==================== map_tile_store_flat
map_tile_store_flat/layer_met3.png
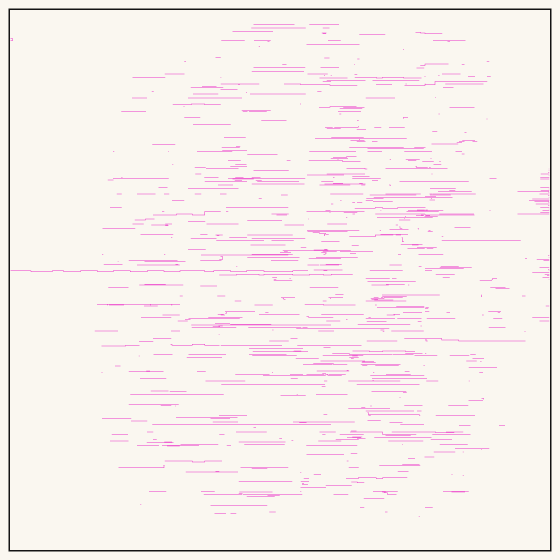

**config.mk**
```make
export PLATFORM = sky130hd
export DESIGN_NAME = map_tile_store_flat
export DESIGN_NICKNAME = d
export VERILOG_FILES = /design/src/rtl/map_pkg.sv /design/src/rtl/map_tile_store_if.sv /design/src/rtl/map_layout_rom.sv /design/src/rtl/map_tile_store.sv /design/src/flat_wrapper.sv
export SDC_FILE = /design/constraint.sdc
export NUM_CORES = 2
export LEC_CHECK = 0
export CORE_UTILIZATION = 30
export CTS_BUF_LIST = sky130_fd_sc_hd__clkbuf_16
export DETAILED_ROUTE_END_ITERATION = 10
export MAX_ROUTING_LAYER = met4
export PLACE_DENSITY_LB_ADDON = 0.15
export SLEW_MARGIN = 20
export SYNTH_ARGS = -nofsm -noshare
export SYNTH_HDL_FRONTEND = slang
export SYNTH_SLANG_ARGS = --single-unit
export TNS_END_PERCENT = 20
```
**constraint.sdc**
```tcl
create_clock -name clock_50 -period 8.8 [get_ports clock_50]
set_input_delay 1.32 -clock clock_50 [delete_from_list [all_inputs] [get_ports clock_50]]
set_output_delay 1.32 -clock clock_50 [all_outputs]
set_load 0.01 [all_outputs]
```
**src/rtl/map_pkg.sv**
```systemverilog
// Shared types, constants and helpers for the tile map store.
// Tile codes, default geometry, FSM states, address and layout helpers.
package map_pkg;

    localparam int MAP_W_DEF   = 21;
    localparam int MAP_H_DEF   = 21;
    localparam int COORD_W_DEF = 5;
    localparam int TILE_W_DEF  = 3;

    localparam logic [2:0] EMPTY  = 3'd0;
    localparam logic [2:0] WALL   = 3'd1;
    localparam logic [2:0] PELLET = 3'd2;
    localparam logic [2:0] POWER  = 3'd3;

    typedef enum logic [1:0] {
        ST_IDLE,
        ST_RESTORE,
        ST_DRAIN
    } map_state_e;

    function automatic logic [15:0] tile_addr(
        input logic [15:0] x,
        input logic [15:0] y,
        input logic [15:0] w
    );
        return y * w + x;
    endfunction

    function automatic logic in_range(input int x, input int y,
                                      input int w, input int h);
        return (x < w) && (y < h);
    endfunction

    // Built-in default level: border walls, even/even pillars,
    // power pellets near the corners, pellets everywhere else.
    function automatic logic [2:0] default_tile(input int x, input int y,
                                                input int w, input int h);
        if (x == 0 || y == 0 || x == w - 1 || y == h - 1)
            return WALL;
        if ((x % 2) == 0 && (y % 2) == 0)
            return WALL;
        if ((x == 1 || x == w - 2) && (y == 1 || y == h - 2))
            return POWER;
        return PELLET;
    endfunction

endpackage

```
**src/rtl/map_tile_store_if.sv**
```systemverilog
// Two-client tile map bus: port A read/write, port B read-only.
// master = client side, slave = map store side.
interface map_tile_store_if
    import map_pkg::*;
#(
    parameter int COORD_W = COORD_W_DEF,
    parameter int TILE_W  = TILE_W_DEF
);
    logic               a_req;
    logic               a_we;
    logic [COORD_W-1:0] a_x;
    logic [COORD_W-1:0] a_y;
    logic [TILE_W-1:0]  a_wdata;
    logic               a_gnt;
    logic               a_rvalid;
    logic [TILE_W-1:0]  a_rdata;

    logic               b_req;
    logic [COORD_W-1:0] b_x;
    logic [COORD_W-1:0] b_y;
    logic               b_gnt;
    logic               b_rvalid;
    logic [TILE_W-1:0]  b_rdata;

    modport master (
        output a_req, a_we, a_x, a_y, a_wdata,
        input  a_gnt, a_rvalid, a_rdata,
        output b_req, b_x, b_y,
        input  b_gnt, b_rvalid, b_rdata
    );

    modport slave (
        input  a_req, a_we, a_x, a_y, a_wdata,
        output a_gnt, a_rvalid, a_rdata,
        input  b_req, b_x, b_y,
        output b_gnt, b_rvalid, b_rdata
    );
endinterface

```
**src/rtl/map_layout_rom.sv**
```systemverilog
// Registered-output layout ROM, one cycle latency.
// An empty INIT_FILE name yields an all-EMPTY board.
module map_layout_rom
    import map_pkg::*;
#(
    parameter int    MAP_W     = MAP_W_DEF,
    parameter int    MAP_H     = MAP_H_DEF,
    parameter int    TILE_W    = TILE_W_DEF,
    parameter int    ADDR_W    = 9,
    parameter string INIT_FILE = "map_default.mif"
) (
    input  logic              clk,
    input  logic [ADDR_W-1:0] addr,
    output logic [TILE_W-1:0] q
);
    localparam int N     = MAP_W * MAP_H;
    localparam bit BLANK = (INIT_FILE == "");

    logic [TILE_W-1:0] rom [N];

    for (genvar i = 0; i < N; i++) begin : g_rom
        assign rom[i] = BLANK ? '0 :
            TILE_W'(default_tile(i % MAP_W, i / MAP_W, MAP_W, MAP_H));
    end

    // Registered read port.
    always_ff @(posedge clk) begin
        q <= rom[addr];
    end
endmodule

```
**src/rtl/map_tile_store.sv**
```systemverilog
// Tile map RAM shared by game logic (A, r/w) and renderer (B, r/o).
// Optional pellet counter enabled by defining MAP_PELLET_COUNT_EN.
module map_tile_store
    import map_pkg::*;
#(
    parameter int                MAP_W    = MAP_W_DEF,
    parameter int                MAP_H    = MAP_H_DEF,
    parameter int                COORD_W  = COORD_W_DEF,
    parameter int                TILE_W   = TILE_W_DEF,
    parameter logic [TILE_W-1:0] OOB_TILE = TILE_W'(WALL),
`ifdef MAP_PELLET_COUNT_EN
    parameter logic [TILE_W-1:0] PELLET_CODE = TILE_W'(PELLET),
`endif
    parameter string             INIT_FILE = "map_default.mif"
) (
    input  logic clock_50,
    input  logic reset_n,
    input  logic restore_req,
    output logic busy,
`ifdef MAP_PELLET_COUNT_EN
    output logic [$clog2(MAP_W*MAP_H+1)-1:0] pellet_count,
    output logic level_clear,
`endif
    map_tile_store_if.slave bus
);
    localparam int N      = MAP_W * MAP_H;
    localparam int ADDR_W = $clog2(N);
    localparam int CW     = ADDR_W + 1;

    map_state_e        state, state_n;
    logic [CW-1:0]     cnt, cnt_n;
    logic              last_b;
    logic              a_gnt, b_gnt;
    logic              a_in, b_in;
    logic [ADDR_W-1:0] a_addr, b_addr;
    logic [ADDR_W-1:0] ram_addr;
    logic              ram_we;
    logic [TILE_W-1:0] ram_wdata, ram_q, rom_q;
    logic [TILE_W-1:0] mem [N];
    logic              a_rv, b_rv, a_oob_q, b_oob_q;
    logic [TILE_W-1:0] a_hold, b_hold, a_rd, b_rd;

    assign a_in = in_range(int'(bus.a_x), int'(bus.a_y), MAP_W, MAP_H);
    assign b_in = in_range(int'(bus.b_x), int'(bus.b_y), MAP_W, MAP_H);
    assign a_addr = ADDR_W'(tile_addr(16'(bus.a_x), 16'(bus.a_y), 16'(MAP_W)));
    assign b_addr = ADDR_W'(tile_addr(16'(bus.b_x), 16'(bus.b_y), 16'(MAP_W)));

    map_layout_rom #(
        .MAP_W(MAP_W), .MAP_H(MAP_H), .TILE_W(TILE_W),
        .ADDR_W(ADDR_W), .INIT_FILE(INIT_FILE)
    ) u_rom (
        .clk(clock_50),
        .addr(ADDR_W'(cnt)),
        .q(rom_q)
    );

    // Next state, arbitration and RAM port steering.
    always_comb begin
        state_n   = state;
        cnt_n     = cnt;
        a_gnt     = 1'b0;
        b_gnt     = 1'b0;
        ram_addr  = ADDR_W'(cnt - CW'(1));
        ram_we    = 1'b0;
        ram_wdata = rom_q;
        unique case (state)
            ST_IDLE: begin
                a_gnt = bus.a_req & (~bus.b_req | last_b);
                b_gnt = bus.b_req & (~bus.a_req | ~last_b);
                if (a_gnt) begin
                    ram_addr  = a_addr;
                    ram_we    = bus.a_we & a_in;
                    ram_wdata = bus.a_wdata;
                end else if (b_gnt) begin
                    ram_addr = b_addr;
                end
                if (restore_req) begin
                    state_n = ST_RESTORE;
                    cnt_n   = '0;
                end
            end
            ST_RESTORE: begin
                ram_we = (cnt != '0);
                cnt_n  = cnt + CW'(1);
                if (cnt == CW'(N - 1))
                    state_n = ST_DRAIN;
            end
            ST_DRAIN: begin
                ram_we  = 1'b1;
                state_n = ST_IDLE;
            end
            default: state_n = ST_RESTORE;
        endcase
    end

    assign busy      = (state != ST_IDLE);
    assign bus.a_gnt = a_gnt;
    assign bus.b_gnt = b_gnt;

    // FSM, restore counter and round-robin history.
    always_ff @(posedge clock_50 or negedge reset_n) begin
        if (!reset_n) begin
            state  <= ST_RESTORE;
            cnt    <= '0;
            last_b <= 1'b0;
        end else begin
            state <= state_n;
            cnt   <= cnt_n;
            if (a_gnt || b_gnt)
                last_b <= b_gnt;
        end
    end

    // Single-port RAM with old-data read during write.
    always_ff @(posedge clock_50) begin
        if (ram_we)
            mem[ram_addr] <= ram_wdata;
        ram_q <= mem[ram_addr];
    end

    assign a_rd = a_oob_q ? OOB_TILE : ram_q;
    assign b_rd = b_oob_q ? OOB_TILE : ram_q;
    assign bus.a_rvalid = a_rv;
    assign bus.b_rvalid = b_rv;
    assign bus.a_rdata  = a_rv ? a_rd : a_hold;
    assign bus.b_rdata  = b_rv ? b_rd : b_hold;

    // Read return pipeline; rdata holds until the next read.
    always_ff @(posedge clock_50 or negedge reset_n) begin
        if (!reset_n) begin
            a_rv    <= 1'b0;
            b_rv    <= 1'b0;
            a_oob_q <= 1'b0;
            b_oob_q <= 1'b0;
            a_hold  <= '0;
            b_hold  <= '0;
        end else begin
            a_rv    <= a_gnt & ~bus.a_we;
            b_rv    <= b_gnt;
            a_oob_q <= ~a_in;
            b_oob_q <= ~b_in;
            if (a_rv)
                a_hold <= a_rd;
            if (b_rv)
                b_hold <= b_rd;
        end
    end

`ifdef MAP_PELLET_COUNT_EN
    localparam int PW = $clog2(N + 1);

    logic              pa_wr_q;
    logic [TILE_W-1:0] pa_new_q;
    logic [PW-1:0]     pcnt;

    // Pellet census: rebuilt on restore, tracked on port A writes.
    always_ff @(posedge clock_50 or negedge reset_n) begin
        if (!reset_n) begin
            pa_wr_q  <= 1'b0;
            pa_new_q <= '0;
            pcnt     <= '0;
        end else begin
            pa_wr_q  <= a_gnt & bus.a_we & a_in;
            pa_new_q <= bus.a_wdata;
            if (state == ST_IDLE && state_n == ST_RESTORE) begin
                pcnt <= '0;
            end else if (state != ST_IDLE) begin
                if (ram_we && rom_q == PELLET_CODE)
                    pcnt <= pcnt + PW'(1);
            end else if (pa_wr_q) begin
                if (ram_q == PELLET_CODE && pa_new_q != PELLET_CODE)
                    pcnt <= pcnt - PW'(1);
                else if (ram_q != PELLET_CODE && pa_new_q == PELLET_CODE)
                    pcnt <= pcnt + PW'(1);
            end
        end
    end

    assign pellet_count = pcnt;
    assign level_clear  = ~busy & (pcnt == '0);
`endif
endmodule
```
**src/flat_wrapper.sv**
```systemverilog
// flat-port wrapper written by rule: the top's interface ports become plain ports
module map_tile_store_flat import map_pkg::*;
#(
    parameter int                MAP_W    = MAP_W_DEF,
    parameter int                MAP_H    = MAP_H_DEF,
    parameter int                COORD_W  = COORD_W_DEF,
    parameter int                TILE_W   = TILE_W_DEF,
    parameter logic [TILE_W-1:0] OOB_TILE = TILE_W'(WALL),

    parameter string             INIT_FILE = "               "
)
  (clock_50, reset_n, restore_req, busy, bus_a_req, bus_a_we, bus_a_x, bus_a_y, bus_a_wdata, bus_a_gnt, bus_a_rvalid, bus_a_rdata, bus_b_req, bus_b_x, bus_b_y, bus_b_gnt, bus_b_rvalid, bus_b_rdata);
  map_tile_store_if #(.COORD_W(COORD_W), .TILE_W(TILE_W)) bus_i ();
  input  logic clock_50;
  input  logic reset_n;
  input  logic restore_req;
  output logic busy;
  input wire logic [$bits(bus_i.a_req)-1:0] bus_a_req;
  input wire logic [$bits(bus_i.a_we)-1:0] bus_a_we;
  input wire logic [$bits(bus_i.a_x)-1:0] bus_a_x;
  input wire logic [$bits(bus_i.a_y)-1:0] bus_a_y;
  input wire logic [$bits(bus_i.a_wdata)-1:0] bus_a_wdata;
  output wire logic [$bits(bus_i.a_gnt)-1:0] bus_a_gnt;
  output wire logic [$bits(bus_i.a_rvalid)-1:0] bus_a_rvalid;
  output wire logic [$bits(bus_i.a_rdata)-1:0] bus_a_rdata;
  input wire logic [$bits(bus_i.b_req)-1:0] bus_b_req;
  input wire logic [$bits(bus_i.b_x)-1:0] bus_b_x;
  input wire logic [$bits(bus_i.b_y)-1:0] bus_b_y;
  output wire logic [$bits(bus_i.b_gnt)-1:0] bus_b_gnt;
  output wire logic [$bits(bus_i.b_rvalid)-1:0] bus_b_rvalid;
  output wire logic [$bits(bus_i.b_rdata)-1:0] bus_b_rdata;
  assign bus_i.a_req = bus_a_req;
  assign bus_i.a_we = bus_a_we;
  assign bus_i.a_x = bus_a_x;
  assign bus_i.a_y = bus_a_y;
  assign bus_i.a_wdata = bus_a_wdata;
  assign bus_a_gnt = bus_i.a_gnt;
  assign bus_a_rvalid = bus_i.a_rvalid;
  assign bus_a_rdata = bus_i.a_rdata;
  assign bus_i.b_req = bus_b_req;
  assign bus_i.b_x = bus_b_x;
  assign bus_i.b_y = bus_b_y;
  assign bus_b_gnt = bus_i.b_gnt;
  assign bus_b_rvalid = bus_i.b_rvalid;
  assign bus_b_rdata = bus_i.b_rdata;
  map_tile_store #(.MAP_W(MAP_W), .MAP_H(MAP_H), .COORD_W(COORD_W), .TILE_W(TILE_W), .OOB_TILE(OOB_TILE), .INIT_FILE(INIT_FILE)) u_core (.clock_50(clock_50), .reset_n(reset_n), .restore_req(restore_req), .busy(busy), .bus(bus_i));
endmodule
```
==================== rv32_mod_mem_arbiter
==> src/rtl/rv32_mod_mem_arbiter.sv <==
// rv32_mod_mem_arbiter: shares the external memory bus between fetch and LSU, LSU first, one transaction at a time
module rv32_mod_mem_arbiter #(
    parameter int XLEN           = 32,
    parameter int TIMEOUT_CYCLES = 255
) (
    input  logic            clk,
    input  logic            reset,
    input  logic            i_if_req,
    input  logic [XLEN-1:0] i_if_addr,
    input  logic            i_if_kill,
    output logic            o_if_valid,
    output logic [XLEN-1:0] o_if_rdata,
    output logic            o_if_error,
    input  logic            i_lsu_req,
    input  logic [XLEN-1:0] i_lsu_addr,
    input  logic            i_lsu_we,
    input  logic [3:0]      i_lsu_be,
    input  logic [XLEN-1:0] i_lsu_wdata,
    output logic            o_lsu_valid,
    output logic [XLEN-1:0] o_lsu_rdata,
    output logic            o_lsu_error,
    output logic            o_bus_req,
    output logic [XLEN-1:0] o_bus_addr,
    output logic            o_bus_we,
    output logic [3:0]      o_bus_be,
    output logic [XLEN-1:0] o_bus_wdata,
    input  logic            i_bus_ack,
    input  logic [XLEN-1:0] i_bus_rdata,
    input  logic            i_bus_err
);
    typedef enum logic [1:0] {IDLE, BUSY_IF, BUSY_LSU, RESP} state_t;
    localparam logic [15:0] T_MAX = 16'(TIMEOUT_CYCLES - 1);

    state_t          r_state, w_next;
    logic [15:0]     r_cnt;
    logic            r_kill, r_owner_lsu, r_err, r_we;
    logic [XLEN-1:0] r_addr, r_wdata, r_rdata;
    logic [3:0]      r_be;
    logic            w_busy, w_timeout, w_grant_lsu, w_grant_if, w_if_valid, w_lsu_valid;

    always_ff @(posedge clk or posedge reset)
        if (reset) r_state <= IDLE;
        else       r_state <= w_next;

    always_comb begin
        w_busy      = r_state == BUSY_IF || r_state == BUSY_LSU;
        w_timeout   = w_busy && !i_bus_ack && r_cnt == T_MAX;
        w_grant_lsu = r_state == IDLE && i_lsu_req;
        w_grant_if  = r_state == IDLE && !i_lsu_req && i_if_req && !i_if_kill;
        w_next      = w_grant_lsu ? BUSY_LSU :
                      w_grant_if ? BUSY_IF :
                      (w_busy && (i_bus_ack || w_timeout)) ? RESP :
                      (r_state == RESP) ? IDLE : r_state;
    end

    always_ff @(posedge clk or posedge reset) begin
        if (reset) begin
            r_addr      <= '0;
            r_we        <= 1'b0;
            r_be        <= 4'h0;
            r_wdata     <= '0;
            r_owner_lsu <= 1'b0;
            r_cnt       <= 16'd0;
            r_kill      <= 1'b0;
            r_rdata     <= '0;
            r_err       <= 1'b0;
        end else begin
            if (w_grant_lsu) begin
                r_addr      <= i_lsu_addr;
                r_we        <= i_lsu_we;
                r_be        <= i_lsu_be;
                r_wdata     <= i_lsu_wdata;
                r_owner_lsu <= 1'b1;
            end else if (w_grant_if) begin
                r_addr      <= i_if_addr;
                r_we        <= 1'b0;
                r_be        <= 4'hF;
                r_wdata     <= '0;
                r_owner_lsu <= 1'b0;
            end
            r_cnt <= w_busy ? r_cnt + 16'd1 : 16'd0;
            // killed fetches still finish on the bus; only the response is dropped
            r_kill <= (w_next == IDLE) ? 1'b0 : r_kill | (r_state == BUSY_IF && i_if_kill);
            if (w_busy && i_bus_ack) begin
                r_rdata <= i_bus_rdata;
                r_err   <= i_bus_err;
            end else if (w_timeout) begin
                r_rdata <= '0;
                r_err   <= 1'b1;
            end
        end
    end

    assign w_lsu_valid = r_state == RESP && r_owner_lsu;
    assign w_if_valid  = r_state == RESP && !r_owner_lsu && !r_kill && !i_if_kill;
    assign o_lsu_valid = w_lsu_valid;
    assign o_lsu_rdata = w_lsu_valid ? r_rdata : '0;
    assign o_lsu_error = w_lsu_valid && r_err;
    assign o_if_valid  = w_if_valid;
    assign o_if_rdata  = w_if_valid ? r_rdata : '0;
    assign o_if_error  = w_if_valid && r_err;
    assign o_bus_req   = w_busy;
    assign o_bus_addr  = r_addr;
    assign o_bus_we    = r_we;
    assign o_bus_be    = r_be;
    assign o_bus_wdata = r_wdata;
endmodule

==> config.mk <==
export PLATFORM = sky130hd
export DESIGN_NAME = rv32_mod_mem_arbiter
export DESIGN_NICKNAME = d
export VERILOG_FILES = /design/src/rtl/rv32_mod_mem_arbiter.sv
export SDC_FILE = /design/constraint.sdc
export NUM_CORES = 1
export LEC_CHECK = 0
export CAP_MARGIN = 40
export CORE_AREA = 3 3 124 126
export DETAILED_ROUTE_END_ITERATION = 10
export DIE_AREA = 0 0 127 129
export GPL_ROUTABILITY_DRIVEN = 0
export PLACE_DENSITY = 0.78
export SLEW_MARGIN = 20
export SYNTH_ARGS = -nofsm -noshare
export SYNTH_HDL_FRONTEND = slang
export SYNTH_SLANG_ARGS = --single-unit
export TNS_END_PERCENT = 20
==> constraint.sdc <==
create_clock -name clk -period 6.15 [get_ports clk]
set_input_delay 1.845 -clock clk [delete_from_list [all_inputs] [get_ports clk]]
set_output_delay 1.845 -clock clk [all_outputs]
set_load 0.02 [all_outputs]
map_tile_store_flat/power_grid.png
Bar = 100 µm. Pins as bars on the die edge.
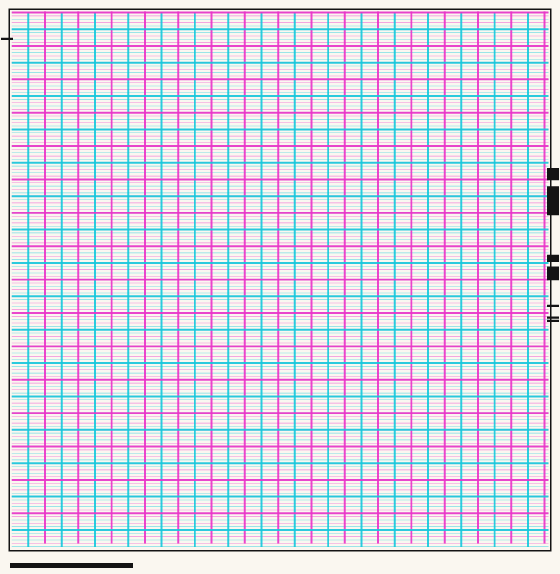
legend:
  magenta:
    net: VDD
  cyan:
    net: VSS
met5 straps: 32
rows: 160
Die Wd: 440 µm
core area: 190000 µm²
Die Y: 440 µm
worst vdd ir: 348 µV

Notes on map_tile_store_flat/layer_met3.png above:
main direction: horizontal
share of all routed wire: 5.8%
longest straight run: 145 µm
nets with wire on the layer: 329

==> impl_metrics.yaml, map_tile_store_flat <==
# generated from flow reports
cts:
  h-tree-depth: 4
  ctsHoldBuffers: 0
  clk_latency_ns: 0.81
  cts_buffer_depth: 3
timing:
  tightestPinTransition_ns: 1.24
  maxSlewHeadroom_pct: 17.2
  period_used_pct: 79.1
run_status:
  status: "completed"
die:
  die-area_um2: 194000
worst_setup_path:
  end_kind: "flip-flop"
logic_synthesis:
  ys_cells: 4560
  top_area_share_pct: 69.0
  xor_share_pct: 0.289
route:
  avgRoutedWirePerCell_um: 27.0
pwr:
  pg_comb_mw: 12.1
min_path:
  min-delay-path-class: "reg -> reg"
global_route:
  grt_pass1_vias: 37500
final_layout:
  largest_register: "u_core.mem"
place:
  place.gp.congestion: 0.809
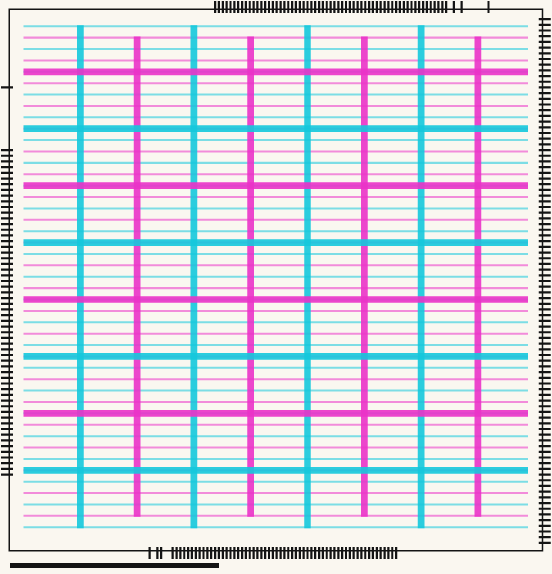
rv32_mod_mem_arbiter/power_grid.png
Bar = 50 µm. Pins as bars on the die edge.
legend:
  cyan:
    net: VSS
  magenta:
    net: VDD
rows: 44
met1 rails: 45

==> impl_metrics.yaml, rv32_mod_mem_arbiter <==
# generated from flow reports
logic_synthesis:
  synth.cellmix.compoundShare_pct: 12.9
  syn_inst: 628
  synth-edff-count: 0
  synth-seq-cells: 122
  synthTopCellsByCount: "nand2_1, dfrtp_1, o21ai_0"
  synth_nets: 774
min_path:
  hold_start: "r_cnt[0]"
worst_setup_path:
  path_common_cell: "clkdlybuf4s50_1"
  crit_path_end: "o_if_rdata[5]"
  rr_endpoint: "r_rdata[3]"
  reg2reg_slack_ns: 3.63
pwr:
  intPower_mw: 2.69
  power.density_nw_per_um2: 452
  ir_worst_vdd_uv: 237
  power_leader: "combinational cells"
place:
  io_buffers: 277
  hpwl_mm: 12.7
  detailedPlace.worstSlack_ns: 0.588
global_route:
  grt_max_degree: 70
  grt_use_total_pct: 21.5
  antenna_found_initial: 0
route:
  detail_route.wirelength_mm: 17.9
  first_pass_iters: 4
  dr_wl_met2_mm: 8.76
final_layout:
  area_dominant_class: "registers"
  nNonClkInverters: 10
run_status:
  status: "completed"
timing:
  hold_slack_ns: 0.512
  finalSetupViolCount: 0
cts:
  h-tree-depth: 4

==================== foo_intf_arbiter_flat
$ cat src/rtl/foo_intf_arbiter_if.sv
// foo_intf_arbiter_if
// Bundles the requester-side and sink-side signals of the round-robin arbiter.
//   req       : per-requester beat request, bit i belongs to requester i
//   last      : per-requester final-beat flag, only meaningful with req
//   wdata     : requester i's beat lives in slice [i*DW +: DW]
//   gnt       : one-hot (or zero) registered grant
//   out_valid : forwarded beat valid
//   out_data  : forwarded beat, holds its value when out_valid is low
//   out_src   : index of the requester that produced out_data
// Modports: master = requesters plus sink (drives requests, observes grant and
// output); slave = the arbiter itself.

interface foo_intf_arbiter_if #(
    parameter int N  = 4,
    parameter int DW = 8
);
    localparam int IW = (N > 1) ? $clog2(N) : 1;

    logic [N-1:0]    req;
    logic [N-1:0]    last;
    logic [N*DW-1:0] wdata;
    logic [N-1:0]    gnt;
    logic            out_valid;
    logic [DW-1:0]   out_data;
    logic [IW-1:0]   out_src;

    modport master (
        output req, last, wdata,
        input  gnt, out_valid, out_data, out_src
    );

    modport slave (
        input  req, last, wdata,
        output gnt, out_valid, out_data, out_src
    );
endinterface

$ cat src/rtl/foo_intf_arbiter.sv
// foo_intf_arbiter
// Round-robin arbiter sharing one single-beat downstream channel among N
// requesters. One requester owns the channel at a time; its beats are forwarded
// with one cycle of latency and a tenure ends on a last beat, on the MAX_HOLD-th
// beat, or when the owner drops req. One IDLE cycle separates tenures.
//
// Ports:
//   clk : single clock, all state on the rising edge
//   rst : asynchronous active-high reset
//   bus : foo_intf_arbiter_if.slave (req/last/wdata in, gnt/out_* out)
//
// State table
//   state    | meaning
//   ST_IDLE  | no owner; gnt is zero; pick next requester searching up from ptr
//   ST_GRANT | owner holds the channel; beats accepted whenever req[owner]=1

module foo_intf_arbiter #(
    parameter int N        = 4,
    parameter int DW       = 8,
    parameter int MAX_HOLD = 4
) (
    input  logic              clk,
    input  logic              rst,
    foo_intf_arbiter_if.slave bus
);
    localparam int IW = (N > 1) ? $clog2(N) : 1;
    localparam int CW = $clog2(MAX_HOLD + 1);

    typedef enum logic [0:0] {
        ST_IDLE  = 1'b0,
        ST_GRANT = 1'b1
    } state_t;

    state_t        state_q, state_d;
    logic [IW-1:0] ptr_q, ptr_d;
    logic [IW-1:0] owner_q, owner_d;
    logic [CW-1:0] beat_cnt_q, beat_cnt_d;
    logic [N-1:0]  gnt_q, gnt_d;
    logic          out_valid_q, out_valid_d;
    logic [DW-1:0] out_data_q, out_data_d;
    logic [IW-1:0] out_src_q, out_src_d;

    logic [IW-1:0] pick;
    logic          pick_vld;
    logic [IW-1:0] idx;
    logic          own_req;
    logic          own_last;
    logic [DW-1:0] own_data;
    logic [IW-1:0] owner_inc;
    logic          hold_limit;
    logic          release_now;

    // Round-robin search: walk from the farthest candidate back toward ptr so
    // the nearest requesting index (starting at ptr, wrapping) is written last.
    always_comb begin
        pick     = '0;
        pick_vld = 1'b0;
        idx      = '0;
        for (int k = N - 1; k >= 0; k--) begin
            idx = IW'((int'(ptr_q) + k) % N);
            if (bus.req[idx]) begin
                pick     = idx;
                pick_vld = 1'b1;
            end
        end
    end

    // Owner's request, last flag and data beat, selected by a constant-index mux.
    always_comb begin
        own_req  = 1'b0;
        own_last = 1'b0;
        own_data = '0;
        for (int i = 0; i < N; i++) begin
            if (owner_q == IW'(i)) begin
                own_req  = bus.req[i];
                own_last = bus.last[i];
                own_data = bus.wdata[i*DW +: DW];
            end
        end
    end

    assign owner_inc  = (owner_q == IW'(N - 1)) ? '0 : owner_q + IW'(1);
    assign hold_limit = (beat_cnt_q == CW'(MAX_HOLD - 1));

    always_comb begin
        state_d     = state_q;
        ptr_d       = ptr_q;
        owner_d     = owner_q;
        beat_cnt_d  = beat_cnt_q;
        gnt_d       = gnt_q;
        out_valid_d = 1'b0;
        out_data_d  = out_data_q;
        out_src_d   = out_src_q;
        release_now = 1'b0;

        case (state_q)
            ST_IDLE: begin
                gnt_d = '0;
                if (pick_vld) begin
                    owner_d     = pick;
                    beat_cnt_d  = '0;
                    gnt_d[pick] = 1'b1;
                    state_d     = ST_GRANT;
                end
            end

            ST_GRANT: begin
                if (own_req) begin
                    out_valid_d = 1'b1;
                    out_data_d  = own_data;
                    out_src_d   = owner_q;
                    beat_cnt_d  = beat_cnt_q + CW'(1);
                    // last and hold limit in the same beat collapse into one release
                    release_now = own_last | hold_limit;
                end else begin
                    // owner abandoned the tenure; nothing accepted this cycle
                    release_now = 1'b1;
                end

                if (release_now) begin
                    state_d = ST_IDLE;
                    ptr_d   = owner_inc;
                    gnt_d   = '0;
                end
            end

            default: begin
                state_d = ST_IDLE;
                gnt_d   = '0;
            end
        endcase
    end

    always_ff @(posedge clk or posedge rst) begin
        if (rst) begin
            state_q     <= ST_IDLE;
            ptr_q       <= '0;
            owner_q     <= '0;
            beat_cnt_q  <= '0;
            gnt_q       <= '0;
            out_valid_q <= 1'b0;
            out_data_q  <= '0;
            out_src_q   <= '0;
        end else begin
            state_q     <= state_d;
            ptr_q       <= ptr_d;
            owner_q     <= owner_d;
            beat_cnt_q  <= beat_cnt_d;
            gnt_q       <= gnt_d;
            out_valid_q <= out_valid_d;
            out_data_q  <= out_data_d;
            out_src_q   <= out_src_d;
        end
    end

    assign bus.gnt       = gnt_q;
    assign bus.out_valid = out_valid_q;
    assign bus.out_data  = out_data_q;
    assign bus.out_src   = out_src_q;

endmodule
$ cat src/flat_wrapper.sv
// flat-port wrapper written by rule: the top's interface ports become plain ports
module foo_intf_arbiter_flat 
#(
    parameter int N        = 4,
    parameter int DW       = 8,
    parameter int MAX_HOLD = 4
)
  (clk, rst, bus_req, bus_last, bus_wdata, bus_gnt, bus_out_valid, bus_out_data, bus_out_src);
  foo_intf_arbiter_if #(.N(N), .DW(DW)) bus_i ();
  input  logic clk;
  input  logic rst;
  input wire logic [$bits(bus_i.req)-1:0] bus_req;
  input wire logic [$bits(bus_i.last)-1:0] bus_last;
  input wire logic [$bits(bus_i.wdata)-1:0] bus_wdata;
  output wire logic [$bits(bus_i.gnt)-1:0] bus_gnt;
  output wire logic [$bits(bus_i.out_valid)-1:0] bus_out_valid;
  output wire logic [$bits(bus_i.out_data)-1:0] bus_out_data;
  output wire logic [$bits(bus_i.out_src)-1:0] bus_out_src;
  assign bus_i.req = bus_req;
  assign bus_i.last = bus_last;
  assign bus_i.wdata = bus_wdata;
  assign bus_gnt = bus_i.gnt;
  assign bus_out_valid = bus_i.out_valid;
  assign bus_out_data = bus_i.out_data;
  assign bus_out_src = bus_i.out_src;
  foo_intf_arbiter #(.N(N), .DW(DW), .MAX_HOLD(MAX_HOLD)) u_core (.clk(clk), .rst(rst), .bus(bus_i));
endmodule
$ cat config.mk
export PLATFORM = sky130hd
export DESIGN_NAME = foo_intf_arbiter_flat
export DESIGN_NICKNAME = d
export VERILOG_FILES = /design/src/rtl/foo_intf_arbiter_if.sv /design/src/rtl/foo_intf_arbiter.sv /design/src/flat_wrapper.sv
export SDC_FILE = /design/constraint.sdc
export NUM_CORES = 1
export LEC_CHECK = 0
export CAP_MARGIN = 25
export CORE_AREA = 2 2 67 69
export CTS_BUF_LIST = sky130_fd_sc_hd__clkbuf_4
export CTS_CLUSTER_DIAMETER = 60
export DETAILED_ROUTE_END_ITERATION = 12
export DIE_AREA = 0 0 69 71
export PLACE_DENSITY = 0.7
export SYNTH_ARGS = -nofsm -noshare
export SYNTH_HDL_FRONTEND = slang
export SYNTH_SLANG_ARGS = --single-unit
export TNS_END_PERCENT = 5
$ cat constraint.sdc
create_clock -name clk -period 2.8 [get_ports clk]
set_input_delay 0.56 -clock clk [delete_from_list [all_inputs] [get_ports clk]]
set_output_delay 0.56 -clock clk [all_outputs]
set_load 0.05 [all_outputs]
==================== dsp_48a1
File: src/rtl/dsp_48a1.sv
// DSP48A1-style slice: pre-adder, 18x18 multiplier, 48-bit post-adder.
// Every pipeline stage can be registered or bypassed by parameter.
module dsp_reg_stage #(
   parameter int W  = 18,
   parameter bit EN = 1'b1
) (
   input  logic         clk,
   input  logic         rst_n,
   input  logic         ce,
   input  logic [W-1:0] d,
   output logic [W-1:0] q
);
   generate
      if (EN) begin : g_reg
         logic [W-1:0] r;
         // Enabled register; reset clears it at once and wins over ce.
         always_ff @(posedge clk or negedge rst_n) begin
            if (!rst_n)
               r <= '0;
            else if (ce)
               r <= d;
         end
         assign q = r;
      end else begin : g_byp
         logic unused_ctl;
         assign unused_ctl = &{1'b0, clk, rst_n, ce};
         assign q = d;
      end
   endgenerate
endmodule

module dsp_48a1 #(
   parameter int    WIDTH       = 18,
   parameter int    WIDTH_2     = 48,
   parameter bit    A0REG       = 1'b0,
   parameter bit    A1REG       = 1'b1,
   parameter bit    B0REG       = 1'b0,
   parameter bit    B1REG       = 1'b1,
   parameter bit    CREG        = 1'b1,
   parameter bit    DREG        = 1'b1,
   parameter bit    MREG        = 1'b1,
   parameter bit    PREG        = 1'b1,
   parameter bit    CARRYINREG  = 1'b1,
   parameter bit    CARRYOUTREG = 1'b1,
   parameter bit    OPMODEREG   = 1'b1,
   parameter string CARRYINSEL  = "OPMODE5",
   parameter string B_INPUT     = "DIRECT"
) (
   input  logic                 CLK,
   input  logic                 RSTA,
   input  logic                 RSTB,
   input  logic                 RSTC,
   input  logic                 RSTD,
   input  logic                 RSTCARRYIN,
   input  logic                 RSTM,
   input  logic                 RSTOPMODE,
   input  logic                 RSTP,
   input  logic                 CEA,
   input  logic                 CEB,
   input  logic                 CEC,
   input  logic                 CED,
   input  logic                 CECARRYIN,
   input  logic                 CEM,
   input  logic                 CEOPMODE,
   input  logic                 CEP,
   input  logic [WIDTH-1:0]     A,
   input  logic [WIDTH-1:0]     B,
   input  logic [WIDTH-1:0]     BCIN,
   input  logic [WIDTH-1:0]     D,
   input  logic [WIDTH_2-1:0]   C,
   input  logic [WIDTH_2-1:0]   PCIN,
   input  logic                 CARRYIN,
   input  logic [7:0]           OPMODE,
   output logic [2*WIDTH-1:0]   M,
   output logic [WIDTH_2-1:0]   P,
   output logic [WIDTH_2-1:0]   PCOUT,
   output logic [WIDTH-1:0]     BCOUT,
   output logic                 CARRYOUT,
   output logic                 CARRYOUTF
);
   localparam bit B_DIR  = (B_INPUT == "DIRECT");
   localparam bit B_CAS  = (B_INPUT == "CASCADE");
   localparam bit CI_OP5 = (CARRYINSEL == "OPMODE5");
   localparam bit CI_PIN = (CARRYINSEL == "CARRYIN");

   logic [WIDTH-1:0]   a0_q, a1_q, b_src, b0_q, pre, b1_q, d_q;
   logic [WIDTH_2-1:0] c_q, x_mux, z_mux, p_q;
   logic [7:0]         op;
   logic [2*WIDTH-1:0] mult, m_q;
   logic               ci_src, cin, cy_q;
   logic [WIDTH_2:0]   sum;

   dsp_reg_stage #(.W(WIDTH), .EN(A0REG)) u_a0 (
      .clk(CLK), .rst_n(RSTA), .ce(CEA), .d(A), .q(a0_q));
   dsp_reg_stage #(.W(WIDTH), .EN(A1REG)) u_a1 (
      .clk(CLK), .rst_n(RSTA), .ce(CEA), .d(a0_q), .q(a1_q));

   assign b_src = B_DIR ? B : (B_CAS ? BCIN : '0);

   dsp_reg_stage #(.W(WIDTH), .EN(B0REG)) u_b0 (
      .clk(CLK), .rst_n(RSTB), .ce(CEB), .d(b_src), .q(b0_q));
   dsp_reg_stage #(.W(WIDTH), .EN(DREG)) u_d (
      .clk(CLK), .rst_n(RSTD), .ce(CED), .d(D), .q(d_q));
   dsp_reg_stage #(.W(WIDTH_2), .EN(CREG)) u_c (
      .clk(CLK), .rst_n(RSTC), .ce(CEC), .d(C), .q(c_q));
   dsp_reg_stage #(.W(8), .EN(OPMODEREG)) u_op (
      .clk(CLK), .rst_n(RSTOPMODE), .ce(CEOPMODE), .d(OPMODE), .q(op));

   // Pre-adder: D-B or D+B when enabled, else B0 passes through.
   always_comb begin
      pre = b0_q;
      if (op[4])
         pre = op[6] ? (d_q - b0_q) : (d_q + b0_q);
   end

   dsp_reg_stage #(.W(WIDTH), .EN(B1REG)) u_b1 (
      .clk(CLK), .rst_n(RSTB), .ce(CEB), .d(pre), .q(b1_q));

   assign mult = (2*WIDTH)'(b1_q) * (2*WIDTH)'(a1_q);

   dsp_reg_stage #(.W(2*WIDTH), .EN(MREG)) u_m (
      .clk(CLK), .rst_n(RSTM), .ce(CEM), .d(mult), .q(m_q));

   // X operand select.
   always_comb begin
      x_mux = '0;
      case (op[1:0])
         2'd1:    x_mux = WIDTH_2'(m_q);
         2'd2:    x_mux = p_q;
         2'd3:    x_mux = WIDTH_2'({d_q[11:0], a1_q, b1_q});
         default: x_mux = '0;
      endcase
   end

   // Z operand select.
   always_comb begin
      z_mux = '0;
      case (op[3:2])
         2'd1:    z_mux = PCIN;
         2'd2:    z_mux = p_q;
         2'd3:    z_mux = c_q;
         default: z_mux = '0;
      endcase
   end

   assign ci_src = CI_OP5 ? op[5] : (CI_PIN ? CARRYIN : 1'b0);

   dsp_reg_stage #(.W(1), .EN(CARRYINREG)) u_cyi (
      .clk(CLK), .rst_n(RSTCARRYIN), .ce(CECARRYIN),
      .d(ci_src), .q(cin));

   // Post-adder; the extra top bit is carry (add) or borrow (subtract).
   always_comb begin
      if (op[7])
         sum = {1'b0, z_mux}
             - ({1'b0, x_mux} + (WIDTH_2+1)'(cin));
      else
         sum = {1'b0, z_mux} + {1'b0, x_mux}
             + (WIDTH_2+1)'(cin);
   end

   dsp_reg_stage #(.W(WIDTH_2), .EN(PREG)) u_p (
      .clk(CLK), .rst_n(RSTP), .ce(CEP),
      .d(sum[WIDTH_2-1:0]), .q(p_q));
   dsp_reg_stage #(.W(1), .EN(CARRYOUTREG)) u_cyo (
      .clk(CLK), .rst_n(RSTP), .ce(CEP),
      .d(sum[WIDTH_2]), .q(cy_q));

   assign M         = m_q;
   assign P         = p_q;
   assign PCOUT     = p_q;
   assign BCOUT     = b1_q;
   assign CARRYOUT  = cy_q;
   assign CARRYOUTF = cy_q;
endmodule

File: config.mk
export PLATFORM = sky130hd
export DESIGN_NAME = dsp_48a1
export DESIGN_NICKNAME = d
export VERILOG_FILES = /design/src/rtl/dsp_48a1.sv
export SDC_FILE = /design/constraint.sdc
export NUM_CORES = 2
export LEC_CHECK = 0
export ABC_AREA = 1
export CAP_MARGIN = 25
export CELL_PAD_IN_SITES_DETAIL_PLACEMENT = 1
export CELL_PAD_IN_SITES_GLOBAL_PLACEMENT = 1
export CORE_UTILIZATION = 38
export DETAILED_ROUTE_END_ITERATION = 10
export GPL_ROUTABILITY_DRIVEN = 0
export MAX_ROUTING_LAYER = met4
export PLACE_DENSITY = 0.86
export SYNTH_ARGS = -nofsm -noshare
export SYNTH_HDL_FRONTEND = slang
export SYNTH_SLANG_ARGS = --single-unit
File: constraint.sdc
create_clock -name CLK -period 5.9 [get_ports CLK]
set_clock_uncertainty 0.2 [all_clocks]
set_input_delay 1.18 -clock CLK [delete_from_list [all_inputs] [get_ports CLK]]
set_output_delay 1.18 -clock CLK [all_outputs]
set_load 0.005 [all_outputs]
==================== borrow_lookahead_subtractor
## src/rtl/borrow_lookahead_subtractor.sv

```systemverilog
`default_nettype none
// ============================================================================
//  Module      : borrow_lookahead_subtractor
//  Description : Two-stage pipelined 8-bit subtractor, Diff = A - B - Bin.
//                Stage 1 resolves the low nibble with a 4-bit borrow
//                lookahead. Stage 2 resolves the high nibble from the
//                registered borrow b[4]. A valid/ready handshake sits on
//                both ends of the pipeline.
//  Options     : OVF_FLAG_EN - when defined, adds the signed-overflow
//                output V, registered alongside Diff.
//  Revision    : 1.0 - initial release
// ============================================================================
module borrow_lookahead_subtractor (
    input  logic       clk,
    input  logic       rst,
    input  logic       in_valid,
    output logic       in_ready,
    input  logic [7:0] A,
    input  logic [7:0] B,
    input  logic       Bin,
    output logic       out_valid,
    input  logic       out_ready,
    output logic [7:0] Diff,
`ifdef OVF_FLAG_EN
    output logic       V,
`endif
    output logic       Bout
);

    // ------------------------------------------------------------------
    // 4-bit borrow lookahead: returns {borrow_out, diff[3:0]}.
    // Generate means this bit borrows by itself (a=0, b=1). Propagate
    // means this bit passes the incoming borrow on unchanged (a == b).
    // Every internal borrow is flattened into a sum of products, so no
    // borrow ripples from one bit to the next.
    // ------------------------------------------------------------------
    function automatic logic [4:0] bla4(
        input logic [3:0] a,
        input logic [3:0] b,
        input logic       bin
    );
        logic [3:0] g;
        logic [3:0] p;
        logic [4:0] bw;
        g     = ~a & b;
        p     = ~(a ^ b);
        bw[0] = bin;
        bw[1] = g[0]
              | (p[0] & bin);
        bw[2] = g[1]
              | (p[1] & g[0])
              | (p[1] & p[0] & bin);
        bw[3] = g[2]
              | (p[2] & g[1])
              | (p[2] & p[1] & g[0])
              | (p[2] & p[1] & p[0] & bin);
        bw[4] = g[3]
              | (p[3] & g[2])
              | (p[3] & p[2] & g[1])
              | (p[3] & p[2] & p[1] & g[0])
              | (p[3] & p[2] & p[1] & p[0] & bin);
        return {bw[4], a ^ b ^ bw[3:0]};
    endfunction

    // ------------------------------------------------------------------
    // Stage registers
    // ------------------------------------------------------------------
    // Stage 1: low-nibble result, borrow into bit 4, and the raw high
    // nibbles. A[7] and B[7] ride in a_hi_q[3] and b_hi_q[3], and the
    // overflow flag reads them from there.
    logic       s1_valid_q, s1_valid_d;
    logic [3:0] diff_lo_q,  diff_lo_d;
    logic       b4_q,       b4_d;
    logic [3:0] a_hi_q,     a_hi_d;
    logic [3:0] b_hi_q,     b_hi_d;

    // Stage 2: full result.
    logic       s2_valid_q, s2_valid_d;
    logic [7:0] diff_q,     diff_d;
    logic       bout_q,     bout_d;
`ifdef OVF_FLAG_EN
    logic       v_q,        v_d;
`endif

    // ------------------------------------------------------------------
    // Handshake / load enables
    // ------------------------------------------------------------------
    logic       s2_load;
    logic       s1_load;
    logic       in_xfer;
    logic [4:0] lo_res;
    logic [4:0] hi_res;

    // Stage 2 can take stage 1's content when it is empty or when its
    // own content leaves this cycle. Stage 1 can accept when it is empty
    // or when it empties into stage 2 on the same edge. This lets a full
    // pipeline shift by one stage without a bubble.
    assign s2_load  = !s2_valid_q || out_ready;
    assign s1_load  = !s1_valid_q || s2_load;
    assign in_ready = s1_load && !rst;
    assign in_xfer  = in_valid && in_ready;

    // Arithmetic for each nibble.
    assign lo_res = bla4(A[3:0], B[3:0], Bin);
    assign hi_res = bla4(a_hi_q, b_hi_q, b4_q);

    // Next-state for stage 1. Data moves only on a real input transfer,
    // so an idle stage keeps its old contents.
    always_comb begin
        s1_valid_d = s1_valid_q;
        diff_lo_d  = diff_lo_q;
        b4_d       = b4_q;
        a_hi_d     = a_hi_q;
        b_hi_d     = b_hi_q;
        if (s1_load) begin
            s1_valid_d = in_valid;
        end
        if (in_xfer) begin
            diff_lo_d = lo_res[3:0];
            b4_d      = lo_res[4];
            a_hi_d    = A[7:4];
            b_hi_d    = B[7:4];
        end
    end

    // Next-state for stage 2. The high nibble completes here from the
    // registered operands and borrow.
    always_comb begin
        s2_valid_d = s2_valid_q;
        diff_d     = diff_q;
        bout_d     = bout_q;
`ifdef OVF_FLAG_EN
        v_d        = v_q;
`endif
        if (s2_load) begin
            s2_valid_d = s1_valid_q;
            if (s1_valid_q) begin
                diff_d = {hi_res[3:0], diff_lo_q};
                bout_d = hi_res[4];
`ifdef OVF_FLAG_EN
                // Signed overflow: operand signs differ and the result
                // sign differs from the minuend sign.
                v_d    = (a_hi_q[3] ^ b_hi_q[3]) & (hi_res[3] ^ a_hi_q[3]);
`endif
            end
        end
    end

    // Stage 1 register. Asynchronous reset empties the stage.
    always_ff @(posedge clk or posedge rst) begin
        if (rst) begin
            s1_valid_q <= 1'b0;
            diff_lo_q  <= 4'h0;
            b4_q       <= 1'b0;
            a_hi_q     <= 4'h0;
            b_hi_q     <= 4'h0;
        end else begin
            s1_valid_q <= s1_valid_d;
            diff_lo_q  <= diff_lo_d;
            b4_q       <= b4_d;
            a_hi_q     <= a_hi_d;
            b_hi_q     <= b_hi_d;
        end
    end

    // Stage 2 register. Asynchronous reset discards in-flight results and
    // clears the visible outputs.
    always_ff @(posedge clk or posedge rst) begin
        if (rst) begin
            s2_valid_q <= 1'b0;
            diff_q     <= 8'h00;
            bout_q     <= 1'b0;
        end else begin
            s2_valid_q <= s2_valid_d;
            diff_q     <= diff_d;
            bout_q     <= bout_d;
        end
    end

`ifdef OVF_FLAG_EN
    // Overflow flag register, kept in step with diff_q.
    always_ff @(posedge clk or posedge rst) begin
        if (rst) begin
            v_q <= 1'b0;
        end else begin
            v_q <= v_d;
        end
    end

    assign V = v_q;
`endif

    // Outputs come straight from stage-2 flops.
    assign out_valid = s2_valid_q;
    assign Diff      = diff_q;
    assign Bout      = bout_q;

endmodule
`default_nettype wire

```

## config.mk

```make
export PLATFORM = sky130hd
export DESIGN_NAME = borrow_lookahead_subtractor
export DESIGN_NICKNAME = d
export VERILOG_FILES = /design/src/rtl/borrow_lookahead_subtractor.sv
export SDC_FILE = /design/constraint.sdc
export NUM_CORES = 1
export LEC_CHECK = 0
export ABC_CLOCK_PERIOD_IN_PS = 1800
export CORE_ASPECT_RATIO = 1.4
export CORE_MARGIN = 2
export CORE_UTILIZATION = 48
export DETAILED_ROUTE_END_ITERATION = 8
export GPL_ROUTABILITY_DRIVEN = 1
export HOLD_SLACK_MARGIN = 0.15
export PLACE_DENSITY = 0.87
export SLEW_MARGIN = 0
export SYNTH_ARGS = -nofsm -noshare
export SYNTH_HDL_FRONTEND = slang
export SYNTH_SLANG_ARGS = --single-unit
```

## constraint.sdc

```tcl
create_clock -name clk -period 1.8 [get_ports clk]
set_input_delay 0.36 -clock clk [delete_from_list [all_inputs] [get_ports clk]]
set_output_delay 0.36 -clock clk [all_outputs]
set_load 0.01 [all_outputs]
```

==================== out_port_fifo_flat
==> config.mk <==
export PLATFORM = sky130hd
export DESIGN_NAME = out_port_fifo_flat
export DESIGN_NICKNAME = d
export VERILOG_FILES = /design/src/rtl/out_port_fifo_if.sv /design/src/rtl/out_port_fifo.sv /design/src/flat_wrapper.sv
export SDC_FILE = /design/constraint.sdc
export NUM_CORES = 1
export LEC_CHECK = 0
export CAP_MARGIN = 20
export CORE_MARGIN = 4
export CORE_UTILIZATION = 55
export CTS_CLUSTER_SIZE = 30
export DETAILED_ROUTE_END_ITERATION = 8
export PLACE_DENSITY = 0.8
export REMOVE_ABC_BUFFERS = 1
export SLEW_MARGIN = 15
export SYNTH_ARGS = -nofsm -noshare
export SYNTH_HDL_FRONTEND = slang
export SYNTH_SLANG_ARGS = --single-unit
==> constraint.sdc <==
create_clock -name Clock -period 5 [get_ports Clock]
set_input_delay 1 -clock Clock [delete_from_list [all_inputs] [get_ports Clock]]
set_output_delay 1 -clock Clock [all_outputs]
set_load 0.02 [all_outputs]
==> src/rtl/out_port_fifo_if.sv <==
// Output-port handshake bundle: strobed datapath bus in, valid/ready head word out.
// Latency: none (wires only).
// Backpressure: consumer holds the head by keeping out_ready low.
interface out_port_fifo_if #(
  parameter int WIDTH = 32
);
  logic             OutPortIn;
  logic [WIDTH-1:0] bus;
  logic [WIDTH-1:0] OutPort_data;
  logic             out_valid;
  logic             out_ready;

  // FIFO side
  modport slave (
    input  OutPortIn,
    input  bus,
    input  out_ready,
    output OutPort_data,
    output out_valid
  );

  // Producer/consumer side
  modport master (
    output OutPortIn,
    output bus,
    output out_ready,
    input  OutPort_data,
    input  out_valid
  );
endinterface

==> src/rtl/out_port_fifo.sv <==
// Output-port FIFO: queues one bus word per OutPortIn rising edge, drains over valid/ready.
// Latency: a word pushed at edge k is at the head after edge k; no bus-to-head bypass.
// Backpressure: out_ready low holds the head; a strobe edge while full with no pop is dropped and sets sticky overflow.
module out_port_fifo #(
  parameter int WIDTH = 32,
  parameter int DEPTH = 4,
  parameter int AW    = 2
) (
  input  logic          Clock,
  input  logic          Clear,
  out_port_fifo_if.slave port,
  output logic          full,
  output logic          empty,
  output logic [AW:0]   count,
  output logic          overflow
);

  localparam logic [AW:0] DEPTH_C = (AW + 1)'(DEPTH);

  logic [WIDTH-1:0] mem [DEPTH];
  logic [AW-1:0]    rd_ptr;
  logic [AW-1:0]    wr_ptr;
  logic             strobe_q;
  logic             push_req;
  logic             pop;
  logic             push_acc;

  // Flags and head word are decoded from registered state only
  always_comb begin
    empty          = (count == '0);
    full           = (count == DEPTH_C);
    port.out_valid = ~empty;
    port.OutPort_data = empty ? '0 : mem[rd_ptr];
  end

  // Handshake decode: one push request per strobe edge; a pop frees room for a push the same cycle
  always_comb begin
    push_req = port.OutPortIn & ~strobe_q;
    pop      = port.out_valid & port.out_ready;
    push_acc = push_req & (~full | pop);
  end

  // Pointer, count, edge-detect and sticky overflow state
  always_ff @(posedge Clock) begin
    if (!Clear) begin
      rd_ptr   <= '0;
      wr_ptr   <= '0;
      count    <= '0;
      overflow <= 1'b0;
      strobe_q <= 1'b0;
    end else begin
      strobe_q <= port.OutPortIn;
      if (push_acc) wr_ptr <= wr_ptr + 1'b1;
      if (pop)      rd_ptr <= rd_ptr + 1'b1;
      if (push_acc && !pop)      count <= count + 1'b1;
      else if (pop && !push_acc) count <= count - 1'b1;
      if (push_req && full && !pop) overflow <= 1'b1;
    end
  end

  // Storage array; contents are left as-is on reset since the pointers discard them
  always_ff @(posedge Clock) begin
    if (Clear && push_acc) mem[wr_ptr] <= port.bus;
  end

endmodule
==> src/flat_wrapper.sv <==
// flat-port wrapper written by rule: the top's interface ports become plain ports
module out_port_fifo_flat 
#(
  parameter int WIDTH = 32,
  parameter int DEPTH = 4,
  parameter int AW    = 2
)
  (Clock, Clear, full, empty, count, overflow, port_OutPortIn, port_bus, port_out_ready, port_OutPort_data, port_out_valid);
  out_port_fifo_if #(.WIDTH(WIDTH)) port_i ();
  input  logic Clock;
  input  logic Clear;
  output logic full;
  output logic empty;
  output logic [AW:0] count;
  output logic overflow;
  input wire logic [$bits(port_i.OutPortIn)-1:0] port_OutPortIn;
  input wire logic [$bits(port_i.bus)-1:0] port_bus;
  input wire logic [$bits(port_i.out_ready)-1:0] port_out_ready;
  output wire logic [$bits(port_i.OutPort_data)-1:0] port_OutPort_data;
  output wire logic [$bits(port_i.out_valid)-1:0] port_out_valid;
  assign port_i.OutPortIn = port_OutPortIn;
  assign port_i.bus = port_bus;
  assign port_i.out_ready = port_out_ready;
  assign port_OutPort_data = port_i.OutPort_data;
  assign port_out_valid = port_i.out_valid;
  out_port_fifo #(.WIDTH(WIDTH), .DEPTH(DEPTH), .AW(AW)) u_core (.Clock(Clock), .Clear(Clear), .port(port_i), .full(full), .empty(empty), .count(count), .overflow(overflow));
endmodule
foo_intf_arbiter_flat/power_grid.png
Bar = 20 µm. Pins as bars on the die edge.
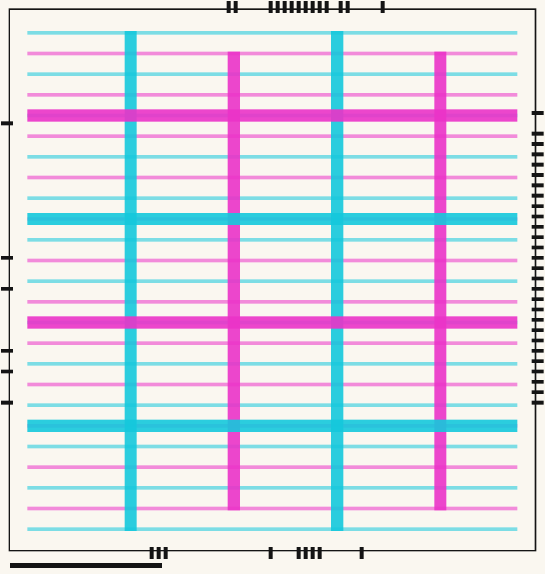
legend:
  cyan:
    net: VSS
  magenta:
    net: VDD
signal pins: 57
met1 rails: 25
Die Wd: 69 µm
Die Y: 71 µm
core area: 4200 µm²

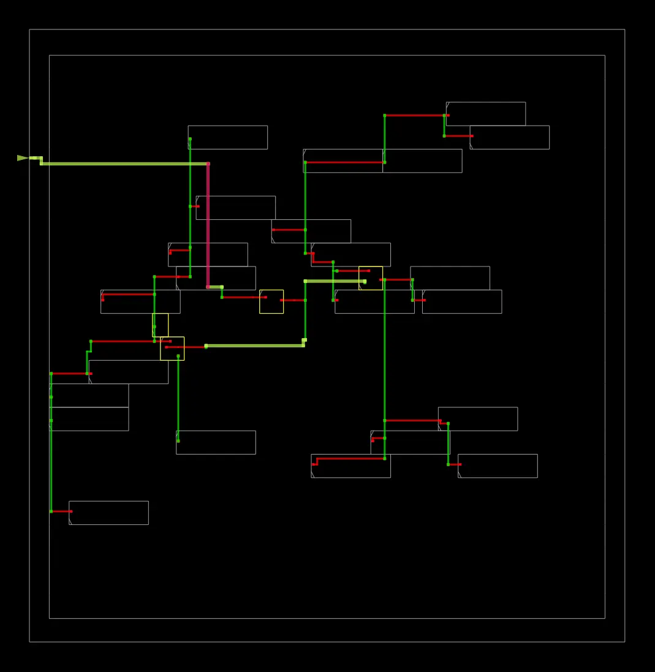
foo_intf_arbiter_flat/clocks.png
Flops: 23
CLK BUF: 3
TritonCTS sink count: 23

==> impl_metrics.yaml, foo_intf_arbiter_flat <==
# generated from flow reports
run_status:
  status: "completed"
timing:
  rsz0062_at_grt: "false"
  fin_ws_ns: 0.594
final_layout:
  final_cell_mix: "clkdlybuf4s50_1, dfrtp_1, a21oi_1, nand2_1"
  finalNetCount: 258
  final_cells: 261
  logic_gates: 106
global_route:
  antenna_found_initial: 0
route:
  vias: 1313
worst_setup_path:
  critPathMaxFanout: 27
  arrival_ns: 2.45
  r2r-start: "u_core.owner_q[0]"
  path_buffers: 1
cts:
  cts_buffers: 3
min_path:
  hold_depth: 1
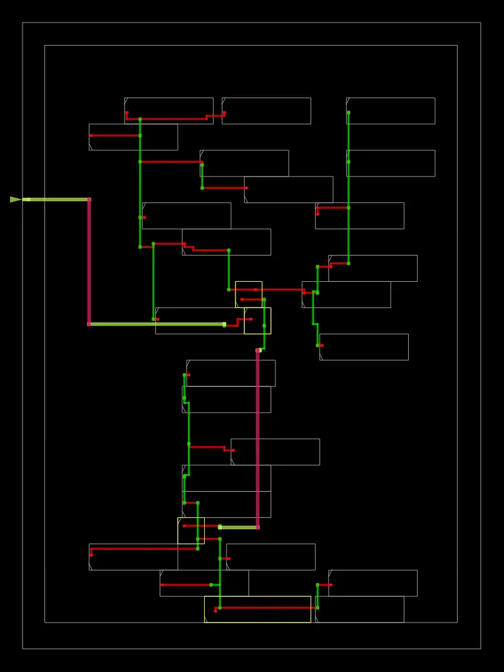
borrow_lookahead_subtractor/clocks.png
Flops: 24
TritonCTS sink count: 24

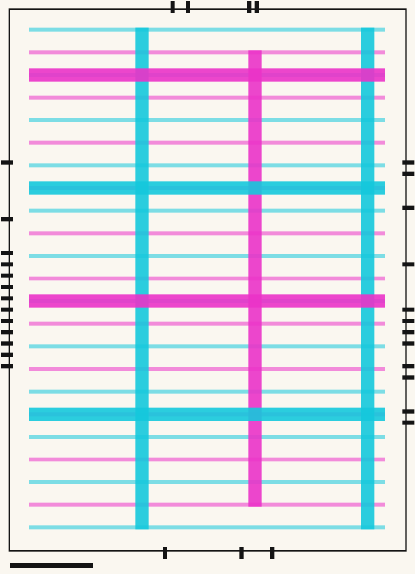
borrow_lookahead_subtractor/power_grid.png
Bar = 10 µm. Pins as bars on the die edge.
legend:
  magenta:
    net: VDD
  cyan:
    net: VSS
met4 straps: 3
rows: 22
met1 rails: 23

==> impl_metrics.yaml, borrow_lookahead_subtractor <==
# generated from flow reports
timing:
  layout_min_cycle_time_ns: 1.76
  setup_tns_ns: 0
  clock_skew_ns: 0.0162
  final_hold_viol_count: 0
global_route:
  grt.busiest_layer: "met2"
  antenna_found_initial: 0
  use_met1_pct: 17.8
  grt_pass1_vias: 981
cts:
  cts-root-buf: "clkbuf_4"
logic_synthesis:
  syn_area_per_cell_um2: 12.1
  synthTopCellsByCount: "dfrtp_1, inv_1, mux2_2"
  ff_type: "dfrtp_1"
place:
  numPlacedInstances: 179
final_layout:
  syn_to_final_growth_pct: 36.3
  buffers_excl_clock: 40
run_status:
  status: "completed"
worst_setup_path:
  worst_setup_path_start_kind: "input pin"
  reg2reg_slack_ns: 0.18
die:
  core_area_um2: 2560
route:
  routed.top_layer: "met4"
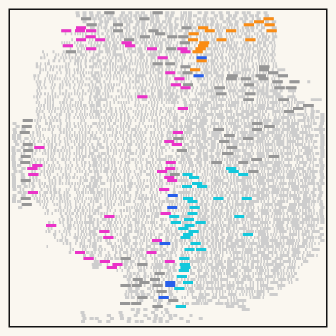
dsp_48a1/by_instance.png
legend:
  cyan:
    scope: u_m
    placed_flops: 36
  magenta:
    scope: u_p
    placed_flops: 48
  blue:
    scope: u_op
    placed_flops: 8
  orange:
    scope: u_d
    placed_flops: 18

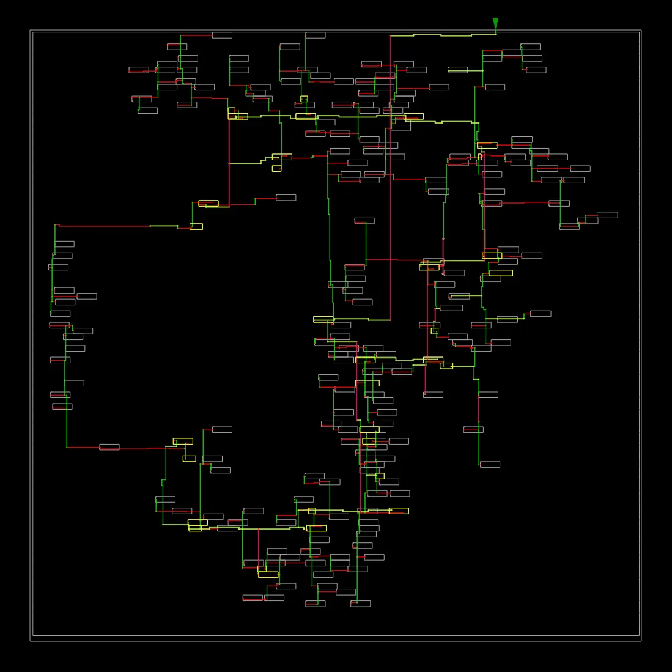
dsp_48a1/clocks.png
Num CTS Buffers: 17
TritonCTS sink count: 196
CLK BUF: 18

==> impl_metrics.yaml, dsp_48a1 <==
# generated from flow reports
run_status:
  status: "finished with violations"
  violations: "setup timing"
logic_synthesis:
  ys_cells: 4625
  xor_share_pct: 1.48
  ff_type: "dfrtp_1"
cts:
  post_cts_resized: 23
  clk_latency_ns: 0.52
  cts-root-buf: "clkbuf_16"
timing:
  finalSetupViolCount: 17
  fin_ws_ns: -0.176
  layout_min_cycle_time_ns: 6.08
  setup_tns_ns: -1.47
place:
  io_buffers: 326
  numPlacedInstances: 5929
  dpl_cell_area_um2: 35300
final_layout:
  final_cell_mix: "nand2_1, inv_1, clkdlybuf4s50_1"
  fillCellCount: 10400
worst_setup_path:
  critPathMaxFanout: 8
  r2r_cells: 22
  path_common_cell: "fa_1"
min_path:
  min-delay-path-class: "reg -> reg"
global_route:
  grt_pass1_vias: 34600
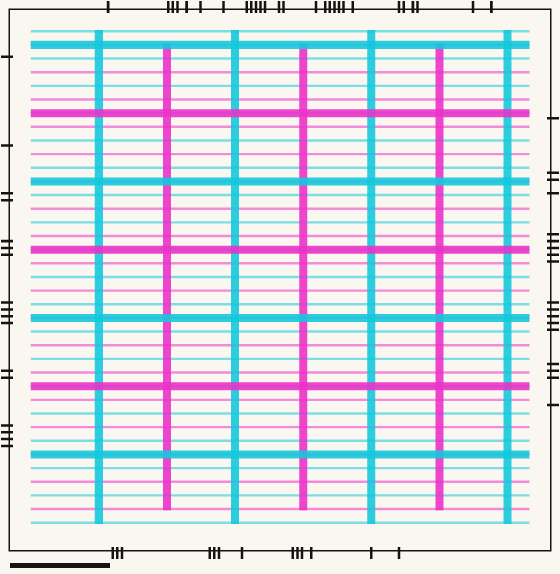
out_port_fifo_flat/power_grid.png
Bar = 20 µm. Pins as bars on the die edge.
legend:
  magenta:
    net: VDD
  cyan:
    net: VSS
met1 rails: 37
met4 straps: 7
signal pins: 75
core area: 9730 µm²
Die Y: 108 µm
Die Wd: 108 µm

==> impl_metrics.yaml, out_port_fifo_flat <==
# generated from flow reports
logic_synthesis:
  synth-seq-cells: 139
  top_logic_kind: "multiplexers"
  top_area_cell: "edfxtp_1"
  synth.cellmix.compoundShare_pct: 0.986
worst_setup_path:
  crit_family: "buffers and inverters"
  slowest_stage: "dfxtp_2"
  rr_endpoint: "u_core.count[2]"
route:
  first_pass_iters: 4
  drc_errors: 0
  dr_wl_met2_mm: 5.17
timing:
  clock_skew_ns: 0.00625
  tightestPinTransition_ns: 0.952
  rsz0062_at_grt: "false"
  finalSetupViolCount: 0
  max_freq_mhz: 252
die:
  num_rows: 36
  die-area_um2: 11600
global_route:
  grt_pass1_vias: 2776
run_status:
  status: "completed"
final_layout:
  fin_area_um2: 6900
  clock_area_share_pct: 8.89

==> screenshots <==
The metal 2 layer.
picture 1
Bar = 10 µm.
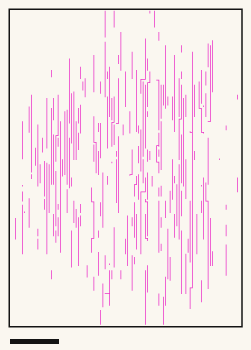
picture 2
Bar = 20 µm.
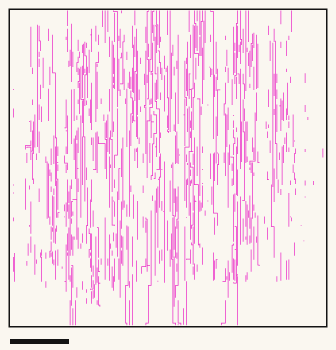
picture 3
Bar = 20 µm.
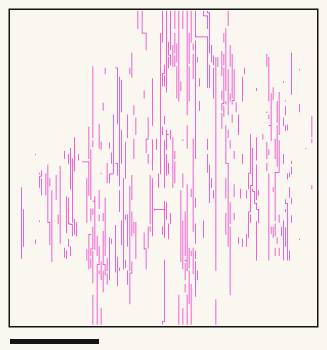
picture 4
Bar = 100 µm.
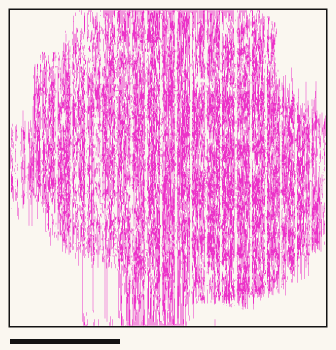
Picture 2 comes from out_port_fifo_flat.
Picture 4 comes from dsp_48a1.
Picture 1 comes from borrow_lookahead_subtractor.
Picture 3 comes from foo_intf_arbiter_flat.
The one with the largest die is picture 4.
The one with the smallest die is picture 1.



==> notes/layouts.md <==
Pictures saved along the way, in no particular order.

Wiring by layer.
(a)
Bar = 10 µm. Two of the layers only.
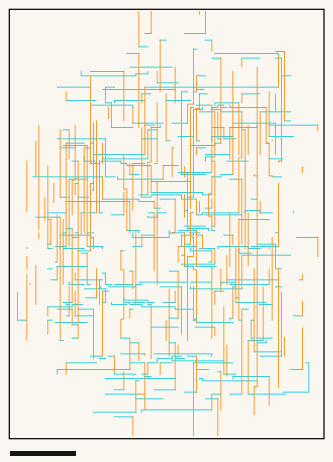
(b)
Bar = 20 µm. Two of the layers only.
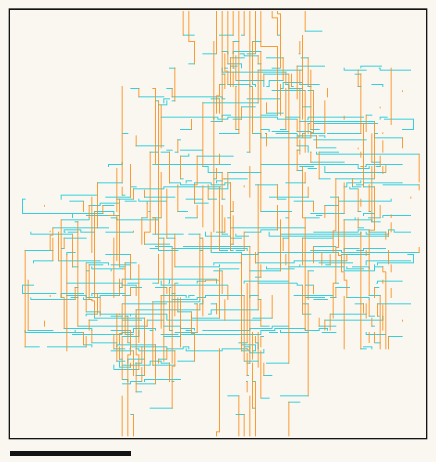
(c)
Bar = 50 µm. Two of the layers only.
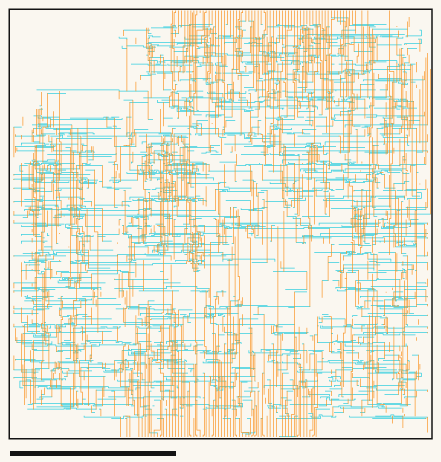
(d)
Bar = 20 µm. Two of the layers only.
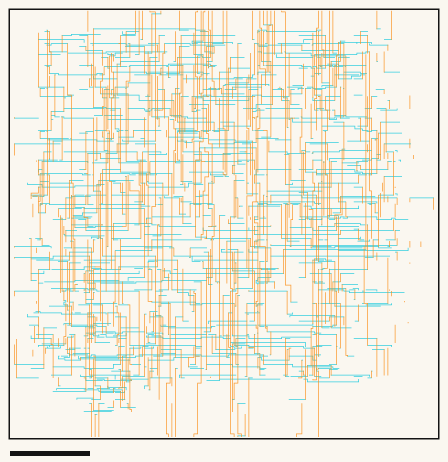
(e)
Bar = 100 µm. Two of the layers only.
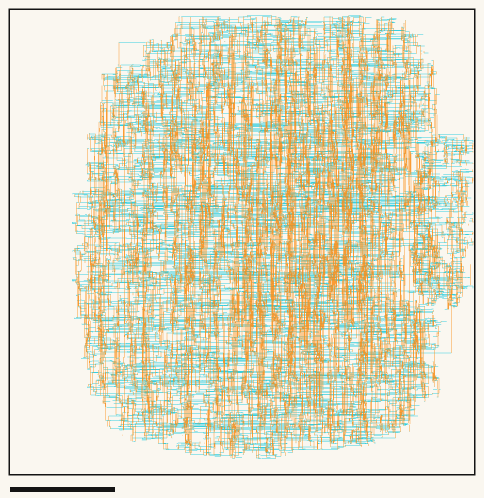
The one with the least wire is (a).
For borrow_lookahead_subtractor, see (a).
For out_port_fifo_flat, see (d).
For foo_intf_arbiter_flat, see (b).
For map_tile_store_flat, see (e).
For rv32_mod_mem_arbiter, see (c).

Key to (c):
legend:
  cyan:
    layer: metal 1
    wire_length: 7570 µm
  orange:
    layer: metal 2
    wire_length: 8760 µm


==> screenshots <==
Clock routing.
shot_01.png
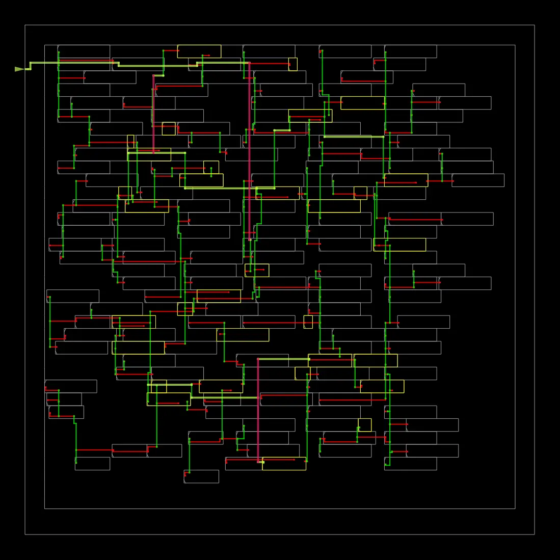
shot_02.png
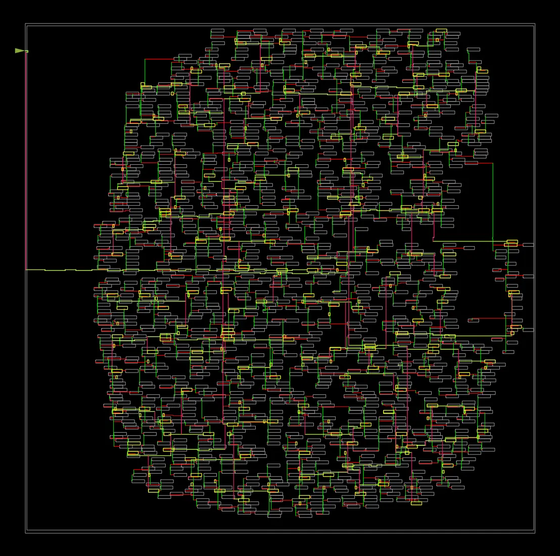
shot_03.png
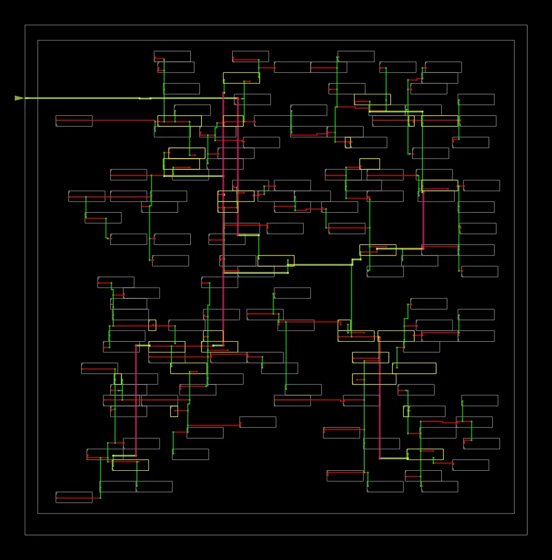
- fewest clock buffers: shot_01.png
shot_03.png is rv32_mod_mem_arbiter.
shot_02.png is map_tile_store_flat.
shot_01.png is out_port_fifo_flat.

Power is estimated from default activity; no workload was simulated.
